# syn_branch_resolver

==> src/rtl/syn_branch_resolver.sv <==
//==============================================================================
// Module   : syn_branch_resolver
// Purpose  : Resolve-side partner of the synchronous PC / BHT. Tracks each
//            fetched prediction in an in-order queue, compares the head entry
//            against the PC reported by EX, drives the BHT update / redirect
//            outputs, a timed pipeline flush and the fetch stall.
// Options  : BR_RESOLVER_STATS_EN adds saturating branch / mispredict counters.
// Revision : 1.0 - initial release
//==============================================================================
`default_nettype none

`ifndef IM_ADDR_BIT
`define IM_ADDR_BIT 32
`endif

module syn_branch_resolver #(
   parameter int ADDR_W    = `IM_ADDR_BIT,
   parameter int DEPTH     = 4,
   parameter int FLUSH_CYC = 2
) (
   input  logic              clk,
   input  logic              rst_n,
   input  logic              en,
   input  logic              f_valid,
   input  logic [ADDR_W-1:0] f_pc,
   input  logic [ADDR_W-1:0] f_pred,
   input  logic              f_hit,
   input  logic              r_valid,
   input  logic              r_isbj,
   input  logic [ADDR_W-1:0] r_next,
   output logic              isbj,
   output logic              succeed,
   output logic [ADDR_W-1:0] pc_before_g,
   output logic [ADDR_W-1:0] g_addr,
   output logic              flush,
`ifdef BR_RESOLVER_STATS_EN
   output logic [31:0]       stat_br,
   output logic [31:0]       stat_mis,
`endif
   output logic              f_full,
   output logic              q_err
);

   localparam int PW  = $clog2(DEPTH);
   localparam int CW  = PW + 1;
   localparam int FCW = $clog2(FLUSH_CYC + 1);

   typedef enum logic [0:0] {
      S_RUN   = 1'b0,
      S_FLUSH = 1'b1
   } state_t;

   state_t            state_q, state_d;
   logic [FCW-1:0]    flcnt_q, flcnt_d;

   logic [ADDR_W-1:0] pc_q   [DEPTH];
   logic [ADDR_W-1:0] pred_q [DEPTH];
   logic              hit_q  [DEPTH];
   logic [PW-1:0]     wr_ptr_q, rd_ptr_q;
   logic [CW-1:0]     count_q;

   logic              isbj_q, succeed_q, flush_q, qerr_q;
   logic [ADDR_W-1:0] pcbg_q, gaddr_q;

   logic              w_run, w_full, w_pop, w_mis, w_mis_pop, w_push, w_qerr_set;
   // The BHT hit bit travels with its entry but the resolve decision uses only
   // the full-width predicted PC, so it is not consumed here.
   logic              w_unused_hit;

   // Queue control decoded from the current state and the head entry
   always_comb begin
      w_run        = (state_q == S_RUN);
      w_full       = (count_q == CW'(DEPTH));
      w_pop        = r_valid & (count_q != '0) & w_run;
      w_mis        = (pred_q[rd_ptr_q] != r_next);
      w_mis_pop    = w_pop & w_mis;
      w_push       = f_valid & (~w_full | w_pop) & w_run & ~w_mis_pop;
      w_qerr_set   = r_valid & (count_q == '0) & w_run;
      w_unused_hit = hit_q[rd_ptr_q];
   end

   // FSM next state: a mispredict enters FLUSH for FLUSH_CYC enabled cycles
   always_comb begin
      state_d = state_q;
      flcnt_d = flcnt_q;
      case (state_q)
         S_RUN: begin
            if (w_mis_pop) begin
               state_d = S_FLUSH;
               flcnt_d = FCW'(FLUSH_CYC);
            end
         end
         S_FLUSH: begin
            if (flcnt_q == FCW'(1)) begin
               state_d = S_RUN;
            end else begin
               flcnt_d = flcnt_q - FCW'(1);
            end
         end
         default: state_d = S_RUN;
      endcase
   end

   // FSM state register
   always_ff @(posedge clk) begin
      if (!rst_n) begin
         state_q <= S_RUN;
         flcnt_q <= '0;
      end else if (en) begin
         state_q <= state_d;
         flcnt_q <= flcnt_d;
      end
   end

   // Entry storage, written at the tail on an accepted push
   always_ff @(posedge clk) begin
      if (en && rst_n && w_push) begin
         pc_q[wr_ptr_q]   <= f_pc;
         pred_q[wr_ptr_q] <= f_pred;
         hit_q[wr_ptr_q]  <= f_hit;
      end
   end

   // Pointers and occupancy; a mispredict pop empties the whole queue
   always_ff @(posedge clk) begin
      if (!rst_n) begin
         wr_ptr_q <= '0;
         rd_ptr_q <= '0;
         count_q  <= '0;
      end else if (en) begin
         if (w_mis_pop) begin
            wr_ptr_q <= '0;
            rd_ptr_q <= '0;
            count_q  <= '0;
         end else begin
            if (w_push) wr_ptr_q <= wr_ptr_q + PW'(1);
            if (w_pop)  rd_ptr_q <= rd_ptr_q + PW'(1);
            if (w_push && !w_pop)      count_q <= count_q + CW'(1);
            else if (!w_push && w_pop) count_q <= count_q - CW'(1);
         end
      end
   end

   // Registered resolve outputs: one-cycle pulse after each pop
   always_ff @(posedge clk) begin
      if (!rst_n) begin
         isbj_q    <= 1'b0;
         succeed_q <= 1'b0;
         pcbg_q    <= '0;
         gaddr_q   <= '0;
         flush_q   <= 1'b0;
         qerr_q    <= 1'b0;
      end else if (en) begin
         isbj_q    <= w_pop & (r_isbj | w_mis);
         succeed_q <= w_pop & ~w_mis;
         if (w_pop) begin
            pcbg_q  <= pc_q[rd_ptr_q];
            gaddr_q <= r_next;
         end
         flush_q   <= (state_d == S_FLUSH);
         qerr_q    <= qerr_q | w_qerr_set;
      end
   end

`ifdef BR_RESOLVER_STATS_EN
   logic [31:0] stat_br_q, stat_mis_q;

   // Saturating branch and mispredict counters
   always_ff @(posedge clk) begin
      if (!rst_n) begin
         stat_br_q  <= '0;
         stat_mis_q <= '0;
      end else if (en) begin
         if (w_pop && r_isbj && (stat_br_q != '1))  stat_br_q  <= stat_br_q + 32'd1;
         if (w_mis_pop && (stat_mis_q != '1))       stat_mis_q <= stat_mis_q + 32'd1;
      end
   end

   assign stat_br  = stat_br_q;
   assign stat_mis = stat_mis_q;
`endif

   assign isbj        = isbj_q;
   assign succeed     = succeed_q;
   assign pc_before_g = pcbg_q;
   assign g_addr      = gaddr_q;
   assign flush       = flush_q;
   assign f_full      = w_full;
   assign q_err       = qerr_q;

endmodule

`default_nettype wire

==> config.mk <==
export PLATFORM = sky130hd
export DESIGN_NAME = syn_branch_resolver
export DESIGN_NICKNAME = d
export VERILOG_FILES = /design/src/rtl/syn_branch_resolver.sv
export SDC_FILE = /design/constraint.sdc
export NUM_CORES = 1
export LEC_CHECK = 0
export ABC_AREA = 1
export CORE_MARGIN = 5
export CORE_UTILIZATION = 62
export CTS_BUF_LIST = sky130_fd_sc_hd__clkbuf_2 sky130_fd_sc_hd__clkbuf_4 sky130_fd_sc_hd__clkbuf_8
export DETAILED_ROUTE_END_ITERATION = 8
export PLACE_DENSITY = 0.88
export SLEW_MARGIN = 10
export SYNTH_ARGS = -nofsm -noshare
export SYNTH_HDL_FRONTEND = slang
export SYNTH_SLANG_ARGS = --single-unit
==> constraint.sdc <==
create_clock -name clk -period 7.93 [get_ports clk]
set_clock_uncertainty 0.05 [all_clocks]
set_input_delay 0.793 -clock clk [delete_from_list [all_inputs] [get_ports clk]]
set_output_delay 0.793 -clock clk [all_outputs]
set_load 0.02 [all_outputs]
# pcm_fifo_flat

===== src/rtl/pcm_pkg.sv =====
// Shared PCM sample definitions for the FIR decimator and its output buffer.
package pcm_pkg;

  localparam int unsigned PCM_WIDTH      = 16;
  localparam int unsigned PCM_DEPTH      = 16;
  localparam int unsigned PCM_HIGH_WATER = 12;

  typedef logic signed [PCM_WIDTH-1:0] pcm_t;

endpackage


===== src/rtl/pcm_fifo_if.sv =====
// Producer/consumer bundle of the PCM sample FIFO; slave is the FIFO side.
interface pcm_fifo_if import pcm_pkg::*; #(
  parameter int unsigned DEPTH = PCM_DEPTH,
  parameter int unsigned WIDTH = PCM_WIDTH
) ();

  localparam int unsigned CW = $clog2(DEPTH) + 1;

  logic             Push;
  logic [WIDTH-1:0] Din;
  logic [WIDTH-1:0] Dout;
  logic             Valid;
  logic             Ready;
  logic [CW-1:0]    Count;
  logic             Full;
  logic             Empty;
  logic             HighWater;
  logic             Overflow;
  logic             OvfClear;

  modport master (
    output Push, Din, Ready, OvfClear,
    input  Dout, Valid, Count, Full, Empty, HighWater, Overflow
  );

  modport slave (
    input  Push, Din, Ready, OvfClear,
    output Dout, Valid, Count, Full, Empty, HighWater, Overflow
  );

endinterface


===== src/rtl/pcm_fifo_mem.sv =====
// Sample storage: one synchronous write port, one asynchronous read port.
module pcm_fifo_mem import pcm_pkg::*; #(
  parameter int unsigned DEPTH = PCM_DEPTH,
  parameter int unsigned WIDTH = PCM_WIDTH,
  parameter int unsigned AW    = $clog2(DEPTH)
) (
  input  logic             Clock,
  input  logic             wr_en,
  input  logic [AW-1:0]    wr_addr,
  input  logic [WIDTH-1:0] wr_data,
  input  logic [AW-1:0]    rd_addr,
  output logic [WIDTH-1:0] rd_data
);

  logic [WIDTH-1:0] mem [DEPTH];

  // Contents are deliberately left unreset; the top gates Dout while empty.
  always_ff @(posedge Clock) begin
    if (wr_en) begin
      mem[wr_addr] <= wr_data;
    end
  end

  assign rd_data = mem[rd_addr];

endmodule


===== src/rtl/pcm_fifo.sv =====
// PCM sample FIFO between the decimator and its consumer, with sticky overflow
// and a high-water flag; all outputs come from registered state.
module pcm_fifo import pcm_pkg::*; #(
  parameter int unsigned DEPTH      = PCM_DEPTH,
  parameter int unsigned WIDTH      = PCM_WIDTH,
  parameter int unsigned HIGH_WATER = PCM_HIGH_WATER
) (
  input  logic       Clock,
  input  logic       Reset,
  pcm_fifo_if.slave  bus
);

  localparam int unsigned AW = $clog2(DEPTH);
  localparam int unsigned CW = AW + 1;

  localparam logic [CW-1:0] FullDiff = {1'b1, {AW{1'b0}}};
  localparam logic [CW-1:0] HwLevel  = CW'(HIGH_WATER);
  localparam logic [CW-1:0] PtrOne   = CW'(1);

  logic [CW-1:0]    wr_ptr_q, wr_ptr_d;
  logic [CW-1:0]    rd_ptr_q, rd_ptr_d;
  logic [CW-1:0]    count_q, count_d;
  logic             overflow_q, overflow_d;
  logic             full, empty, pop, push_ok, drop;
  logic [WIDTH-1:0] rd_data;

  assign empty = (wr_ptr_q == rd_ptr_q);
  assign full  = ((wr_ptr_q ^ rd_ptr_q) == FullDiff);

  // A pop frees the slot the write lands in, so push is accepted when full.
  assign pop     = ~empty & bus.Ready;
  assign push_ok = bus.Push & (~full | pop);
  assign drop    = bus.Push & full & ~pop;

  always_comb begin
    wr_ptr_d   = wr_ptr_q;
    rd_ptr_d   = rd_ptr_q;
    count_d    = count_q;
    overflow_d = overflow_q;

    if (push_ok) begin
      wr_ptr_d = wr_ptr_q + PtrOne;
    end
    if (pop) begin
      rd_ptr_d = rd_ptr_q + PtrOne;
    end

    unique case ({push_ok, pop})
      2'b10:   count_d = count_q + PtrOne;
      2'b01:   count_d = count_q - PtrOne;
      default: count_d = count_q;
    endcase

    if (drop) begin
      overflow_d = 1'b1;
    end else if (bus.OvfClear) begin
      overflow_d = 1'b0;
    end
  end

  always_ff @(posedge Clock or posedge Reset) begin
    if (Reset) begin
      wr_ptr_q   <= '0;
      rd_ptr_q   <= '0;
      count_q    <= '0;
      overflow_q <= 1'b0;
    end else begin
      wr_ptr_q   <= wr_ptr_d;
      rd_ptr_q   <= rd_ptr_d;
      count_q    <= count_d;
      overflow_q <= overflow_d;
    end
  end

  pcm_fifo_mem #(
    .DEPTH (DEPTH),
    .WIDTH (WIDTH),
    .AW    (AW)
  ) u_mem (
    .Clock   (Clock),
    .wr_en   (push_ok),
    .wr_addr (wr_ptr_q[AW-1:0]),
    .wr_data (bus.Din),
    .rd_addr (rd_ptr_q[AW-1:0]),
    .rd_data (rd_data)
  );

  assign bus.Dout      = empty ? '0 : rd_data;
  assign bus.Valid     = ~empty;
  assign bus.Empty     = empty;
  assign bus.Full      = full;
  assign bus.Count     = count_q;
  assign bus.HighWater = (count_q >= HwLevel);
  assign bus.Overflow  = overflow_q;

endmodule

===== src/flat_wrapper.sv =====
// flat-port wrapper written by rule: the top's interface ports become plain ports
module pcm_fifo_flat import pcm_pkg::*;
#(
  parameter int unsigned DEPTH      = PCM_DEPTH,
  parameter int unsigned WIDTH      = PCM_WIDTH,
  parameter int unsigned HIGH_WATER = PCM_HIGH_WATER
)
  (Clock, Reset, bus_Push, bus_Din, bus_Ready, bus_OvfClear, bus_Dout, bus_Valid, bus_Count, bus_Full, bus_Empty, bus_HighWater, bus_Overflow);
  pcm_fifo_if #(.DEPTH(DEPTH), .WIDTH(WIDTH)) bus_i ();
  input  logic Clock;
  input  logic Reset;
  input wire logic [$bits(bus_i.Push)-1:0] bus_Push;
  input wire logic [$bits(bus_i.Din)-1:0] bus_Din;
  input wire logic [$bits(bus_i.Ready)-1:0] bus_Ready;
  input wire logic [$bits(bus_i.OvfClear)-1:0] bus_OvfClear;
  output wire logic [$bits(bus_i.Dout)-1:0] bus_Dout;
  output wire logic [$bits(bus_i.Valid)-1:0] bus_Valid;
  output wire logic [$bits(bus_i.Count)-1:0] bus_Count;
  output wire logic [$bits(bus_i.Full)-1:0] bus_Full;
  output wire logic [$bits(bus_i.Empty)-1:0] bus_Empty;
  output wire logic [$bits(bus_i.HighWater)-1:0] bus_HighWater;
  output wire logic [$bits(bus_i.Overflow)-1:0] bus_Overflow;
  assign bus_i.Push = bus_Push;
  assign bus_i.Din = bus_Din;
  assign bus_i.Ready = bus_Ready;
  assign bus_i.OvfClear = bus_OvfClear;
  assign bus_Dout = bus_i.Dout;
  assign bus_Valid = bus_i.Valid;
  assign bus_Count = bus_i.Count;
  assign bus_Full = bus_i.Full;
  assign bus_Empty = bus_i.Empty;
  assign bus_HighWater = bus_i.HighWater;
  assign bus_Overflow = bus_i.Overflow;
  pcm_fifo #(.DEPTH(DEPTH), .WIDTH(WIDTH), .HIGH_WATER(HIGH_WATER)) u_core (.Clock(Clock), .Reset(Reset), .bus(bus_i));
endmodule

===== config.mk =====
export PLATFORM = sky130hd
export DESIGN_NAME = pcm_fifo_flat
export DESIGN_NICKNAME = d
export VERILOG_FILES = /design/src/rtl/pcm_pkg.sv /design/src/rtl/pcm_fifo_if.sv /design/src/rtl/pcm_fifo_mem.sv /design/src/rtl/pcm_fifo.sv /design/src/flat_wrapper.sv
export SDC_FILE = /design/constraint.sdc
export NUM_CORES = 1
export LEC_CHECK = 0
export CORE_MARGIN = 2
export CORE_UTILIZATION = 54
export DETAILED_ROUTE_END_ITERATION = 8
export MAX_ROUTING_LAYER = met4
export PLACE_DENSITY_LB_ADDON = 0.08
export SYNTH_ARGS = -nofsm -noshare
export SYNTH_HDL_FRONTEND = slang
export SYNTH_HIERARCHICAL = 1
export SYNTH_SLANG_ARGS = --single-unit
export TNS_END_PERCENT = 30

===== constraint.sdc =====
create_clock -name Clock -period 3.1 [get_ports Clock]
set_input_delay 0.31 -clock Clock [delete_from_list [all_inputs] [get_ports Clock]]
set_output_delay 0.31 -clock Clock [all_outputs]
set_load 0.01 [all_outputs]

# ysyx_22050243_ifu

<file path="src/rtl/ysyx_22050243_pkg.sv">
// ----------------------------------------------------------------------------
// ysyx_22050243_pkg
//   Shared definitions for the instruction-fetch unit:
//     if_exc_e          - cause code attached to every instruction handed to ID
//     RESET_PC_DEFAULT  - default PC loaded on reset
// ----------------------------------------------------------------------------
package ysyx_22050243_pkg;

  typedef enum logic [1:0] {
    EXC_NONE     = 2'b00,
    EXC_ACCESS   = 2'b01,
    EXC_MISALIGN = 2'b10
  } if_exc_e;

  localparam logic [63:0] RESET_PC_DEFAULT = 64'h0000_0000_8000_0000;

endpackage

</file>
<file path="src/rtl/ysyx_22050243_sync_fifo.sv">
// ----------------------------------------------------------------------------
// ysyx_22050243_sync_fifo
//   Single-clock FIFO with a combinational head read (first-word fall-through
//   from storage; a pushed word becomes visible the cycle after the push).
//   Ports:
//     clk, rst     - clock, asynchronous active-high reset (pointers/count)
//     flush_i      - empty the FIFO; takes priority over push/pop
//     push_i/data_i- write one word
//     pop_i        - remove the head word (caller never pops when empty)
//     data_o       - head word
//     count_o      - occupancy, 0..DEPTH
//   DEPTH must be a power of two so the pointers wrap naturally.
// ----------------------------------------------------------------------------
module ysyx_22050243_sync_fifo
  import ysyx_22050243_pkg::*;
#(
  parameter int unsigned WIDTH = 8,
  parameter int unsigned DEPTH = 4
) (
  input  logic                       clk,
  input  logic                       rst,
  input  logic                       flush_i,
  input  logic                       push_i,
  input  logic [WIDTH-1:0]           data_i,
  input  logic                       pop_i,
  output logic [WIDTH-1:0]           data_o,
  output logic [$clog2(DEPTH):0]     count_o
);

  localparam int unsigned AW = $clog2(DEPTH);
  localparam int unsigned CW = AW + 1;

  logic [WIDTH-1:0] mem_q [DEPTH];
  logic [AW-1:0]    wr_ptr_q, wr_ptr_d;
  logic [AW-1:0]    rd_ptr_q, rd_ptr_d;
  logic [CW-1:0]    count_q, count_d;
  logic             do_push, do_pop;

  assign do_push = push_i && !flush_i;
  assign do_pop  = pop_i  && !flush_i;

  always_comb begin
    wr_ptr_d = wr_ptr_q;
    rd_ptr_d = rd_ptr_q;
    count_d  = count_q;
    if (flush_i) begin
      wr_ptr_d = '0;
      rd_ptr_d = '0;
      count_d  = '0;
    end else begin
      if (do_push) wr_ptr_d = wr_ptr_q + AW'(1);
      if (do_pop)  rd_ptr_d = rd_ptr_q + AW'(1);
      count_d = count_q + CW'(do_push) - CW'(do_pop);
    end
  end

  always_ff @(posedge clk or posedge rst) begin
    if (rst) begin
      wr_ptr_q <= '0;
      rd_ptr_q <= '0;
      count_q  <= '0;
    end else begin
      wr_ptr_q <= wr_ptr_d;
      rd_ptr_q <= rd_ptr_d;
      count_q  <= count_d;
    end
  end

  // Storage carries no reset; consumers qualify the head with count_o.
  always_ff @(posedge clk) begin
    if (do_push) mem_q[wr_ptr_q] <= data_i;
  end

  assign data_o  = mem_q[rd_ptr_q];
  assign count_o = count_q;

endmodule

</file>
<file path="src/rtl/ysyx_22050243_ifu.sv">
// ----------------------------------------------------------------------------
// ysyx_22050243_ifu
//   Instruction-fetch unit: owns the PC, issues pipelined in-order fetches
//   under a credit limit, buffers responses and presents a valid/ready stream
//   to ID. Redirects flush the buffer and mark in-flight responses as stale.
//
//   Ports:
//     clk, rst                      - clock, asynchronous active-high reset
//     inst_req_o / inst_addr_o      - fetch request (registered outputs)
//     inst_req_ready_i              - bus accepts the request this cycle
//     inst_rsp_valid_i/_data_i/_err_i - in-order response, bus error flag
//     redirect_valid_i/redirect_pc_i  - flush and restart fetch
//     id_ready_i                    - ID consumes the head entry
//     if_valid_o/if_inst_o/if_pc_o/if_exc_o - head entry to ID
//
//   Build option YSYX_22050243_IFU_MISALIGN_EN: a misaligned fetch PC produces
//   a single misaligned-exception entry and halts fetch until a redirect.
//   Without it the low two address bits are forced to zero.
// ----------------------------------------------------------------------------
module ysyx_22050243_ifu
  import ysyx_22050243_pkg::*;
#(
  parameter int unsigned           ADDR_WIDTH = 64,
  parameter int unsigned           INST_WIDTH = 32,
  parameter int unsigned           FIFO_DEPTH = 4,
  parameter logic [ADDR_WIDTH-1:0] RESET_PC   = ADDR_WIDTH'(RESET_PC_DEFAULT)
) (
  input  logic                  clk,
  input  logic                  rst,
  output logic                  inst_req_o,
  output logic [ADDR_WIDTH-1:0] inst_addr_o,
  input  logic                  inst_req_ready_i,
  input  logic                  inst_rsp_valid_i,
  input  logic [INST_WIDTH-1:0] inst_rsp_data_i,
  input  logic                  inst_rsp_err_i,
  input  logic                  redirect_valid_i,
  input  logic [ADDR_WIDTH-1:0] redirect_pc_i,
  input  logic                  id_ready_i,
  output logic                  if_valid_o,
  output logic [INST_WIDTH-1:0] if_inst_o,
  output logic [ADDR_WIDTH-1:0] if_pc_o,
  output logic [1:0]            if_exc_o
);

  localparam int unsigned CW = $clog2(FIFO_DEPTH) + 1;
  localparam int unsigned SW = CW + 1;
  localparam int unsigned EW = ADDR_WIDTH + INST_WIDTH + 2;

`ifdef YSYX_22050243_IFU_MISALIGN_EN
  localparam logic [ADDR_WIDTH-1:0] PC_MASK = '1;
`else
  localparam logic [ADDR_WIDTH-1:0] PC_MASK = ~ADDR_WIDTH'(3);
`endif

  logic [ADDR_WIDTH-1:0] fetch_pc_q, fetch_pc_d;
  logic [CW-1:0]         inflight_q, inflight_d;
  logic [CW-1:0]         discard_q, discard_d;
  logic                  req_q, req_d;
  logic                  halted_q, halted_d;

  logic [CW-1:0]         fifo_cnt, fifo_cnt_d, pend_cnt;
  logic [SW-1:0]         credit_sum_d;
  logic [ADDR_WIDTH-1:0] pend_pc;
  logic [EW-1:0]         out_wdata, out_rdata;
  logic                  accept, rsp, rsp_keep, mis_push, out_push, out_pop;
  if_exc_e               rsp_exc;

  assign accept   = req_q && inst_req_ready_i;
  // Responses with nothing pending belong to requests issued before a reset.
  assign rsp      = inst_rsp_valid_i && (pend_cnt != '0);
  assign rsp_keep = rsp && (discard_q == '0) && !redirect_valid_i;
  assign out_pop  = if_valid_o && id_ready_i && !redirect_valid_i;
  assign rsp_exc  = inst_rsp_err_i ? EXC_ACCESS : EXC_NONE;

`ifdef YSYX_22050243_IFU_MISALIGN_EN
  // Waiting for the bus to drain keeps the exception entry in program order
  // and guarantees it never collides with a response push.
  assign mis_push = !halted_q && (fetch_pc_q[1:0] != 2'b00) &&
                    (inflight_q == '0) && (fifo_cnt < CW'(FIFO_DEPTH)) &&
                    !redirect_valid_i;
  assign out_wdata = mis_push ? {fetch_pc_q, INST_WIDTH'(0), EXC_MISALIGN}
                              : {pend_pc, inst_rsp_data_i, rsp_exc};
`else
  assign mis_push  = 1'b0;
  assign out_wdata = {pend_pc, inst_rsp_data_i, rsp_exc};
`endif

  assign out_push = rsp_keep || mis_push;

  always_comb begin
    inflight_d = inflight_q + CW'(accept) - CW'(rsp);
    discard_d  = discard_q;
    fetch_pc_d = fetch_pc_q;
    halted_d   = halted_q;
    fifo_cnt_d = fifo_cnt + CW'(out_push) - CW'(out_pop);

    if (rsp && (discard_q != '0)) discard_d = discard_q - CW'(1);
    if (accept)                   fetch_pc_d = fetch_pc_q + ADDR_WIDTH'(4);
    if (mis_push)                 halted_d = 1'b1;

    // Everything still outstanding after this cycle's bookkeeping is stale.
    if (redirect_valid_i) begin
      fifo_cnt_d = '0;
      discard_d  = inflight_d;
      fetch_pc_d = redirect_pc_i & PC_MASK;
      halted_d   = 1'b0;
    end

    // Request is registered, so it is decided from next-cycle occupancy.
    credit_sum_d = SW'(fifo_cnt_d) + SW'(inflight_d);
    req_d        = !halted_d && (credit_sum_d < SW'(FIFO_DEPTH));
`ifdef YSYX_22050243_IFU_MISALIGN_EN
    if (fetch_pc_d[1:0] != 2'b00) req_d = 1'b0;
`endif
  end

  always_ff @(posedge clk or posedge rst) begin
    if (rst) begin
      fetch_pc_q <= RESET_PC & PC_MASK;
      inflight_q <= '0;
      discard_q  <= '0;
      req_q      <= 1'b0;
      halted_q   <= 1'b0;
    end else begin
      fetch_pc_q <= fetch_pc_d;
      inflight_q <= inflight_d;
      discard_q  <= discard_d;
      req_q      <= req_d;
      halted_q   <= halted_d;
    end
  end

  // PCs of accepted requests; popped by every response, stale or not, so it
  // stays aligned with the bus and is never flushed by a redirect.
  ysyx_22050243_sync_fifo #(
    .WIDTH (ADDR_WIDTH),
    .DEPTH (FIFO_DEPTH)
  ) u_pend_q (
    .clk     (clk),
    .rst     (rst),
    .flush_i (1'b0),
    .push_i  (accept),
    .data_i  (fetch_pc_q),
    .pop_i   (rsp),
    .data_o  (pend_pc),
    .count_o (pend_cnt)
  );

  ysyx_22050243_sync_fifo #(
    .WIDTH (EW),
    .DEPTH (FIFO_DEPTH)
  ) u_out_q (
    .clk     (clk),
    .rst     (rst),
    .flush_i (redirect_valid_i),
    .push_i  (out_push),
    .data_i  (out_wdata),
    .pop_i   (out_pop),
    .data_o  (out_rdata),
    .count_o (fifo_cnt)
  );

  assign inst_req_o  = req_q;
  assign inst_addr_o = fetch_pc_q;
  assign if_valid_o  = (fifo_cnt != '0);
  assign {if_pc_o, if_inst_o, if_exc_o} = if_valid_o ? out_rdata : '0;

endmodule
</file>
<file path="config.mk">
export PLATFORM = sky130hd
export DESIGN_NAME = ysyx_22050243_ifu
export DESIGN_NICKNAME = d
export VERILOG_FILES = /design/src/rtl/ysyx_22050243_pkg.sv /design/src/rtl/ysyx_22050243_sync_fifo.sv /design/src/rtl/ysyx_22050243_ifu.sv
export SDC_FILE = /design/constraint.sdc
export NUM_CORES = 1
export LEC_CHECK = 0
export CAP_MARGIN = 30
export CORE_MARGIN = 2
export CORE_UTILIZATION = 60
export DETAILED_ROUTE_END_ITERATION = 8
export GPL_TIMING_DRIVEN = 0
export HOLD_SLACK_MARGIN = 0.15
export MAX_ROUTING_LAYER = met4
export PLACE_DENSITY = 0.85
export SETUP_SLACK_MARGIN = 0.05
export SLEW_MARGIN = 15
export SYNTH_ARGS = -nofsm -noshare
export SYNTH_HDL_FRONTEND = slang
export SYNTH_SLANG_ARGS = --single-unit
</file>
<file path="constraint.sdc">
create_clock -name clk -period 8.2 [get_ports clk]
set_input_delay 1.23 -clock clk [delete_from_list [all_inputs] [get_ports clk]]
set_output_delay 1.23 -clock clk [all_outputs]
set_load 0.02 [all_outputs]
</file>
# gun_input_frontend_flat

File: src/rtl/gun_pkg.sv
// gun_pkg: shared types and default constants for the light-gun input front end.
package gun_pkg;
    typedef enum logic [1:0] {DB_LOW, DB_RISE, DB_HIGH, DB_FALL} db_state_t;
    localparam int unsigned SCREEN_PIXELS       = 640 * 480;
    localparam int unsigned CNT_W_DEF           = $clog2(SCREEN_PIXELS + 1);
    localparam int unsigned DEBOUNCE_CYCLES_DEF = 250000;
    localparam int unsigned HIT_MIN_DEF         = 64;
    localparam int unsigned AMBIENT_MAX_DEF     = 200000;
endpackage

File: src/rtl/gun_input_frontend_if.sv
// gun_input_frontend_if: gun connector pins and timing inputs in, conditioned trigger/detect out.
interface gun_input_frontend_if import gun_pkg::*; #(
    parameter int unsigned CNT_W = CNT_W_DEF
);
    logic             trigger_raw;
    logic             photo_raw;
    logic             valid;
    logic             frame_tick;
    logic             trigger;
    logic             trigger_rise;
    logic             detect;
    logic             ambient;
    logic [CNT_W-1:0] photo_count;
    modport master (
        output trigger_raw, photo_raw, valid, frame_tick,
        input  trigger, trigger_rise, detect, ambient, photo_count
    );
    modport slave (
        input  trigger_raw, photo_raw, valid, frame_tick,
        output trigger, trigger_rise, detect, ambient, photo_count
    );
endinterface

File: src/rtl/input_debouncer.sv
// input_debouncer: 2-FF synchroniser plus debounce FSM producing a clean level and a rise pulse.
// The level/rise outputs are decoded from the registered FSM so the edge lands 2 + DEBOUNCE_CYCLES clocks after the pin.
module input_debouncer import gun_pkg::*; #(
    parameter int unsigned DEBOUNCE_CYCLES = DEBOUNCE_CYCLES_DEF,
    parameter bit          ACTIVE_LOW      = 1'b1
) (
    input  logic clk,
    input  logic rst,
    input  logic raw,
    output logic level,
    output logic rise
);
    localparam int unsigned CW = $clog2(DEBOUNCE_CYCLES + 1);
    localparam logic [CW-1:0] LAST = CW'(DEBOUNCE_CYCLES - 1);
    logic [1:0] sync;
    logic s, done;
    db_state_t state, state_nx;
    logic [CW-1:0] cnt, cnt_nx;
    assign s    = sync[1] ^ ACTIVE_LOW;
    assign done = cnt == LAST;
    // Synchroniser clears to the inactive pin level so a held input re-qualifies from scratch.
    always_ff @(posedge clk or negedge rst)
        if (!rst) begin
            sync  <= {2{ACTIVE_LOW}};
            state <= DB_LOW;
            cnt   <= '0;
        end else begin
            sync  <= {sync[0], raw};
            state <= state_nx;
            cnt   <= cnt_nx;
        end
    always_comb begin
        state_nx = state;
        cnt_nx   = cnt;
        rise     = 1'b0;
        level    = state == DB_HIGH || state == DB_FALL;
        case (state)
            DB_LOW:  if (s) begin
                         state_nx = DB_RISE;
                         cnt_nx   = '0;
                     end
            DB_RISE: if (!s) state_nx = DB_LOW;
                     else if (done) begin
                         state_nx = DB_HIGH;
                         level    = 1'b1;
                         rise     = 1'b1;
                     end else cnt_nx = cnt + 1'b1;
            DB_HIGH: if (!s) begin
                         state_nx = DB_FALL;
                         cnt_nx   = '0;
                     end
            DB_FALL: if (s) state_nx = DB_HIGH;
                     else if (done) begin
                         state_nx = DB_LOW;
                         level    = 1'b0;
                     end else cnt_nx = cnt + 1'b1;
            default: state_nx = DB_LOW;
        endcase
    end
endmodule

File: src/rtl/gun_input_frontend.sv
// gun_input_frontend: debounced trigger plus per-frame photodiode hit/ambient classification.
module gun_input_frontend import gun_pkg::*; #(
    parameter int unsigned DEBOUNCE_CYCLES  = DEBOUNCE_CYCLES_DEF,
    parameter int unsigned CNT_W            = CNT_W_DEF,
    parameter int unsigned HIT_MIN          = HIT_MIN_DEF,
    parameter int unsigned AMBIENT_MAX      = AMBIENT_MAX_DEF,
    parameter bit          TRIG_ACTIVE_LOW  = 1'b1,
    parameter bit          PHOTO_ACTIVE_LOW = 1'b0
) (
    input logic                 clk,
    input logic                 rst,
    gun_input_frontend_if.slave bus
);
    logic [1:0]       photo_sync;
    logic             photo_s;
    logic [CNT_W-1:0] frame_cnt;
    input_debouncer #(
        .DEBOUNCE_CYCLES(DEBOUNCE_CYCLES),
        .ACTIVE_LOW     (TRIG_ACTIVE_LOW)
    ) u_trig (
        .clk  (clk),
        .rst  (rst),
        .raw  (bus.trigger_raw),
        .level(bus.trigger),
        .rise (bus.trigger_rise)
    );
    assign photo_s = photo_sync[1] ^ PHOTO_ACTIVE_LOW;
    // The sample coincident with frame_tick belongs to neither frame and is dropped.
    always_ff @(posedge clk or negedge rst)
        if (!rst) begin
            photo_sync      <= {2{PHOTO_ACTIVE_LOW}};
            frame_cnt       <= '0;
            bus.photo_count <= '0;
            bus.detect      <= 1'b0;
            bus.ambient     <= 1'b0;
        end else begin
            photo_sync <= {photo_sync[0], bus.photo_raw};
            if (bus.frame_tick) begin
                bus.photo_count <= frame_cnt;
                bus.detect      <= 32'(frame_cnt) >= HIT_MIN && 32'(frame_cnt) <= AMBIENT_MAX;
                bus.ambient     <= 32'(frame_cnt) > AMBIENT_MAX;
                frame_cnt       <= '0;
            end else if (bus.valid && photo_s && frame_cnt != '1)
                frame_cnt <= frame_cnt + 1'b1;
        end
endmodule

File: src/flat_wrapper.sv
// flat-port wrapper written by rule: the top's interface ports become plain ports
module gun_input_frontend_flat import gun_pkg::*;
#(
    parameter int unsigned DEBOUNCE_CYCLES  = DEBOUNCE_CYCLES_DEF,
    parameter int unsigned CNT_W            = CNT_W_DEF,
    parameter int unsigned HIT_MIN          = HIT_MIN_DEF,
    parameter int unsigned AMBIENT_MAX      = AMBIENT_MAX_DEF,
    parameter bit          TRIG_ACTIVE_LOW  = 1'b1,
    parameter bit          PHOTO_ACTIVE_LOW = 1'b0
)
  (clk, rst, bus_trigger_raw, bus_photo_raw, bus_valid, bus_frame_tick, bus_trigger, bus_trigger_rise, bus_detect, bus_ambient, bus_photo_count);
  gun_input_frontend_if #(.CNT_W(CNT_W)) bus_i ();
  input logic clk;
  input logic rst;
  input wire logic [$bits(bus_i.trigger_raw)-1:0] bus_trigger_raw;
  input wire logic [$bits(bus_i.photo_raw)-1:0] bus_photo_raw;
  input wire logic [$bits(bus_i.valid)-1:0] bus_valid;
  input wire logic [$bits(bus_i.frame_tick)-1:0] bus_frame_tick;
  output wire logic [$bits(bus_i.trigger)-1:0] bus_trigger;
  output wire logic [$bits(bus_i.trigger_rise)-1:0] bus_trigger_rise;
  output wire logic [$bits(bus_i.detect)-1:0] bus_detect;
  output wire logic [$bits(bus_i.ambient)-1:0] bus_ambient;
  output wire logic [$bits(bus_i.photo_count)-1:0] bus_photo_count;
  assign bus_i.trigger_raw = bus_trigger_raw;
  assign bus_i.photo_raw = bus_photo_raw;
  assign bus_i.valid = bus_valid;
  assign bus_i.frame_tick = bus_frame_tick;
  assign bus_trigger = bus_i.trigger;
  assign bus_trigger_rise = bus_i.trigger_rise;
  assign bus_detect = bus_i.detect;
  assign bus_ambient = bus_i.ambient;
  assign bus_photo_count = bus_i.photo_count;
  gun_input_frontend #(.DEBOUNCE_CYCLES(DEBOUNCE_CYCLES), .CNT_W(CNT_W), .HIT_MIN(HIT_MIN), .AMBIENT_MAX(AMBIENT_MAX), .TRIG_ACTIVE_LOW(TRIG_ACTIVE_LOW), .PHOTO_ACTIVE_LOW(PHOTO_ACTIVE_LOW)) u_core (.clk(clk), .rst(rst), .bus(bus_i));
endmodule
File: config.mk
export PLATFORM = sky130hd
export DESIGN_NAME = gun_input_frontend_flat
export DESIGN_NICKNAME = d
export VERILOG_FILES = /design/src/rtl/gun_pkg.sv /design/src/rtl/gun_input_frontend_if.sv /design/src/rtl/input_debouncer.sv /design/src/rtl/gun_input_frontend.sv /design/src/flat_wrapper.sv
export SDC_FILE = /design/constraint.sdc
export NUM_CORES = 1
export LEC_CHECK = 0
export ABC_AREA = 1
export CORE_MARGIN = 2
export CORE_UTILIZATION = 54
export CTS_CLUSTER_SIZE = 14
export DETAILED_ROUTE_END_ITERATION = 7
export DONT_BUFFER_PORTS = 1
export GPL_TIMING_DRIVEN = 0
export PLACE_DENSITY_LB_ADDON = 0.3
export SLEW_MARGIN = 20
export SYNTH_ARGS = -nofsm -noshare
export SYNTH_HDL_FRONTEND = slang
export SYNTH_SLANG_ARGS = --single-unit
File: constraint.sdc
create_clock -name clk -period 4.27 [get_ports clk]
set_input_delay 1.281 -clock clk [delete_from_list [all_inputs] [get_ports clk]]
set_output_delay 1.281 -clock clk [all_outputs]
set_load 0.02 [all_outputs]
**gun_input_frontend_flat: placement view**

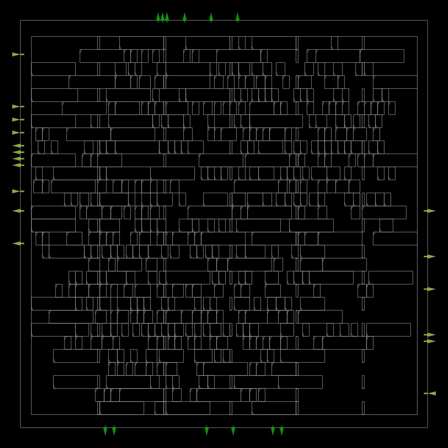
fillers: 578
Rows: 29
fin util: 60.5%

**gun_input_frontend_flat: M4 wires**

Supply wires on this layer in gray.
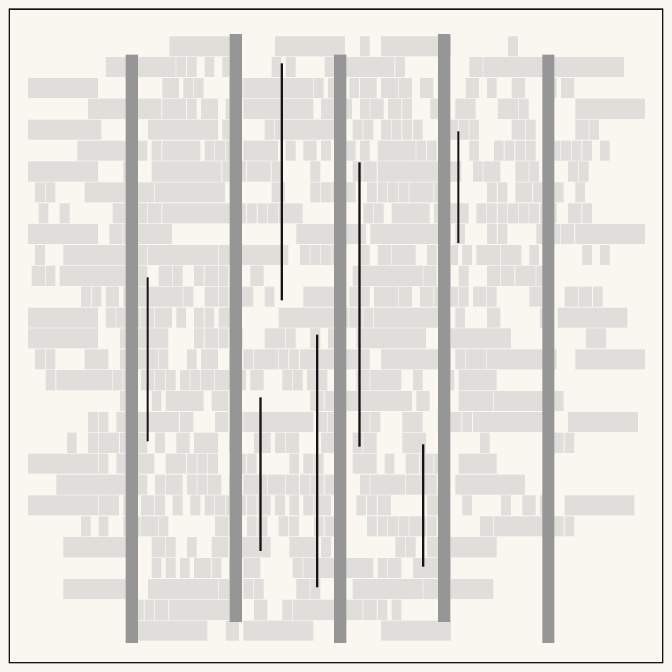
The layer carries 171 um of wire. The longest straight run is 36.7 um. The wires run mostly vertical. The layer holds 2.0% of the routed length.
DR vias: 3173
final wirelength: 8570 um

==> results.sh, gun_input_frontend_flat <==
# implementation run metrics
export IMPL_wl_met1_um=4050
export IMPL_clk_path_buf_depth=2
export IMPL_register_area_um2=1600
export IMPL_synth_seq_cells=64
export IMPL_status="complete, no violations"
export IMPL_final_clk_cell_share_pct=5.34
export IMPL_final_cells=571
export IMPL_grt_start_max_net_pins=65
export IMPL_overflow=0
export IMPL_antenna_found_initial=0
export IMPL_power_leader="registers"
export IMPL_edf_count=0
export IMPL_antennaDiodeCount=0
export IMPL_p_leak_uw=0.00177
export IMPL_routabilityCongestion=0.959
export IMPL_critPathLaunchType="flip-flop"
export IMPL_bufAreaShareNonClock_pct=2.70
export IMPL_die_area_um2=7220
export IMPL_worstPathCellList="ha_1, nand3_1, inv_1, nand3_1, nor2_1, inv_1, or2_2, nor2_1"
export IMPL_largest_class="logic gates"
export IMPL_share_comb_of_total_power_pct=4.1
export IMPL_ir_drop_uv=253
export IMPL_postRouteAntennaNets=0
export IMPL_largestRegisters="u_core.bus.photo_count x19, u_core.frame_cnt x19, u_core.u_trig.cnt x18"
export IMPL_adder_share_pct=1.06
export IMPL_route_met2_wl_um=3730
export IMPL_crit_required_ns=2.99
export IMPL_grt_pass1_vias=2942
export IMPL_swShare_pct=24.8
export IMPL_synth_cellmix_compoundShare_pct=6.72
export IMPL_wl_met3_um=630
export IMPL_root_buffer="clkbuf_8"
export IMPL_num_nets_final=498
export IMPL_drt_iter0_drc=328
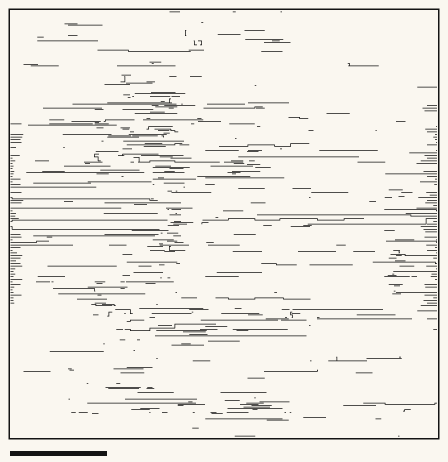
**Above:** ysyx_22050243_ifu (M3 wires).
Scale bar: 50 um.
The wires run mostly horizontal. The layer carries 5410 um of wire. The layer holds 8.3% of the routed length. The longest straight run is 80.0 um.
final wirelength: 65400 um
DR vias: 15536

**ysyx_22050243_ifu: placement view**

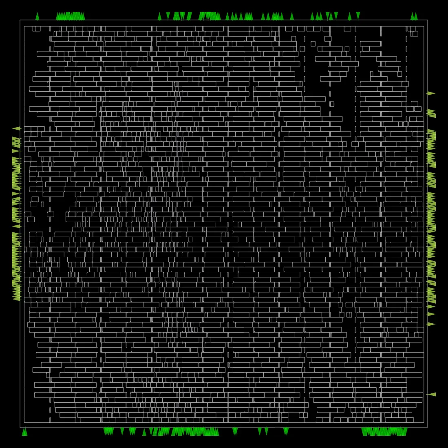
CORE AREA: 46600 um^2
fin util: 73.6%
Tapcell Cnt: 607
Rows: 79

==> results.sh, ysyx_22050243_ifu <==
# implementation run metrics
export IMPL_status="complete, no violations"
export IMPL_critPathLaunchType="flip-flop"
export IMPL_top_layer="met4"
export IMPL_nNonClkBuffers=355
export IMPL_root_buffer="clkbuf_16"
export IMPL_power_leader="registers"
export IMPL_flop_cell="edfxtp_1"
export IMPL_path_clk_slew_ns=0.06
export IMPL_hold_slack_ns=0.486
export IMPL_cts_sinks=712
export IMPL_synth_simple_area_share_pct=7.20
export IMPL_crit_cells=6
export IMPL_placedCellCount=2374
export IMPL_dieWidth_um=221
export IMPL_finalHoldViolCount=0
export IMPL_io_pins=267
export IMPL_yosys_top_cells_area="edfxtp_1 (67%), mux4_2 (13%), dfrtp_1 (7.4%)"
export IMPL_p_per_area_nw_per_um2=314
export IMPL_postRouteAntennaNets=0
export IMPL_holdBufCountCts=0
export IMPL_synth_largest_area_cell="edfxtp_1"
export IMPL_worstSetupPathType="flip-flop to primary output"
export IMPL_comb_power_uw=3040
export IMPL_ys_area_um2=28300
export IMPL_synth_area_um2=28300
export IMPL_cts_repair_resize_count=0
export IMPL_num_nets_final=1971
export IMPL_p_sw_uw=3140
export IMPL_hpwl_um=42200
export IMPL_p_leak_uw=0.0112
export IMPL_met2_usage_pct=44.3
export IMPL_synth_cells=1489
export IMPL_p_total_uw=10800
export IMPL_adder_share_pct=1.05
export IMPL_critical_path_top_delay_family="buffers and inverters"
export IMPL_area_growth_pct=21.2
export IMPL_slowest_delay_ns=0.69
export IMPL_rsz0062_at_grt="false"
export IMPL_seq_cell_count=712
export IMPL_cp_max_fo=10
export IMPL_register_area_um2=21000
export IMPL_final_cells=2509
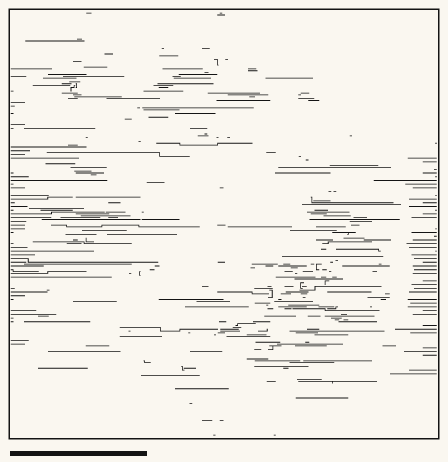
**Above:** syn_branch_resolver (M3 wires).
Scale bar: 50 um.
The layer carries 3180 um of wire. The longest straight run is 47.4 um. 229 nets have wire on it. The layer holds 9.6% of the routed length. The wires run mostly horizontal.
met3 Use GR: 5.95%
final wirelength: 33000 um
DR vias: 10028

==> results.sh, syn_branch_resolver <==
# implementation run metrics
export IMPL_status="complete, no violations"
export IMPL_flop_cell="edfxtp_1"
export IMPL_synth_distinct_cells=28
export IMPL_synth_largest_area_cell="edfxtp_1"
export IMPL_layout_top_cell="nand2_1"
export IMPL_cp_slowest_cell="inv_2"
export IMPL_synth_cellmix_compoundShare_pct=8.06
export IMPL_grt_start_max_net_pins=80
export IMPL_power_frac_seq_pct=46.4
export IMPL_final_clk_cell_share_pct=7.56
export IMPL_path_clk_slew_ns=0.06
export IMPL_clkbuf_count=75
export IMPL_vias_per_cell=5.76
export IMPL_dr_pass1_iters=5
export IMPL_endpoint="pred_q[1][27]"
export IMPL_ir_drop_uv=199
export IMPL_routabilityCongestion=0.891
export IMPL_hold_end="q_err"
export IMPL_met2_usage_pct=46.9
export IMPL_final_setup_tns_ns=0
export IMPL_postRouteAntennaNets=0
export IMPL_max_clock_freq_mhz=200
export IMPL_antennaDiodeCount=2
export IMPL_cts_tree="built"
export IMPL_dpl_cell_area_um2=15200
export IMPL_hold_class="flip-flop to flip-flop"
export IMPL_ys_sh_mux_pct=0
export IMPL_drc=0
export IMPL_pg_clk_uw=1660
export IMPL_relSlewSlack_pct=23.8
export IMPL_crit_required_ns=8.09
export IMPL_top_cells_by_count="nand2_1 (283), edfxtp_1 (256), nor2_1 (167)"
export IMPL_synth_area_um2=13300
export IMPL_synth_top_area_share_pct=57.8
export IMPL_synth_seq_cells=335
export IMPL_sh_comb_area_pct=21.4
export IMPL_finalHoldViolCount=0
export IMPL_holdBufCountCts=0
export IMPL_internal_power_uw=3240
export IMPL_synth_yosys_warnings=0
**pcm_fifo_flat: M4 wires**

Supply wires on this layer in gray.
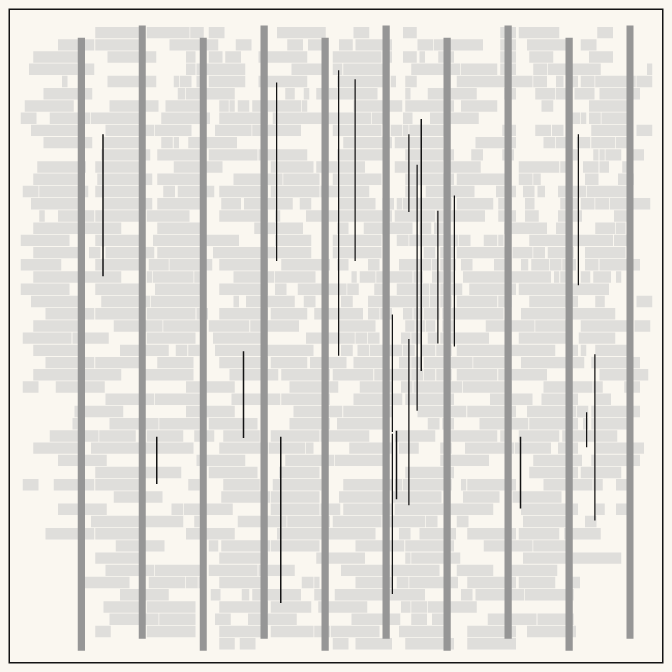
11 nets have wire on it. The layer carries 636 um of wire. The longest straight run is 63.2 um.
final wirelength: 23000 um
DR vias: 5457

==> results.sh, pcm_fifo_flat <==
# implementation run metrics
export IMPL_rows=51
export IMPL_grt_usage_pct=22.9
export IMPL_clk_latency_ns=0.54
export IMPL_power_frac_seq_pct=38.5
export IMPL_flop_cell="edfxtp_1"
export IMPL_avgSynthCellArea_um2=21.1
export IMPL_worstSetupPathType="flip-flop to primary output"
export IMPL_initial_utilization_pct=55.1
export IMPL_synth_cells=510
export IMPL_cts_sinks=272
export IMPL_cts_made_buffers=27
export IMPL_synth_distinct_cells=38
export IMPL_hpwl_um=13100
export IMPL_nNonClkBuffers=99
export IMPL_power_leader="registers"
export IMPL_cp_max_fo=16
export IMPL_crit_cells=6
export IMPL_finalHoldViolCount=0
export IMPL_dieWidth_um=145
export IMPL_ys_sh_mux_pct=14.6
export IMPL_critical_path_top_delay_family="buffers and inverters"
export IMPL_p_leak_uw=0.00431
export IMPL_crit_required_ns=2.79
export IMPL_status="complete, no violations"
export IMPL_routabilityCongestion=0.753
export IMPL_ys_seq_share_pct=75.2

# mesh_term_rx

==> config.mk <==
export PLATFORM = sky130hd
export DESIGN_NAME = mesh_term_rx
export DESIGN_NICKNAME = d
export VERILOG_FILES = /design/src/rtl/mesh_term_pkg.sv /design/src/rtl/mesh_term_fifo.sv /design/src/rtl/mesh_term_rx.sv
export SDC_FILE = /design/constraint.sdc
export NUM_CORES = 1
export LEC_CHECK = 0
export ABC_AREA = 1
export CAP_MARGIN = 15
export CORE_UTILIZATION = 55
export CTS_CLUSTER_SIZE = 20
export DETAILED_ROUTE_END_ITERATION = 16
export PLACE_DENSITY = 0.76
export SLEW_MARGIN = 25
export SYNTH_ARGS = -nofsm -noshare
export SYNTH_HDL_FRONTEND = slang
export SYNTH_SLANG_ARGS = --single-unit
==> constraint.sdc <==
create_clock -name clk -period 10.6 [get_ports clk]
set_input_delay 1.59 -clock clk [delete_from_list [all_inputs] [get_ports clk]]
set_output_delay 1.59 -clock clk [all_outputs]
set_load 0.02 [all_outputs]
==> src/rtl/mesh_term_pkg.sv <==
// Shared definitions for the mesh terminal receiver.
// Field layout, FSM state type and destination matching.
package mesh_term_pkg;

    // Field widths, offsets counted from the packet MSB
    localparam int NJ_W    = 8;
    localparam int ROW_W   = 4;
    localparam int COL_W   = 4;
    localparam int DST_W   = ROW_W + COL_W;
    localparam int DST_OFS = NJ_W;
    localparam int MODE_OFS = NJ_W + DST_W;

    typedef enum logic [1:0] {
        IDLE,
        CAPTURE,
        CHECK
    } term_st_e;

    // pkt is the {row,col} destination field of a packet
    function automatic logic dest_match(
        input logic [DST_W-1:0] pkt,
        input logic [ROW_W-1:0] row,
        input logic [COL_W-1:0] col,
        input logic [DST_W-1:0] bdcst
    );
        return (pkt == {row, col}) || (pkt == bdcst);
    endfunction

endpackage

==> src/rtl/mesh_term_fifo.sv <==
// Synchronous first-word-fall-through FIFO.
// Head reads as zero while empty so the output is clean after reset.
module mesh_term_fifo #(
    parameter int width = 40,
    parameter int depth = 8
) (
    input  logic                       clk,
    input  logic                       reset,
    input  logic                       push,
    input  logic [width-1:0]           wdata,
    input  logic                       pop,
    output logic [width-1:0]           rdata,
    output logic                       full,
    output logic                       empty,
    output logic [$clog2(depth):0]     count
);

    localparam int AW = $clog2(depth);
    localparam int CW = AW + 1;

    logic [width-1:0] r_mem [depth];
    logic [AW-1:0]    r_wptr;
    logic [AW-1:0]    r_rptr;
    logic [CW-1:0]    r_cnt;
    logic             w_wr;
    logic             w_rd;

    assign full  = (r_cnt == CW'(depth));
    assign empty = (r_cnt == '0);
    assign count = r_cnt;
    assign w_wr  = push && !full;
    assign w_rd  = pop && !empty;
    assign rdata = empty ? '0 : r_mem[r_rptr];

    // Storage write, no reset needed on the data array
    always_ff @(posedge clk) begin
        if (w_wr) begin
            r_mem[r_wptr] <= wdata;
        end
    end

    // Pointer and occupancy tracking; pointers wrap naturally
    always_ff @(posedge clk or posedge reset) begin
        if (reset) begin
            r_wptr <= '0;
            r_rptr <= '0;
            r_cnt  <= '0;
        end else begin
            if (w_wr) begin
                r_wptr <= r_wptr + AW'(1);
            end
            if (w_rd) begin
                r_rptr <= r_rptr + AW'(1);
            end
            if (w_wr && !w_rd) begin
                r_cnt <= r_cnt + CW'(1);
            end else if (w_rd && !w_wr) begin
                r_cnt <= r_cnt - CW'(1);
            end
        end
    end

    // Writer must never push into a full FIFO
    always @(posedge clk) begin
        if (!reset) begin
            assert (!(push && full))
                else $error("mesh_term_fifo: push while full");
        end
    end

endmodule

==> src/rtl/mesh_term_rx.sv <==
// Terminal receiver for one mesh-router output port.
// Drains, checks destination, buffers accepted packets, counts errors.
module mesh_term_rx
    import mesh_term_pkg::*;
#(
    parameter int         pckg_sz    = 40,
    parameter int         fifo_depth = 8,
    parameter logic [3:0] MY_ROW     = 4'd0,
    parameter logic [3:0] MY_COL     = 4'd0,
    parameter logic [7:0] bdcst      = 8'hFF
) (
    input  logic               clk,
    input  logic               reset,
    input  logic               pndng,
    input  logic [pckg_sz-1:0] data_in,
    output logic               pop,
    input  logic               rd_en,
    output logic [pckg_sz-1:0] rd_data,
    output logic               rd_vld,
    output logic [15:0]        pkt_cnt,
    output logic [15:0]        err_cnt,
    output logic               err_flag,
    output logic [pckg_sz-1:0] err_pkt,
    input  logic               clr_err
);

    localparam int CW = $clog2(fifo_depth) + 1;

    term_st_e           r_state;
    logic               r_pop;
    logic [pckg_sz-1:0] r_cap;
    logic [15:0]        r_pkt_cnt;
    logic [15:0]        r_err_cnt;
    logic               r_err_flag;
    logic [pckg_sz-1:0] r_err_pkt;

    logic [CW-1:0]      w_count;
    logic [CW-1:0]      w_cnt_nxt;
    logic               w_full;
    logic               w_empty;
    logic               w_match;
    logic               w_push;
    logic               w_miss;
    logic               w_rd_ok;
    logic               w_room;

    assign w_match = dest_match(r_cap[pckg_sz-1-DST_OFS -: DST_W],
                                MY_ROW, MY_COL, bdcst);
    assign w_push    = (r_state == CHECK) && w_match;
    assign w_miss    = (r_state == CHECK) && !w_match;
    assign w_rd_ok   = rd_en && !w_empty;
    assign w_cnt_nxt = w_count + CW'(w_push) - CW'(w_rd_ok);
    assign w_room    = (w_cnt_nxt < CW'(fifo_depth));

    assign pop      = r_pop;
    assign rd_vld   = !w_empty;
    assign pkt_cnt  = r_pkt_cnt;
    assign err_cnt  = r_err_cnt;
    assign err_flag = r_err_flag;
    assign err_pkt  = r_err_pkt;

    mesh_term_fifo #(
        .width (pckg_sz),
        .depth (fifo_depth)
    ) u_fifo (
        .clk   (clk),
        .reset (reset),
        .push  (w_push),
        .wdata (r_cap),
        .pop   (rd_en),
        .rdata (rd_data),
        .full  (w_full),
        .empty (w_empty),
        .count (w_count)
    );

    // Drain FSM; pop is registered and high only in CAPTURE
    always_ff @(posedge clk or posedge reset) begin
        if (reset) begin
            r_state <= IDLE;
            r_pop   <= 1'b0;
            r_cap   <= '0;
        end else begin
            case (r_state)
                IDLE: begin
                    if (pndng && !w_full) begin
                        r_state <= CAPTURE;
                        r_pop   <= 1'b1;
                    end
                end
                CAPTURE: begin
                    r_cap   <= data_in;
                    r_state <= CHECK;
                    r_pop   <= 1'b0;
                end
                CHECK: begin
                    if (pndng && w_room) begin
                        r_state <= CAPTURE;
                        r_pop   <= 1'b1;
                    end else begin
                        r_state <= IDLE;
                    end
                end
                default: begin
                    r_state <= IDLE;
                    r_pop   <= 1'b0;
                end
            endcase
        end
    end

    // Saturating count of accepted packets
    always_ff @(posedge clk or posedge reset) begin
        if (reset) begin
            r_pkt_cnt <= '0;
        end else if (w_push && (r_pkt_cnt != 16'hFFFF)) begin
            r_pkt_cnt <= r_pkt_cnt + 16'd1;
        end
    end

    // Misroute tracking; a new misroute wins over clear
    always_ff @(posedge clk or posedge reset) begin
        if (reset) begin
            r_err_cnt  <= '0;
            r_err_flag <= 1'b0;
            r_err_pkt  <= '0;
        end else if (w_miss) begin
            r_err_flag <= 1'b1;
            r_err_pkt  <= r_cap;
            if (clr_err) begin
                r_err_cnt <= 16'd1;
            end else if (r_err_cnt != 16'hFFFF) begin
                r_err_cnt <= r_err_cnt + 16'd1;
            end
        end else if (clr_err) begin
            r_err_cnt  <= '0;
            r_err_flag <= 1'b0;
            r_err_pkt  <= '0;
        end
    end

endmodule

# uart_rx_sink_flat

File: config.mk
export PLATFORM = sky130hd
export DESIGN_NAME = uart_rx_sink_flat
export DESIGN_NICKNAME = d
export VERILOG_FILES = /design/src/rtl/uart_rx_sink_pkg.sv /design/src/rtl/uart_rx_sink_if.sv /design/src/rtl/uart_rx_sink_fifo.sv /design/src/rtl/uart_rx_sink.sv /design/src/flat_wrapper.sv
export SDC_FILE = /design/constraint.sdc
export NUM_CORES = 1
export LEC_CHECK = 0
export ABC_AREA = 1
export CAP_MARGIN = 20
export CORE_ASPECT_RATIO = 0.6
export CORE_MARGIN = 8
export CORE_UTILIZATION = 58
export CTS_CLUSTER_DIAMETER = 150
export DETAILED_ROUTE_END_ITERATION = 10
export PLACE_DENSITY = 0.92
export RECOVER_POWER = 50
export SYNTH_ARGS = -nofsm -noshare
export SYNTH_HDL_FRONTEND = slang
export SYNTH_SLANG_ARGS = --single-unit
File: constraint.sdc
create_clock -name clock -period 2.8 [get_ports clock]
set_clock_uncertainty 0.2 [all_clocks]
set_input_delay 0.56 -clock clock [delete_from_list [all_inputs] [get_ports clock]]
set_output_delay 0.56 -clock clock [all_outputs]
set_load 0.005 [all_outputs]
File: src/rtl/uart_rx_sink_pkg.sv
// Shared types and helpers for the UART receive sink.
// UART_RX_PARITY_EN adds the PARITY state to the receive FSM.
package uart_pkg;

    localparam int unsigned DATA_BITS = 8;

`ifdef UART_RX_PARITY_EN
    typedef enum logic [2:0] {
        ST_IDLE,
        ST_START,
        ST_DATA,
        ST_PARITY,
        ST_STOP,
        ST_WAIT_IDLE
    } state_t;
`else
    typedef enum logic [2:0] {
        ST_IDLE,
        ST_START,
        ST_DATA,
        ST_STOP,
        ST_WAIT_IDLE
    } state_t;
`endif

    // Bits needed to index 0..n-1; never returns less than 1.
    function automatic int unsigned addr_width(input int unsigned n);
        int unsigned w;
        w = 0;
        for (int unsigned i = 1; i < n; i = i * 2) begin
            w++;
        end
        return (w == 0) ? 1 : w;
    endfunction

    // Extra MSB tells a full FIFO apart from an empty one.
    function automatic int unsigned ptr_width(input int unsigned depth);
        return addr_width(depth) + 1;
    endfunction

endpackage

File: src/rtl/uart_rx_sink_if.sv
// Valid/ready byte stream out of the UART receive sink.
interface uart_rx_sink_if;
    import uart_pkg::*;

    logic [DATA_BITS-1:0] rx_data;
    logic                 rx_valid;
    logic                 rx_ready;

    modport master (output rx_data, output rx_valid, input rx_ready);
    modport slave  (input rx_data, input rx_valid, output rx_ready);

endinterface

File: src/rtl/uart_rx_sink_fifo.sv
// Byte FIFO for the UART sink; a push while full is taken only alongside a pop.
module uart_rx_fifo
    import uart_pkg::*;
#(
    parameter int unsigned WIDTH = 8,
    parameter int unsigned DEPTH = 8
) (
    input  logic             clock,
    input  logic             reset,
    input  logic             push,
    input  logic [WIDTH-1:0] data_in,
    output logic             full,
    input  logic             pop,
    output logic [WIDTH-1:0] data_out,
    output logic             empty
);

    localparam int unsigned AW = addr_width(DEPTH);
    localparam int unsigned PW = ptr_width(DEPTH);

    logic [WIDTH-1:0] mem_q [DEPTH];
    logic [WIDTH-1:0] mem_d [DEPTH];
    logic [PW-1:0]    wr_ptr_q, wr_ptr_d;
    logic [PW-1:0]    rd_ptr_q, rd_ptr_d;
    logic             do_push, do_pop;

    assign empty = (wr_ptr_q == rd_ptr_q);
    assign full  = (wr_ptr_q[PW-1] != rd_ptr_q[PW-1]) &&
                   (wr_ptr_q[AW-1:0] == rd_ptr_q[AW-1:0]);

    assign do_pop  = pop && !empty;
    assign do_push = push && (!full || do_pop);

    // Head reads as zero while empty so reset presents rx_data = 0.
    assign data_out = empty ? '0 : mem_q[rd_ptr_q[AW-1:0]];

    always_comb begin
        mem_d    = mem_q;
        wr_ptr_d = wr_ptr_q;
        rd_ptr_d = rd_ptr_q;
        if (do_push) begin
            mem_d[wr_ptr_q[AW-1:0]] = data_in;
            wr_ptr_d = wr_ptr_q + PW'(1);
        end
        if (do_pop) begin
            rd_ptr_d = rd_ptr_q + PW'(1);
        end
    end

    always_ff @(posedge clock or negedge reset) begin
        if (!reset) begin
            wr_ptr_q <= '0;
            rd_ptr_q <= '0;
        end else begin
            wr_ptr_q <= wr_ptr_d;
            rd_ptr_q <= rd_ptr_d;
        end
    end

    always_ff @(posedge clock) begin
        mem_q <= mem_d;
    end

endmodule

File: src/rtl/uart_rx_sink.sv
// 8N1 UART receiver feeding a byte FIFO with valid/ready output.
// Define UART_RX_PARITY_EN for 8E1 frames and the parity_err output.
module uart_rx_sink
    import uart_pkg::*;
#(
    parameter int unsigned CLK_DIV    = 16,
    parameter int unsigned FIFO_DEPTH = 8
) (
    input  logic                 clock,
    input  logic                 reset,
    input  logic                 rxd,
    uart_rx_sink_if.master       rx,
    output logic                 frame_err,
    output logic                 overrun,
    input  logic                 err_clr,
    output logic                 busy,
`ifdef UART_RX_PARITY_EN
    output logic                 parity_err,
`endif
    output logic [31:0]          byte_count
);

    localparam int unsigned CNT_W = addr_width(CLK_DIV);
    localparam int unsigned IDX_W = addr_width(DATA_BITS);
    localparam logic [CNT_W-1:0] HALF_BIT = CNT_W'(CLK_DIV / 2 - 1);
    localparam logic [CNT_W-1:0] FULL_BIT = CNT_W'(CLK_DIV - 1);
    localparam logic [IDX_W-1:0] LAST_IDX = IDX_W'(DATA_BITS - 1);

    state_t               state_q, state_d;
    logic [CNT_W-1:0]     cnt_q, cnt_d;
    logic [IDX_W-1:0]     bit_idx_q, bit_idx_d;
    logic [DATA_BITS-1:0] shift_q, shift_d;
    logic                 sync1_q, sync1_d;
    logic                 sync2_q, sync2_d;
    logic                 frame_err_q, frame_err_d;
    logic                 overrun_q, overrun_d;
    logic [31:0]          byte_count_q, byte_count_d;

    logic rxs, tick, push, push_ok, pop, full, empty, frame_set, overrun_set;
`ifdef UART_RX_PARITY_EN
    logic par_bad_q, par_bad_d;
    logic parity_err_q, parity_err_d;
    logic parity_set;
`endif

    assign rxs  = sync2_q;
    assign tick = (cnt_q == '0);
    assign pop  = rx.rx_valid && rx.rx_ready;

    always_comb begin
        sync1_d   = rxd;
        sync2_d   = sync1_q;
        state_d   = state_q;
        cnt_d     = cnt_q;
        bit_idx_d = bit_idx_q;
        shift_d   = shift_q;
        push      = 1'b0;
        frame_set = 1'b0;
`ifdef UART_RX_PARITY_EN
        par_bad_d  = par_bad_q;
        parity_set = 1'b0;
`endif
        case (state_q)
            ST_IDLE: begin
                if (!rxs) begin
                    state_d = ST_START;
                    cnt_d   = HALF_BIT;
                end
            end
            ST_START: begin
                if (!tick) begin
                    cnt_d = cnt_q - CNT_W'(1);
                end else if (rxs) begin
                    state_d = ST_IDLE;
                end else begin
                    state_d   = ST_DATA;
                    bit_idx_d = '0;
                    cnt_d     = FULL_BIT;
`ifdef UART_RX_PARITY_EN
                    par_bad_d = 1'b0;
`endif
                end
            end
            ST_DATA: begin
                if (!tick) begin
                    cnt_d = cnt_q - CNT_W'(1);
                end else begin
                    shift_d = {rxs, shift_q[DATA_BITS-1:1]};
                    cnt_d   = FULL_BIT;
                    if (bit_idx_q == LAST_IDX) begin
`ifdef UART_RX_PARITY_EN
                        state_d = ST_PARITY;
`else
                        state_d = ST_STOP;
`endif
                    end else begin
                        bit_idx_d = bit_idx_q + IDX_W'(1);
                    end
                end
            end
`ifdef UART_RX_PARITY_EN
            ST_PARITY: begin
                if (!tick) begin
                    cnt_d = cnt_q - CNT_W'(1);
                end else begin
                    // Even parity: data plus parity bit must hold an even count of ones.
                    par_bad_d  = ^{shift_q, rxs};
                    parity_set = ^{shift_q, rxs};
                    cnt_d      = FULL_BIT;
                    state_d    = ST_STOP;
                end
            end
`endif
            ST_STOP: begin
                if (!tick) begin
                    cnt_d = cnt_q - CNT_W'(1);
                end else if (rxs) begin
`ifdef UART_RX_PARITY_EN
                    push = !par_bad_q;
`else
                    push = 1'b1;
`endif
                    state_d = ST_IDLE;
                end else begin
                    frame_set = 1'b1;
                    state_d   = ST_WAIT_IDLE;
                end
            end
            ST_WAIT_IDLE: begin
                if (rxs) begin
                    state_d = ST_IDLE;
                end
            end
            default: state_d = ST_IDLE;
        endcase
    end

    // A full FIFO still takes the byte when the head leaves in the same cycle.
    assign push_ok     = push && (!full || pop);
    assign overrun_set = push && full && !pop;

    always_comb begin
        frame_err_d  = (frame_err_q && !err_clr) || frame_set;
        overrun_d    = (overrun_q && !err_clr) || overrun_set;
        byte_count_d = byte_count_q + 32'(push_ok);
`ifdef UART_RX_PARITY_EN
        parity_err_d = (parity_err_q && !err_clr) || parity_set;
`endif
    end

    always_ff @(posedge clock or negedge reset) begin
        if (!reset) begin
            sync1_q      <= 1'b1;
            sync2_q      <= 1'b1;
            state_q      <= ST_IDLE;
            cnt_q        <= '0;
            bit_idx_q    <= '0;
            shift_q      <= '0;
            frame_err_q  <= 1'b0;
            overrun_q    <= 1'b0;
            byte_count_q <= '0;
`ifdef UART_RX_PARITY_EN
            par_bad_q    <= 1'b0;
            parity_err_q <= 1'b0;
`endif
        end else begin
            sync1_q      <= sync1_d;
            sync2_q      <= sync2_d;
            state_q      <= state_d;
            cnt_q        <= cnt_d;
            bit_idx_q    <= bit_idx_d;
            shift_q      <= shift_d;
            frame_err_q  <= frame_err_d;
            overrun_q    <= overrun_d;
            byte_count_q <= byte_count_d;
`ifdef UART_RX_PARITY_EN
            par_bad_q    <= par_bad_d;
            parity_err_q <= parity_err_d;
`endif
        end
    end

    uart_rx_fifo #(
        .WIDTH (DATA_BITS),
        .DEPTH (FIFO_DEPTH)
    ) u_fifo (
        .clock    (clock),
        .reset    (reset),
        .push     (push_ok),
        .data_in  (shift_q),
        .full     (full),
        .pop      (pop),
        .data_out (rx.rx_data),
        .empty    (empty)
    );

    assign rx.rx_valid = !empty;
    assign frame_err   = frame_err_q;
    assign overrun     = overrun_q;
    assign byte_count  = byte_count_q;
    assign busy        = (state_q != ST_IDLE);
`ifdef UART_RX_PARITY_EN
    assign parity_err  = parity_err_q;
`endif

endmodule

File: src/flat_wrapper.sv
// flat-port wrapper written by rule: the top's interface ports become plain ports
module uart_rx_sink_flat import uart_pkg::*;
#(
    parameter int unsigned CLK_DIV    = 16,
    parameter int unsigned FIFO_DEPTH = 8
)
  (clock, reset, rxd, frame_err, overrun, err_clr, busy, byte_count, rx_rx_data, rx_rx_valid, rx_rx_ready);
  uart_rx_sink_if rx_i ();
  input  logic clock;
  input  logic reset;
  input  logic rxd;
  output logic frame_err;
  output logic overrun;
  input  logic err_clr;
  output logic busy;
  output logic [31:0] byte_count;
  output wire logic [$bits(rx_i.rx_data)-1:0] rx_rx_data;
  output wire logic [$bits(rx_i.rx_valid)-1:0] rx_rx_valid;
  input wire logic [$bits(rx_i.rx_ready)-1:0] rx_rx_ready;
  assign rx_rx_data = rx_i.rx_data;
  assign rx_rx_valid = rx_i.rx_valid;
  assign rx_i.rx_ready = rx_rx_ready;
  uart_rx_sink #(.CLK_DIV(CLK_DIV), .FIFO_DEPTH(FIFO_DEPTH)) u_core (.clock(clock), .reset(reset), .rxd(rxd), .rx(rx_i), .frame_err(frame_err), .overrun(overrun), .err_clr(err_clr), .busy(busy), .byte_count(byte_count));
endmodule
# nonrestoring_divider

===== config.mk =====
export PLATFORM = sky130hd
export DESIGN_NAME = nonrestoring_divider
export DESIGN_NICKNAME = d
export VERILOG_FILES = /design/src/rtl/nonrestoring_divider.sv
export SDC_FILE = /design/constraint.sdc
export NUM_CORES = 1
export LEC_CHECK = 0
export ABC_AREA = 1
export CAP_MARGIN = 20
export CORE_ASPECT_RATIO = 0.6
export CORE_MARGIN = 1.5
export CORE_UTILIZATION = 55
export DETAILED_ROUTE_END_ITERATION = 10
export PLACE_DENSITY_LB_ADDON = 0.1
export SLEW_MARGIN = 20
export SYNTH_ARGS = -nofsm -noshare
export SYNTH_HDL_FRONTEND = slang
export SYNTH_SLANG_ARGS = --single-unit

===== constraint.sdc =====
create_clock -name clk -period 5.97 [get_ports clk]
set_input_delay 0.8955 -clock clk [delete_from_list [all_inputs] [get_ports clk]]
set_output_delay 0.8955 -clock clk [all_outputs]
set_load 0.01 [all_outputs]

===== src/rtl/nonrestoring_divider.sv =====
// Signed WIDTH-bit divider built on a non-restoring shift/add-sub loop.
// Operands are reduced to unsigned magnitudes. One quotient bit is produced
// per clock. The signs are applied in FIX. Division by zero bypasses the loop
// through ZERO and produces quotient = all ones and remainder = dividend.
module nonrestoring_divider #(
    parameter int WIDTH = 8
) (
    input  logic             clk,
    input  logic             reset,
    input  logic             start,
    input  logic [WIDTH-1:0] dividend,
    input  logic [WIDTH-1:0] divisor,
    output logic             busy,
    output logic             done,
    output logic [WIDTH-1:0] quotient,
    output logic [WIDTH-1:0] remainder,
    output logic             div_by_zero,
    output logic             overflow
);

    localparam int CW = $clog2(WIDTH);
    localparam logic [CW-1:0]    CNT_MAX = CW'(WIDTH - 1);
    localparam logic [CW-1:0]    CNT_ONE = CW'(1);
    localparam logic [CW-1:0]    CNT_ZRO = CW'(0);
    localparam logic [WIDTH-1:0] ALL_ONE = {WIDTH{1'b1}};
    localparam logic [WIDTH-1:0] ALL_ZRO = {WIDTH{1'b0}};
    localparam logic [WIDTH-1:0] MIN_VAL = {1'b1, {(WIDTH-1){1'b0}}};
    localparam logic [WIDTH:0]   PREM_ZRO = {(WIDTH+1){1'b0}};

    typedef enum logic [2:0] {
        IDLE = 3'd0,
        CALC = 3'd1,
        FIX  = 3'd2,
        DONE = 3'd3,
        ZERO = 3'd4
    } state_t;

    // Two's-complement negation helper
    function automatic logic [WIDTH-1:0] neg_f(input logic [WIDTH-1:0] v);
        return ~v + {{(WIDTH-1){1'b0}}, 1'b1};
    endfunction

    // Magnitude of a signed value; the most-negative value maps to 2^(WIDTH-1)
    function automatic logic [WIDTH-1:0] abs_f(input logic [WIDTH-1:0] v);
        return v[WIDTH-1] ? neg_f(v) : v;
    endfunction

    state_t           state_r, state_s;
    logic [WIDTH-1:0] dividend_r, divisor_r, dmag_r, quo_r;
    logic [WIDTH:0]   prem_r;
    logic [CW-1:0]    cnt_r;
    logic [WIDTH-1:0] quotient_r, remainder_r;
    logic             dbz_r, ovf_r, busy_r, done_r;

    logic [WIDTH:0]   shift_s, iter_s, rest_s;
    logic [WIDTH-1:0] quo_fix_s, rem_fix_s;
    logic             ovf_s;

    // Next-state logic for the five-state controller
    always_comb begin
        state_s = state_r;
        case (state_r)
            IDLE: begin
                if (start) begin
                    state_s = (divisor == ALL_ZRO) ? ZERO : CALC;
                end else begin
                    state_s = IDLE;
                end
            end
            CALC: begin
                if (cnt_r == CNT_ZRO) begin
                    state_s = FIX;
                end else begin
                    state_s = CALC;
                end
            end
            FIX:  state_s = DONE;
            ZERO: begin
                if (cnt_r == CNT_ZRO) begin
                    state_s = DONE;
                end else begin
                    state_s = ZERO;
                end
            end
            DONE:    state_s = IDLE;
            default: state_s = IDLE;
        endcase
    end

    // One non-restoring step, the final restore and the sign correction
    always_comb begin
        shift_s = {prem_r[WIDTH-1:0], quo_r[WIDTH-1]};
        if (prem_r[WIDTH] == 1'b0) begin
            iter_s = shift_s - {1'b0, dmag_r};
        end else begin
            iter_s = shift_s + {1'b0, dmag_r};
        end
        if (prem_r[WIDTH] == 1'b1) begin
            rest_s = prem_r + {1'b0, dmag_r};
        end else begin
            rest_s = prem_r;
        end
        if ((dividend_r[WIDTH-1] ^ divisor_r[WIDTH-1]) == 1'b1) begin
            quo_fix_s = neg_f(quo_r);
        end else begin
            quo_fix_s = quo_r;
        end
        if (dividend_r[WIDTH-1] == 1'b1) begin
            rem_fix_s = neg_f(rest_s[WIDTH-1:0]);
        end else begin
            rem_fix_s = rest_s[WIDTH-1:0];
        end
        ovf_s = (dividend_r == MIN_VAL) && (divisor_r == ALL_ONE);
    end

    // State register plus registered busy/done derived from the next state
    always_ff @(posedge clk or negedge reset) begin
        if (!reset) begin
            state_r <= IDLE;
            busy_r  <= 1'b0;
            done_r  <= 1'b0;
        end else begin
            state_r <= state_s;
            busy_r  <= (state_s != IDLE);
            done_r  <= (state_s == DONE);
        end
    end

    // Operand capture, iteration datapath and result registers
    always_ff @(posedge clk or negedge reset) begin
        if (!reset) begin
            dividend_r  <= ALL_ZRO;
            divisor_r   <= ALL_ZRO;
            dmag_r      <= ALL_ZRO;
            quo_r       <= ALL_ZRO;
            prem_r      <= PREM_ZRO;
            cnt_r       <= CNT_ZRO;
            quotient_r  <= ALL_ZRO;
            remainder_r <= ALL_ZRO;
            dbz_r       <= 1'b0;
            ovf_r       <= 1'b0;
        end else begin
            case (state_r)
                IDLE: begin
                    if (start) begin
                        dividend_r <= dividend;
                        divisor_r  <= divisor;
                        dmag_r     <= abs_f(divisor);
                        quo_r      <= abs_f(dividend);
                        prem_r     <= PREM_ZRO;
                        // ZERO spends two edges so done lands two edges after start
                        cnt_r      <= (divisor == ALL_ZRO) ? CNT_ONE : CNT_MAX;
                        dbz_r      <= 1'b0;
                        ovf_r      <= 1'b0;
                    end else begin
                        cnt_r <= cnt_r;
                    end
                end
                CALC: begin
                    prem_r <= iter_s;
                    quo_r  <= {quo_r[WIDTH-2:0], ~iter_s[WIDTH]};
                    if (cnt_r != CNT_ZRO) begin
                        cnt_r <= cnt_r - CNT_ONE;
                    end else begin
                        cnt_r <= CNT_ZRO;
                    end
                end
                FIX: begin
                    quotient_r  <= quo_fix_s;
                    remainder_r <= rem_fix_s;
                    ovf_r       <= ovf_s;
                end
                ZERO: begin
                    quotient_r  <= ALL_ONE;
                    remainder_r <= dividend_r;
                    dbz_r       <= 1'b1;
                    if (cnt_r != CNT_ZRO) begin
                        cnt_r <= cnt_r - CNT_ONE;
                    end else begin
                        cnt_r <= CNT_ZRO;
                    end
                end
                DONE: begin
                    cnt_r <= cnt_r;
                end
                default: begin
                    cnt_r <= CNT_ZRO;
                end
            endcase
        end
    end

    assign busy        = busy_r;
    assign done        = done_r;
    assign quotient    = quotient_r;
    assign remainder   = remainder_r;
    assign div_by_zero = dbz_r;
    assign overflow    = ovf_r;

endmodule



==> layout pictures side by side <==
M4 wires.
Supply wires on this layer in gray.
panel A
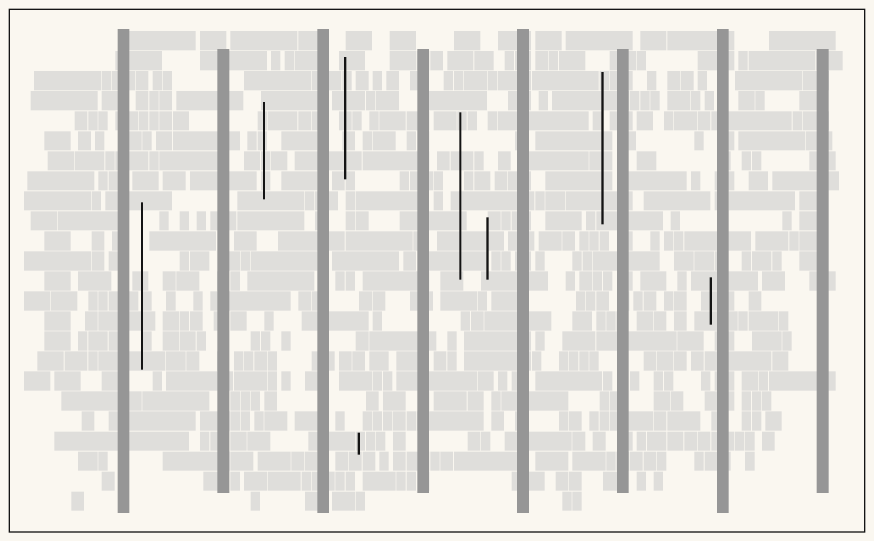
panel B
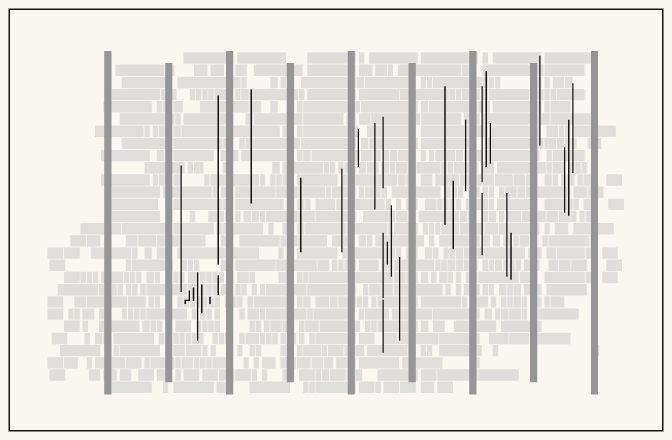
panel C
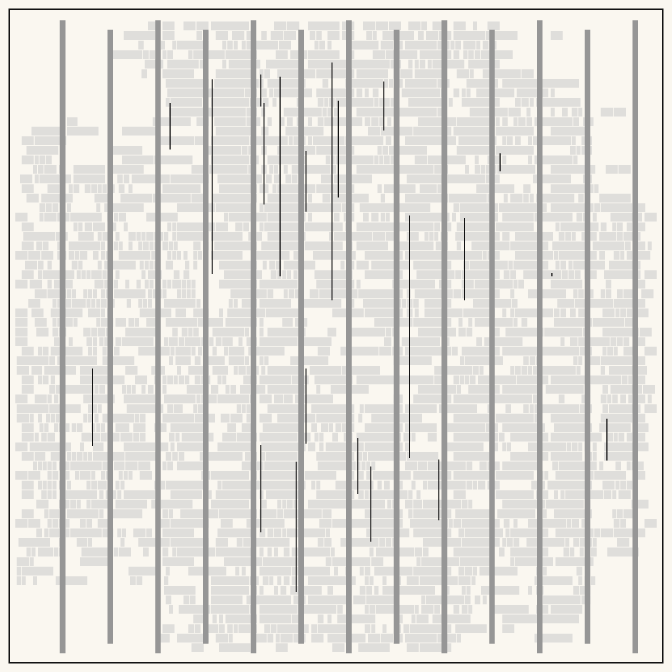
nonrestoring_divider -> panel A
mesh_term_rx -> panel C
uart_rx_sink_flat -> panel B

**uart_rx_sink_flat: signal wires by layer**

Scale bar: 50 um.
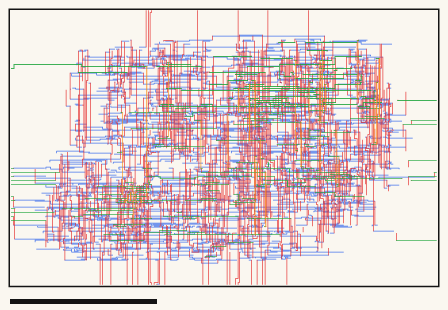
met3: shown in green, wire length 1660 um. met1: shown in blue, wire length 6590 um. met4: shown in orange, wire length 495 um. met2: shown in red, wire length 7570 um.
Avg WL per Cell: 18.8 um
DR vias: 5085
final wirelength: 16300 um

**uart_rx_sink_flat: M3 wires**

Scale bar: 50 um.
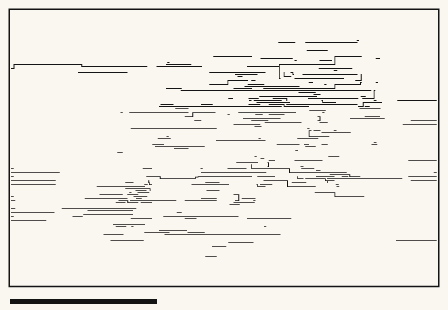
135 nets have wire on it. The longest straight run is 64.4 um. The layer holds 10% of the routed length.
met3 Use GR: 7.31%

==> results.sh, uart_rx_sink_flat <==
# implementation run metrics
export IMPL_crit_arrival_ns=1.99
export IMPL_nMultiInputCombCells=448
export IMPL_dr_pass1_iters=6
export IMPL_synthArstFlopShare_pct=49.2
export IMPL_status="complete, but fails checks"
export IMPL_cts_repair_resize_count=23
export IMPL_cap_viol_max_count=1
export IMPL_worstPathCellList="inv_4, buf_4, buf_12, o21ai_0, o211ai_1, nand2_1, nor2_1, dlygate4sd2_1"
export IMPL_dieWidth_um=145
export IMPL_slew_violations=34
export IMPL_synth_seq_cells=126
export IMPL_ir_drop_uv=577
export IMPL_synth_yosys_warnings=0
export IMPL_met2_usage_pct=37.1
export IMPL_rsz0062_at_grt="true"
export IMPL_final_area_um2=7370
export IMPL_synth_simple_area_share_pct=25.2
export IMPL_routabilityCongestion=0.917
export IMPL_postLayoutCoreUtil_pct=75.2
export IMPL_hpwl_um=9610
export IMPL_violations="capacitance limit, slew limit"
export IMPL_topCombFamilyByArea="simple AND/OR/NAND/NOR gates"
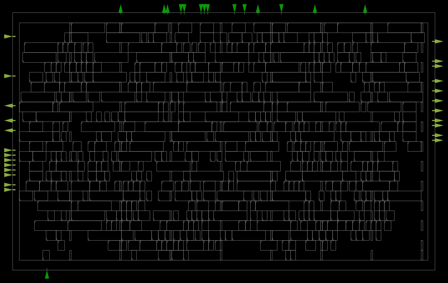
**Above:** nonrestoring_divider (placement view).
Rows: 24
fin util: 68.0%
final cell count without fillers: 692

==> results.sh, nonrestoring_divider <==
# implementation run metrics
export IMPL_worstPathCellList="clkdlybuf4s50_1, nand2_4, inv_2, nor2_1, inv_1, o221ai_1"
export IMPL_grt_pass1_vias=3403
export IMPL_timing_rr_end="quo_r[0]"
export IMPL_dieWidth_um=116
export IMPL_rsz0062_at_grt="false"
export IMPL_cp_end_kind="flip-flop"
export IMPL_final_setup_tns_ns=0
export IMPL_rr_worst_depth=14
export IMPL_initial_utilization_pct=57.5
export IMPL_fp_nets=590
export IMPL_crit_required_ns=6.20
export IMPL_die_area_um2=8220
export IMPL_drive_gt1_share_pct=8.16
export IMPL_ys_area_um2=4220
export IMPL_grt_start_max_net_pins=67
export IMPL_r2r_setup_slack_ns=3.29
export IMPL_fp_dieH_um=70.8
export IMPL_antennaDiodeCount=0
export IMPL_p_leak_uw=0.00244
export IMPL_grt_most_used_layer="met1"
export IMPL_postRouteAntennaNets=0
export IMPL_nMultiInputCombCells=391
export IMPL_status="complete, no violations"
export IMPL_crit_cells=6
export IMPL_wl_met1_um=4970
export IMPL_p_total_uw=3230
export IMPL_largest_register="prem_r"
export IMPL_hold_end="remainder[7]"
export IMPL_slew_violations=0
export IMPL_io_pins=39
export IMPL_ir_drop_uv=302
export IMPL_slowest_delay_ns=0.68
export IMPL_hold_class="flip-flop to flip-flop"
export IMPL_cts_sinks=66
**mesh_term_rx: M3 wires**

Scale bar: 50 um.
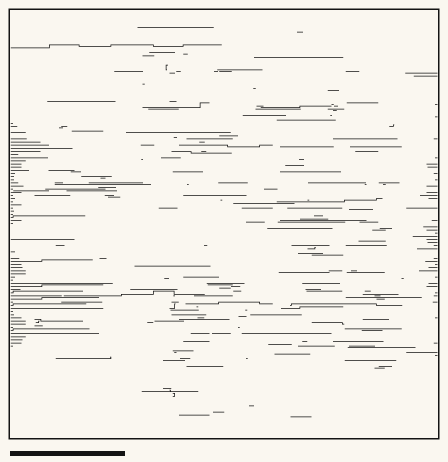
The layer holds 7.5% of the routed length. The longest straight run is 45.1 um. The wires run mostly horizontal.
DR vias: 12699
met3 Use GR: 4.76%
final wirelength: 42100 um

==> results.sh, mesh_term_rx <==
# implementation run metrics
export IMPL_ys_seq_share_pct=69.0
export IMPL_seq_cell_power_uw=2540
export IMPL_core_um2=32800
export IMPL_synth_yosys_warnings=0
export IMPL_yosys_top_cells_area="edfxtp_1 (52%), dfrtp_1 (17%), o21ai_0 (7.3%)"
export IMPL_drt_iter0_drc=1240
export IMPL_dieWidth_um=185
export IMPL_p_leak_uw=0.00812
export IMPL_synth_cells=1632
export IMPL_slew_violations=0
export IMPL_clk_path_buf_depth=3
export IMPL_synth_simple_area_share_pct=13.4
export IMPL_p_per_area_nw_per_um2=279
export IMPL_power_leader="registers"
export IMPL_status="complete, no violations"
export IMPL_route_met2_wl_um=19900
export IMPL_hpwl_um=24200
export IMPL_taps=442
export IMPL_endpoint="rd_data[14]"
export IMPL_grt_most_used_layer="met2"
export IMPL_clk_latency_ns=0.54
export IMPL_final_area_um2=21900
export IMPL_io_buffers=159
export IMPL_cts_setup_buffers=0


==> layout pictures side by side <==
Cells by drive strength.
Plate I
Scale bar: 20 um.
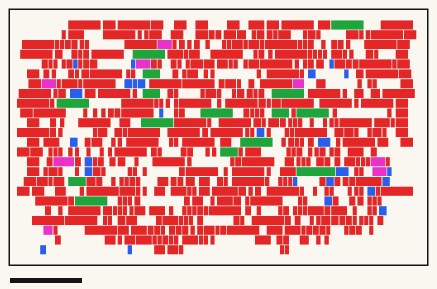
Plate II
Scale bar: 50 um.
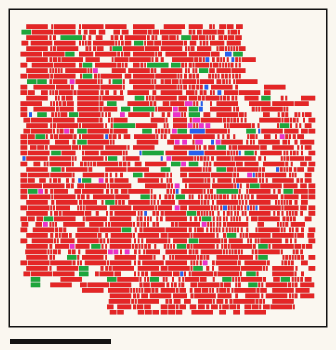
Plate III
Scale bar: 50 um.
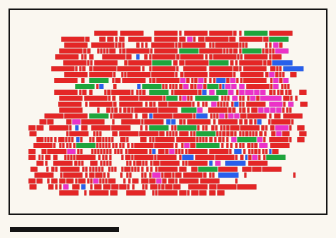
Plate IV
Scale bar: 20 um.
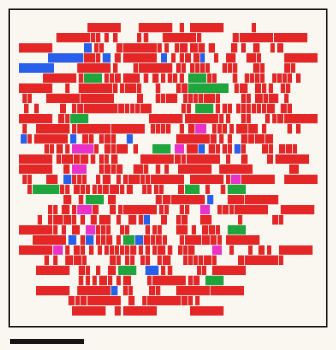
Plate V
Scale bar: 50 um.
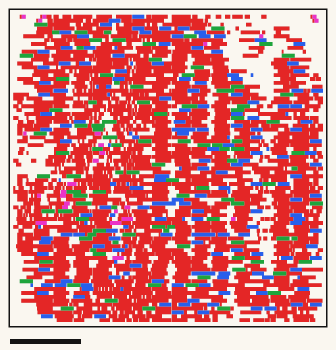
Plate VI
Scale bar: 50 um.
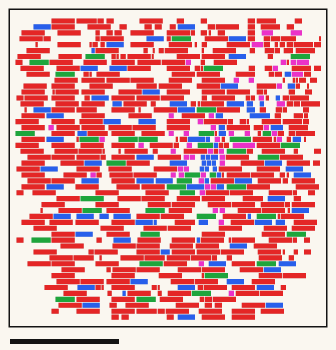
Plate IV comes from gun_input_frontend_flat.
Plate II comes from syn_branch_resolver.
Plate V comes from ysyx_22050243_ifu.
Plate I comes from nonrestoring_divider.
Plate III comes from uart_rx_sink_flat.
Plate VI comes from pcm_fifo_flat.

Key to Plate VI:
drive 6 and up: shown in green, cells 39, share 6.1%. drive 1 or less: shown in red, cells 453, share 71%. drive 3 to 4: shown in magenta, cells 53, share 8.3%. drive 2: shown in blue, cells 91, share 14%.


==> gallery <==
Placement view.
picture 1
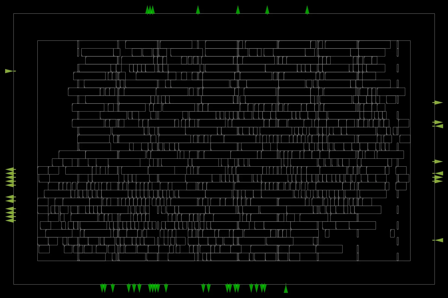
picture 2
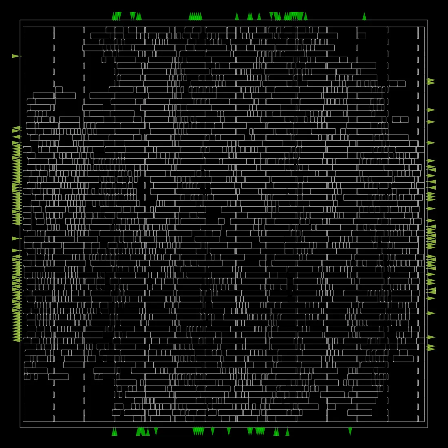
picture 3
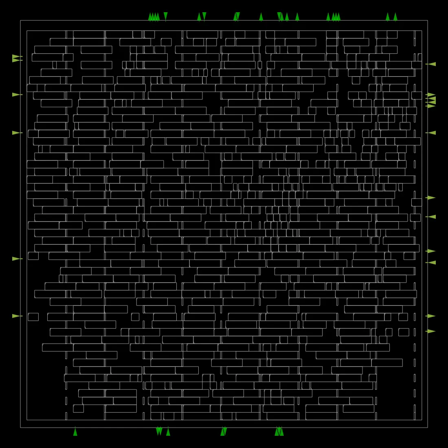
picture 4
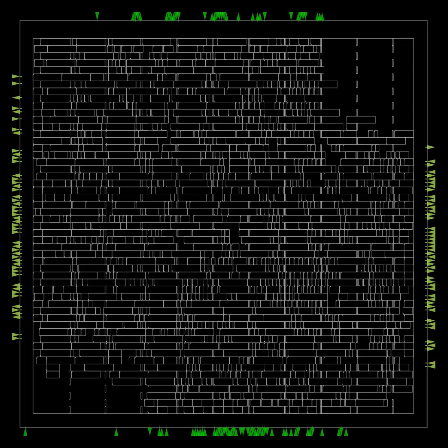
syn_branch_resolver is picture 4.
uart_rx_sink_flat is picture 1.
mesh_term_rx is picture 2.
pcm_fifo_flat is picture 3.
Of these, most cells: picture 2
Of these, fewest sequential cells: picture 1

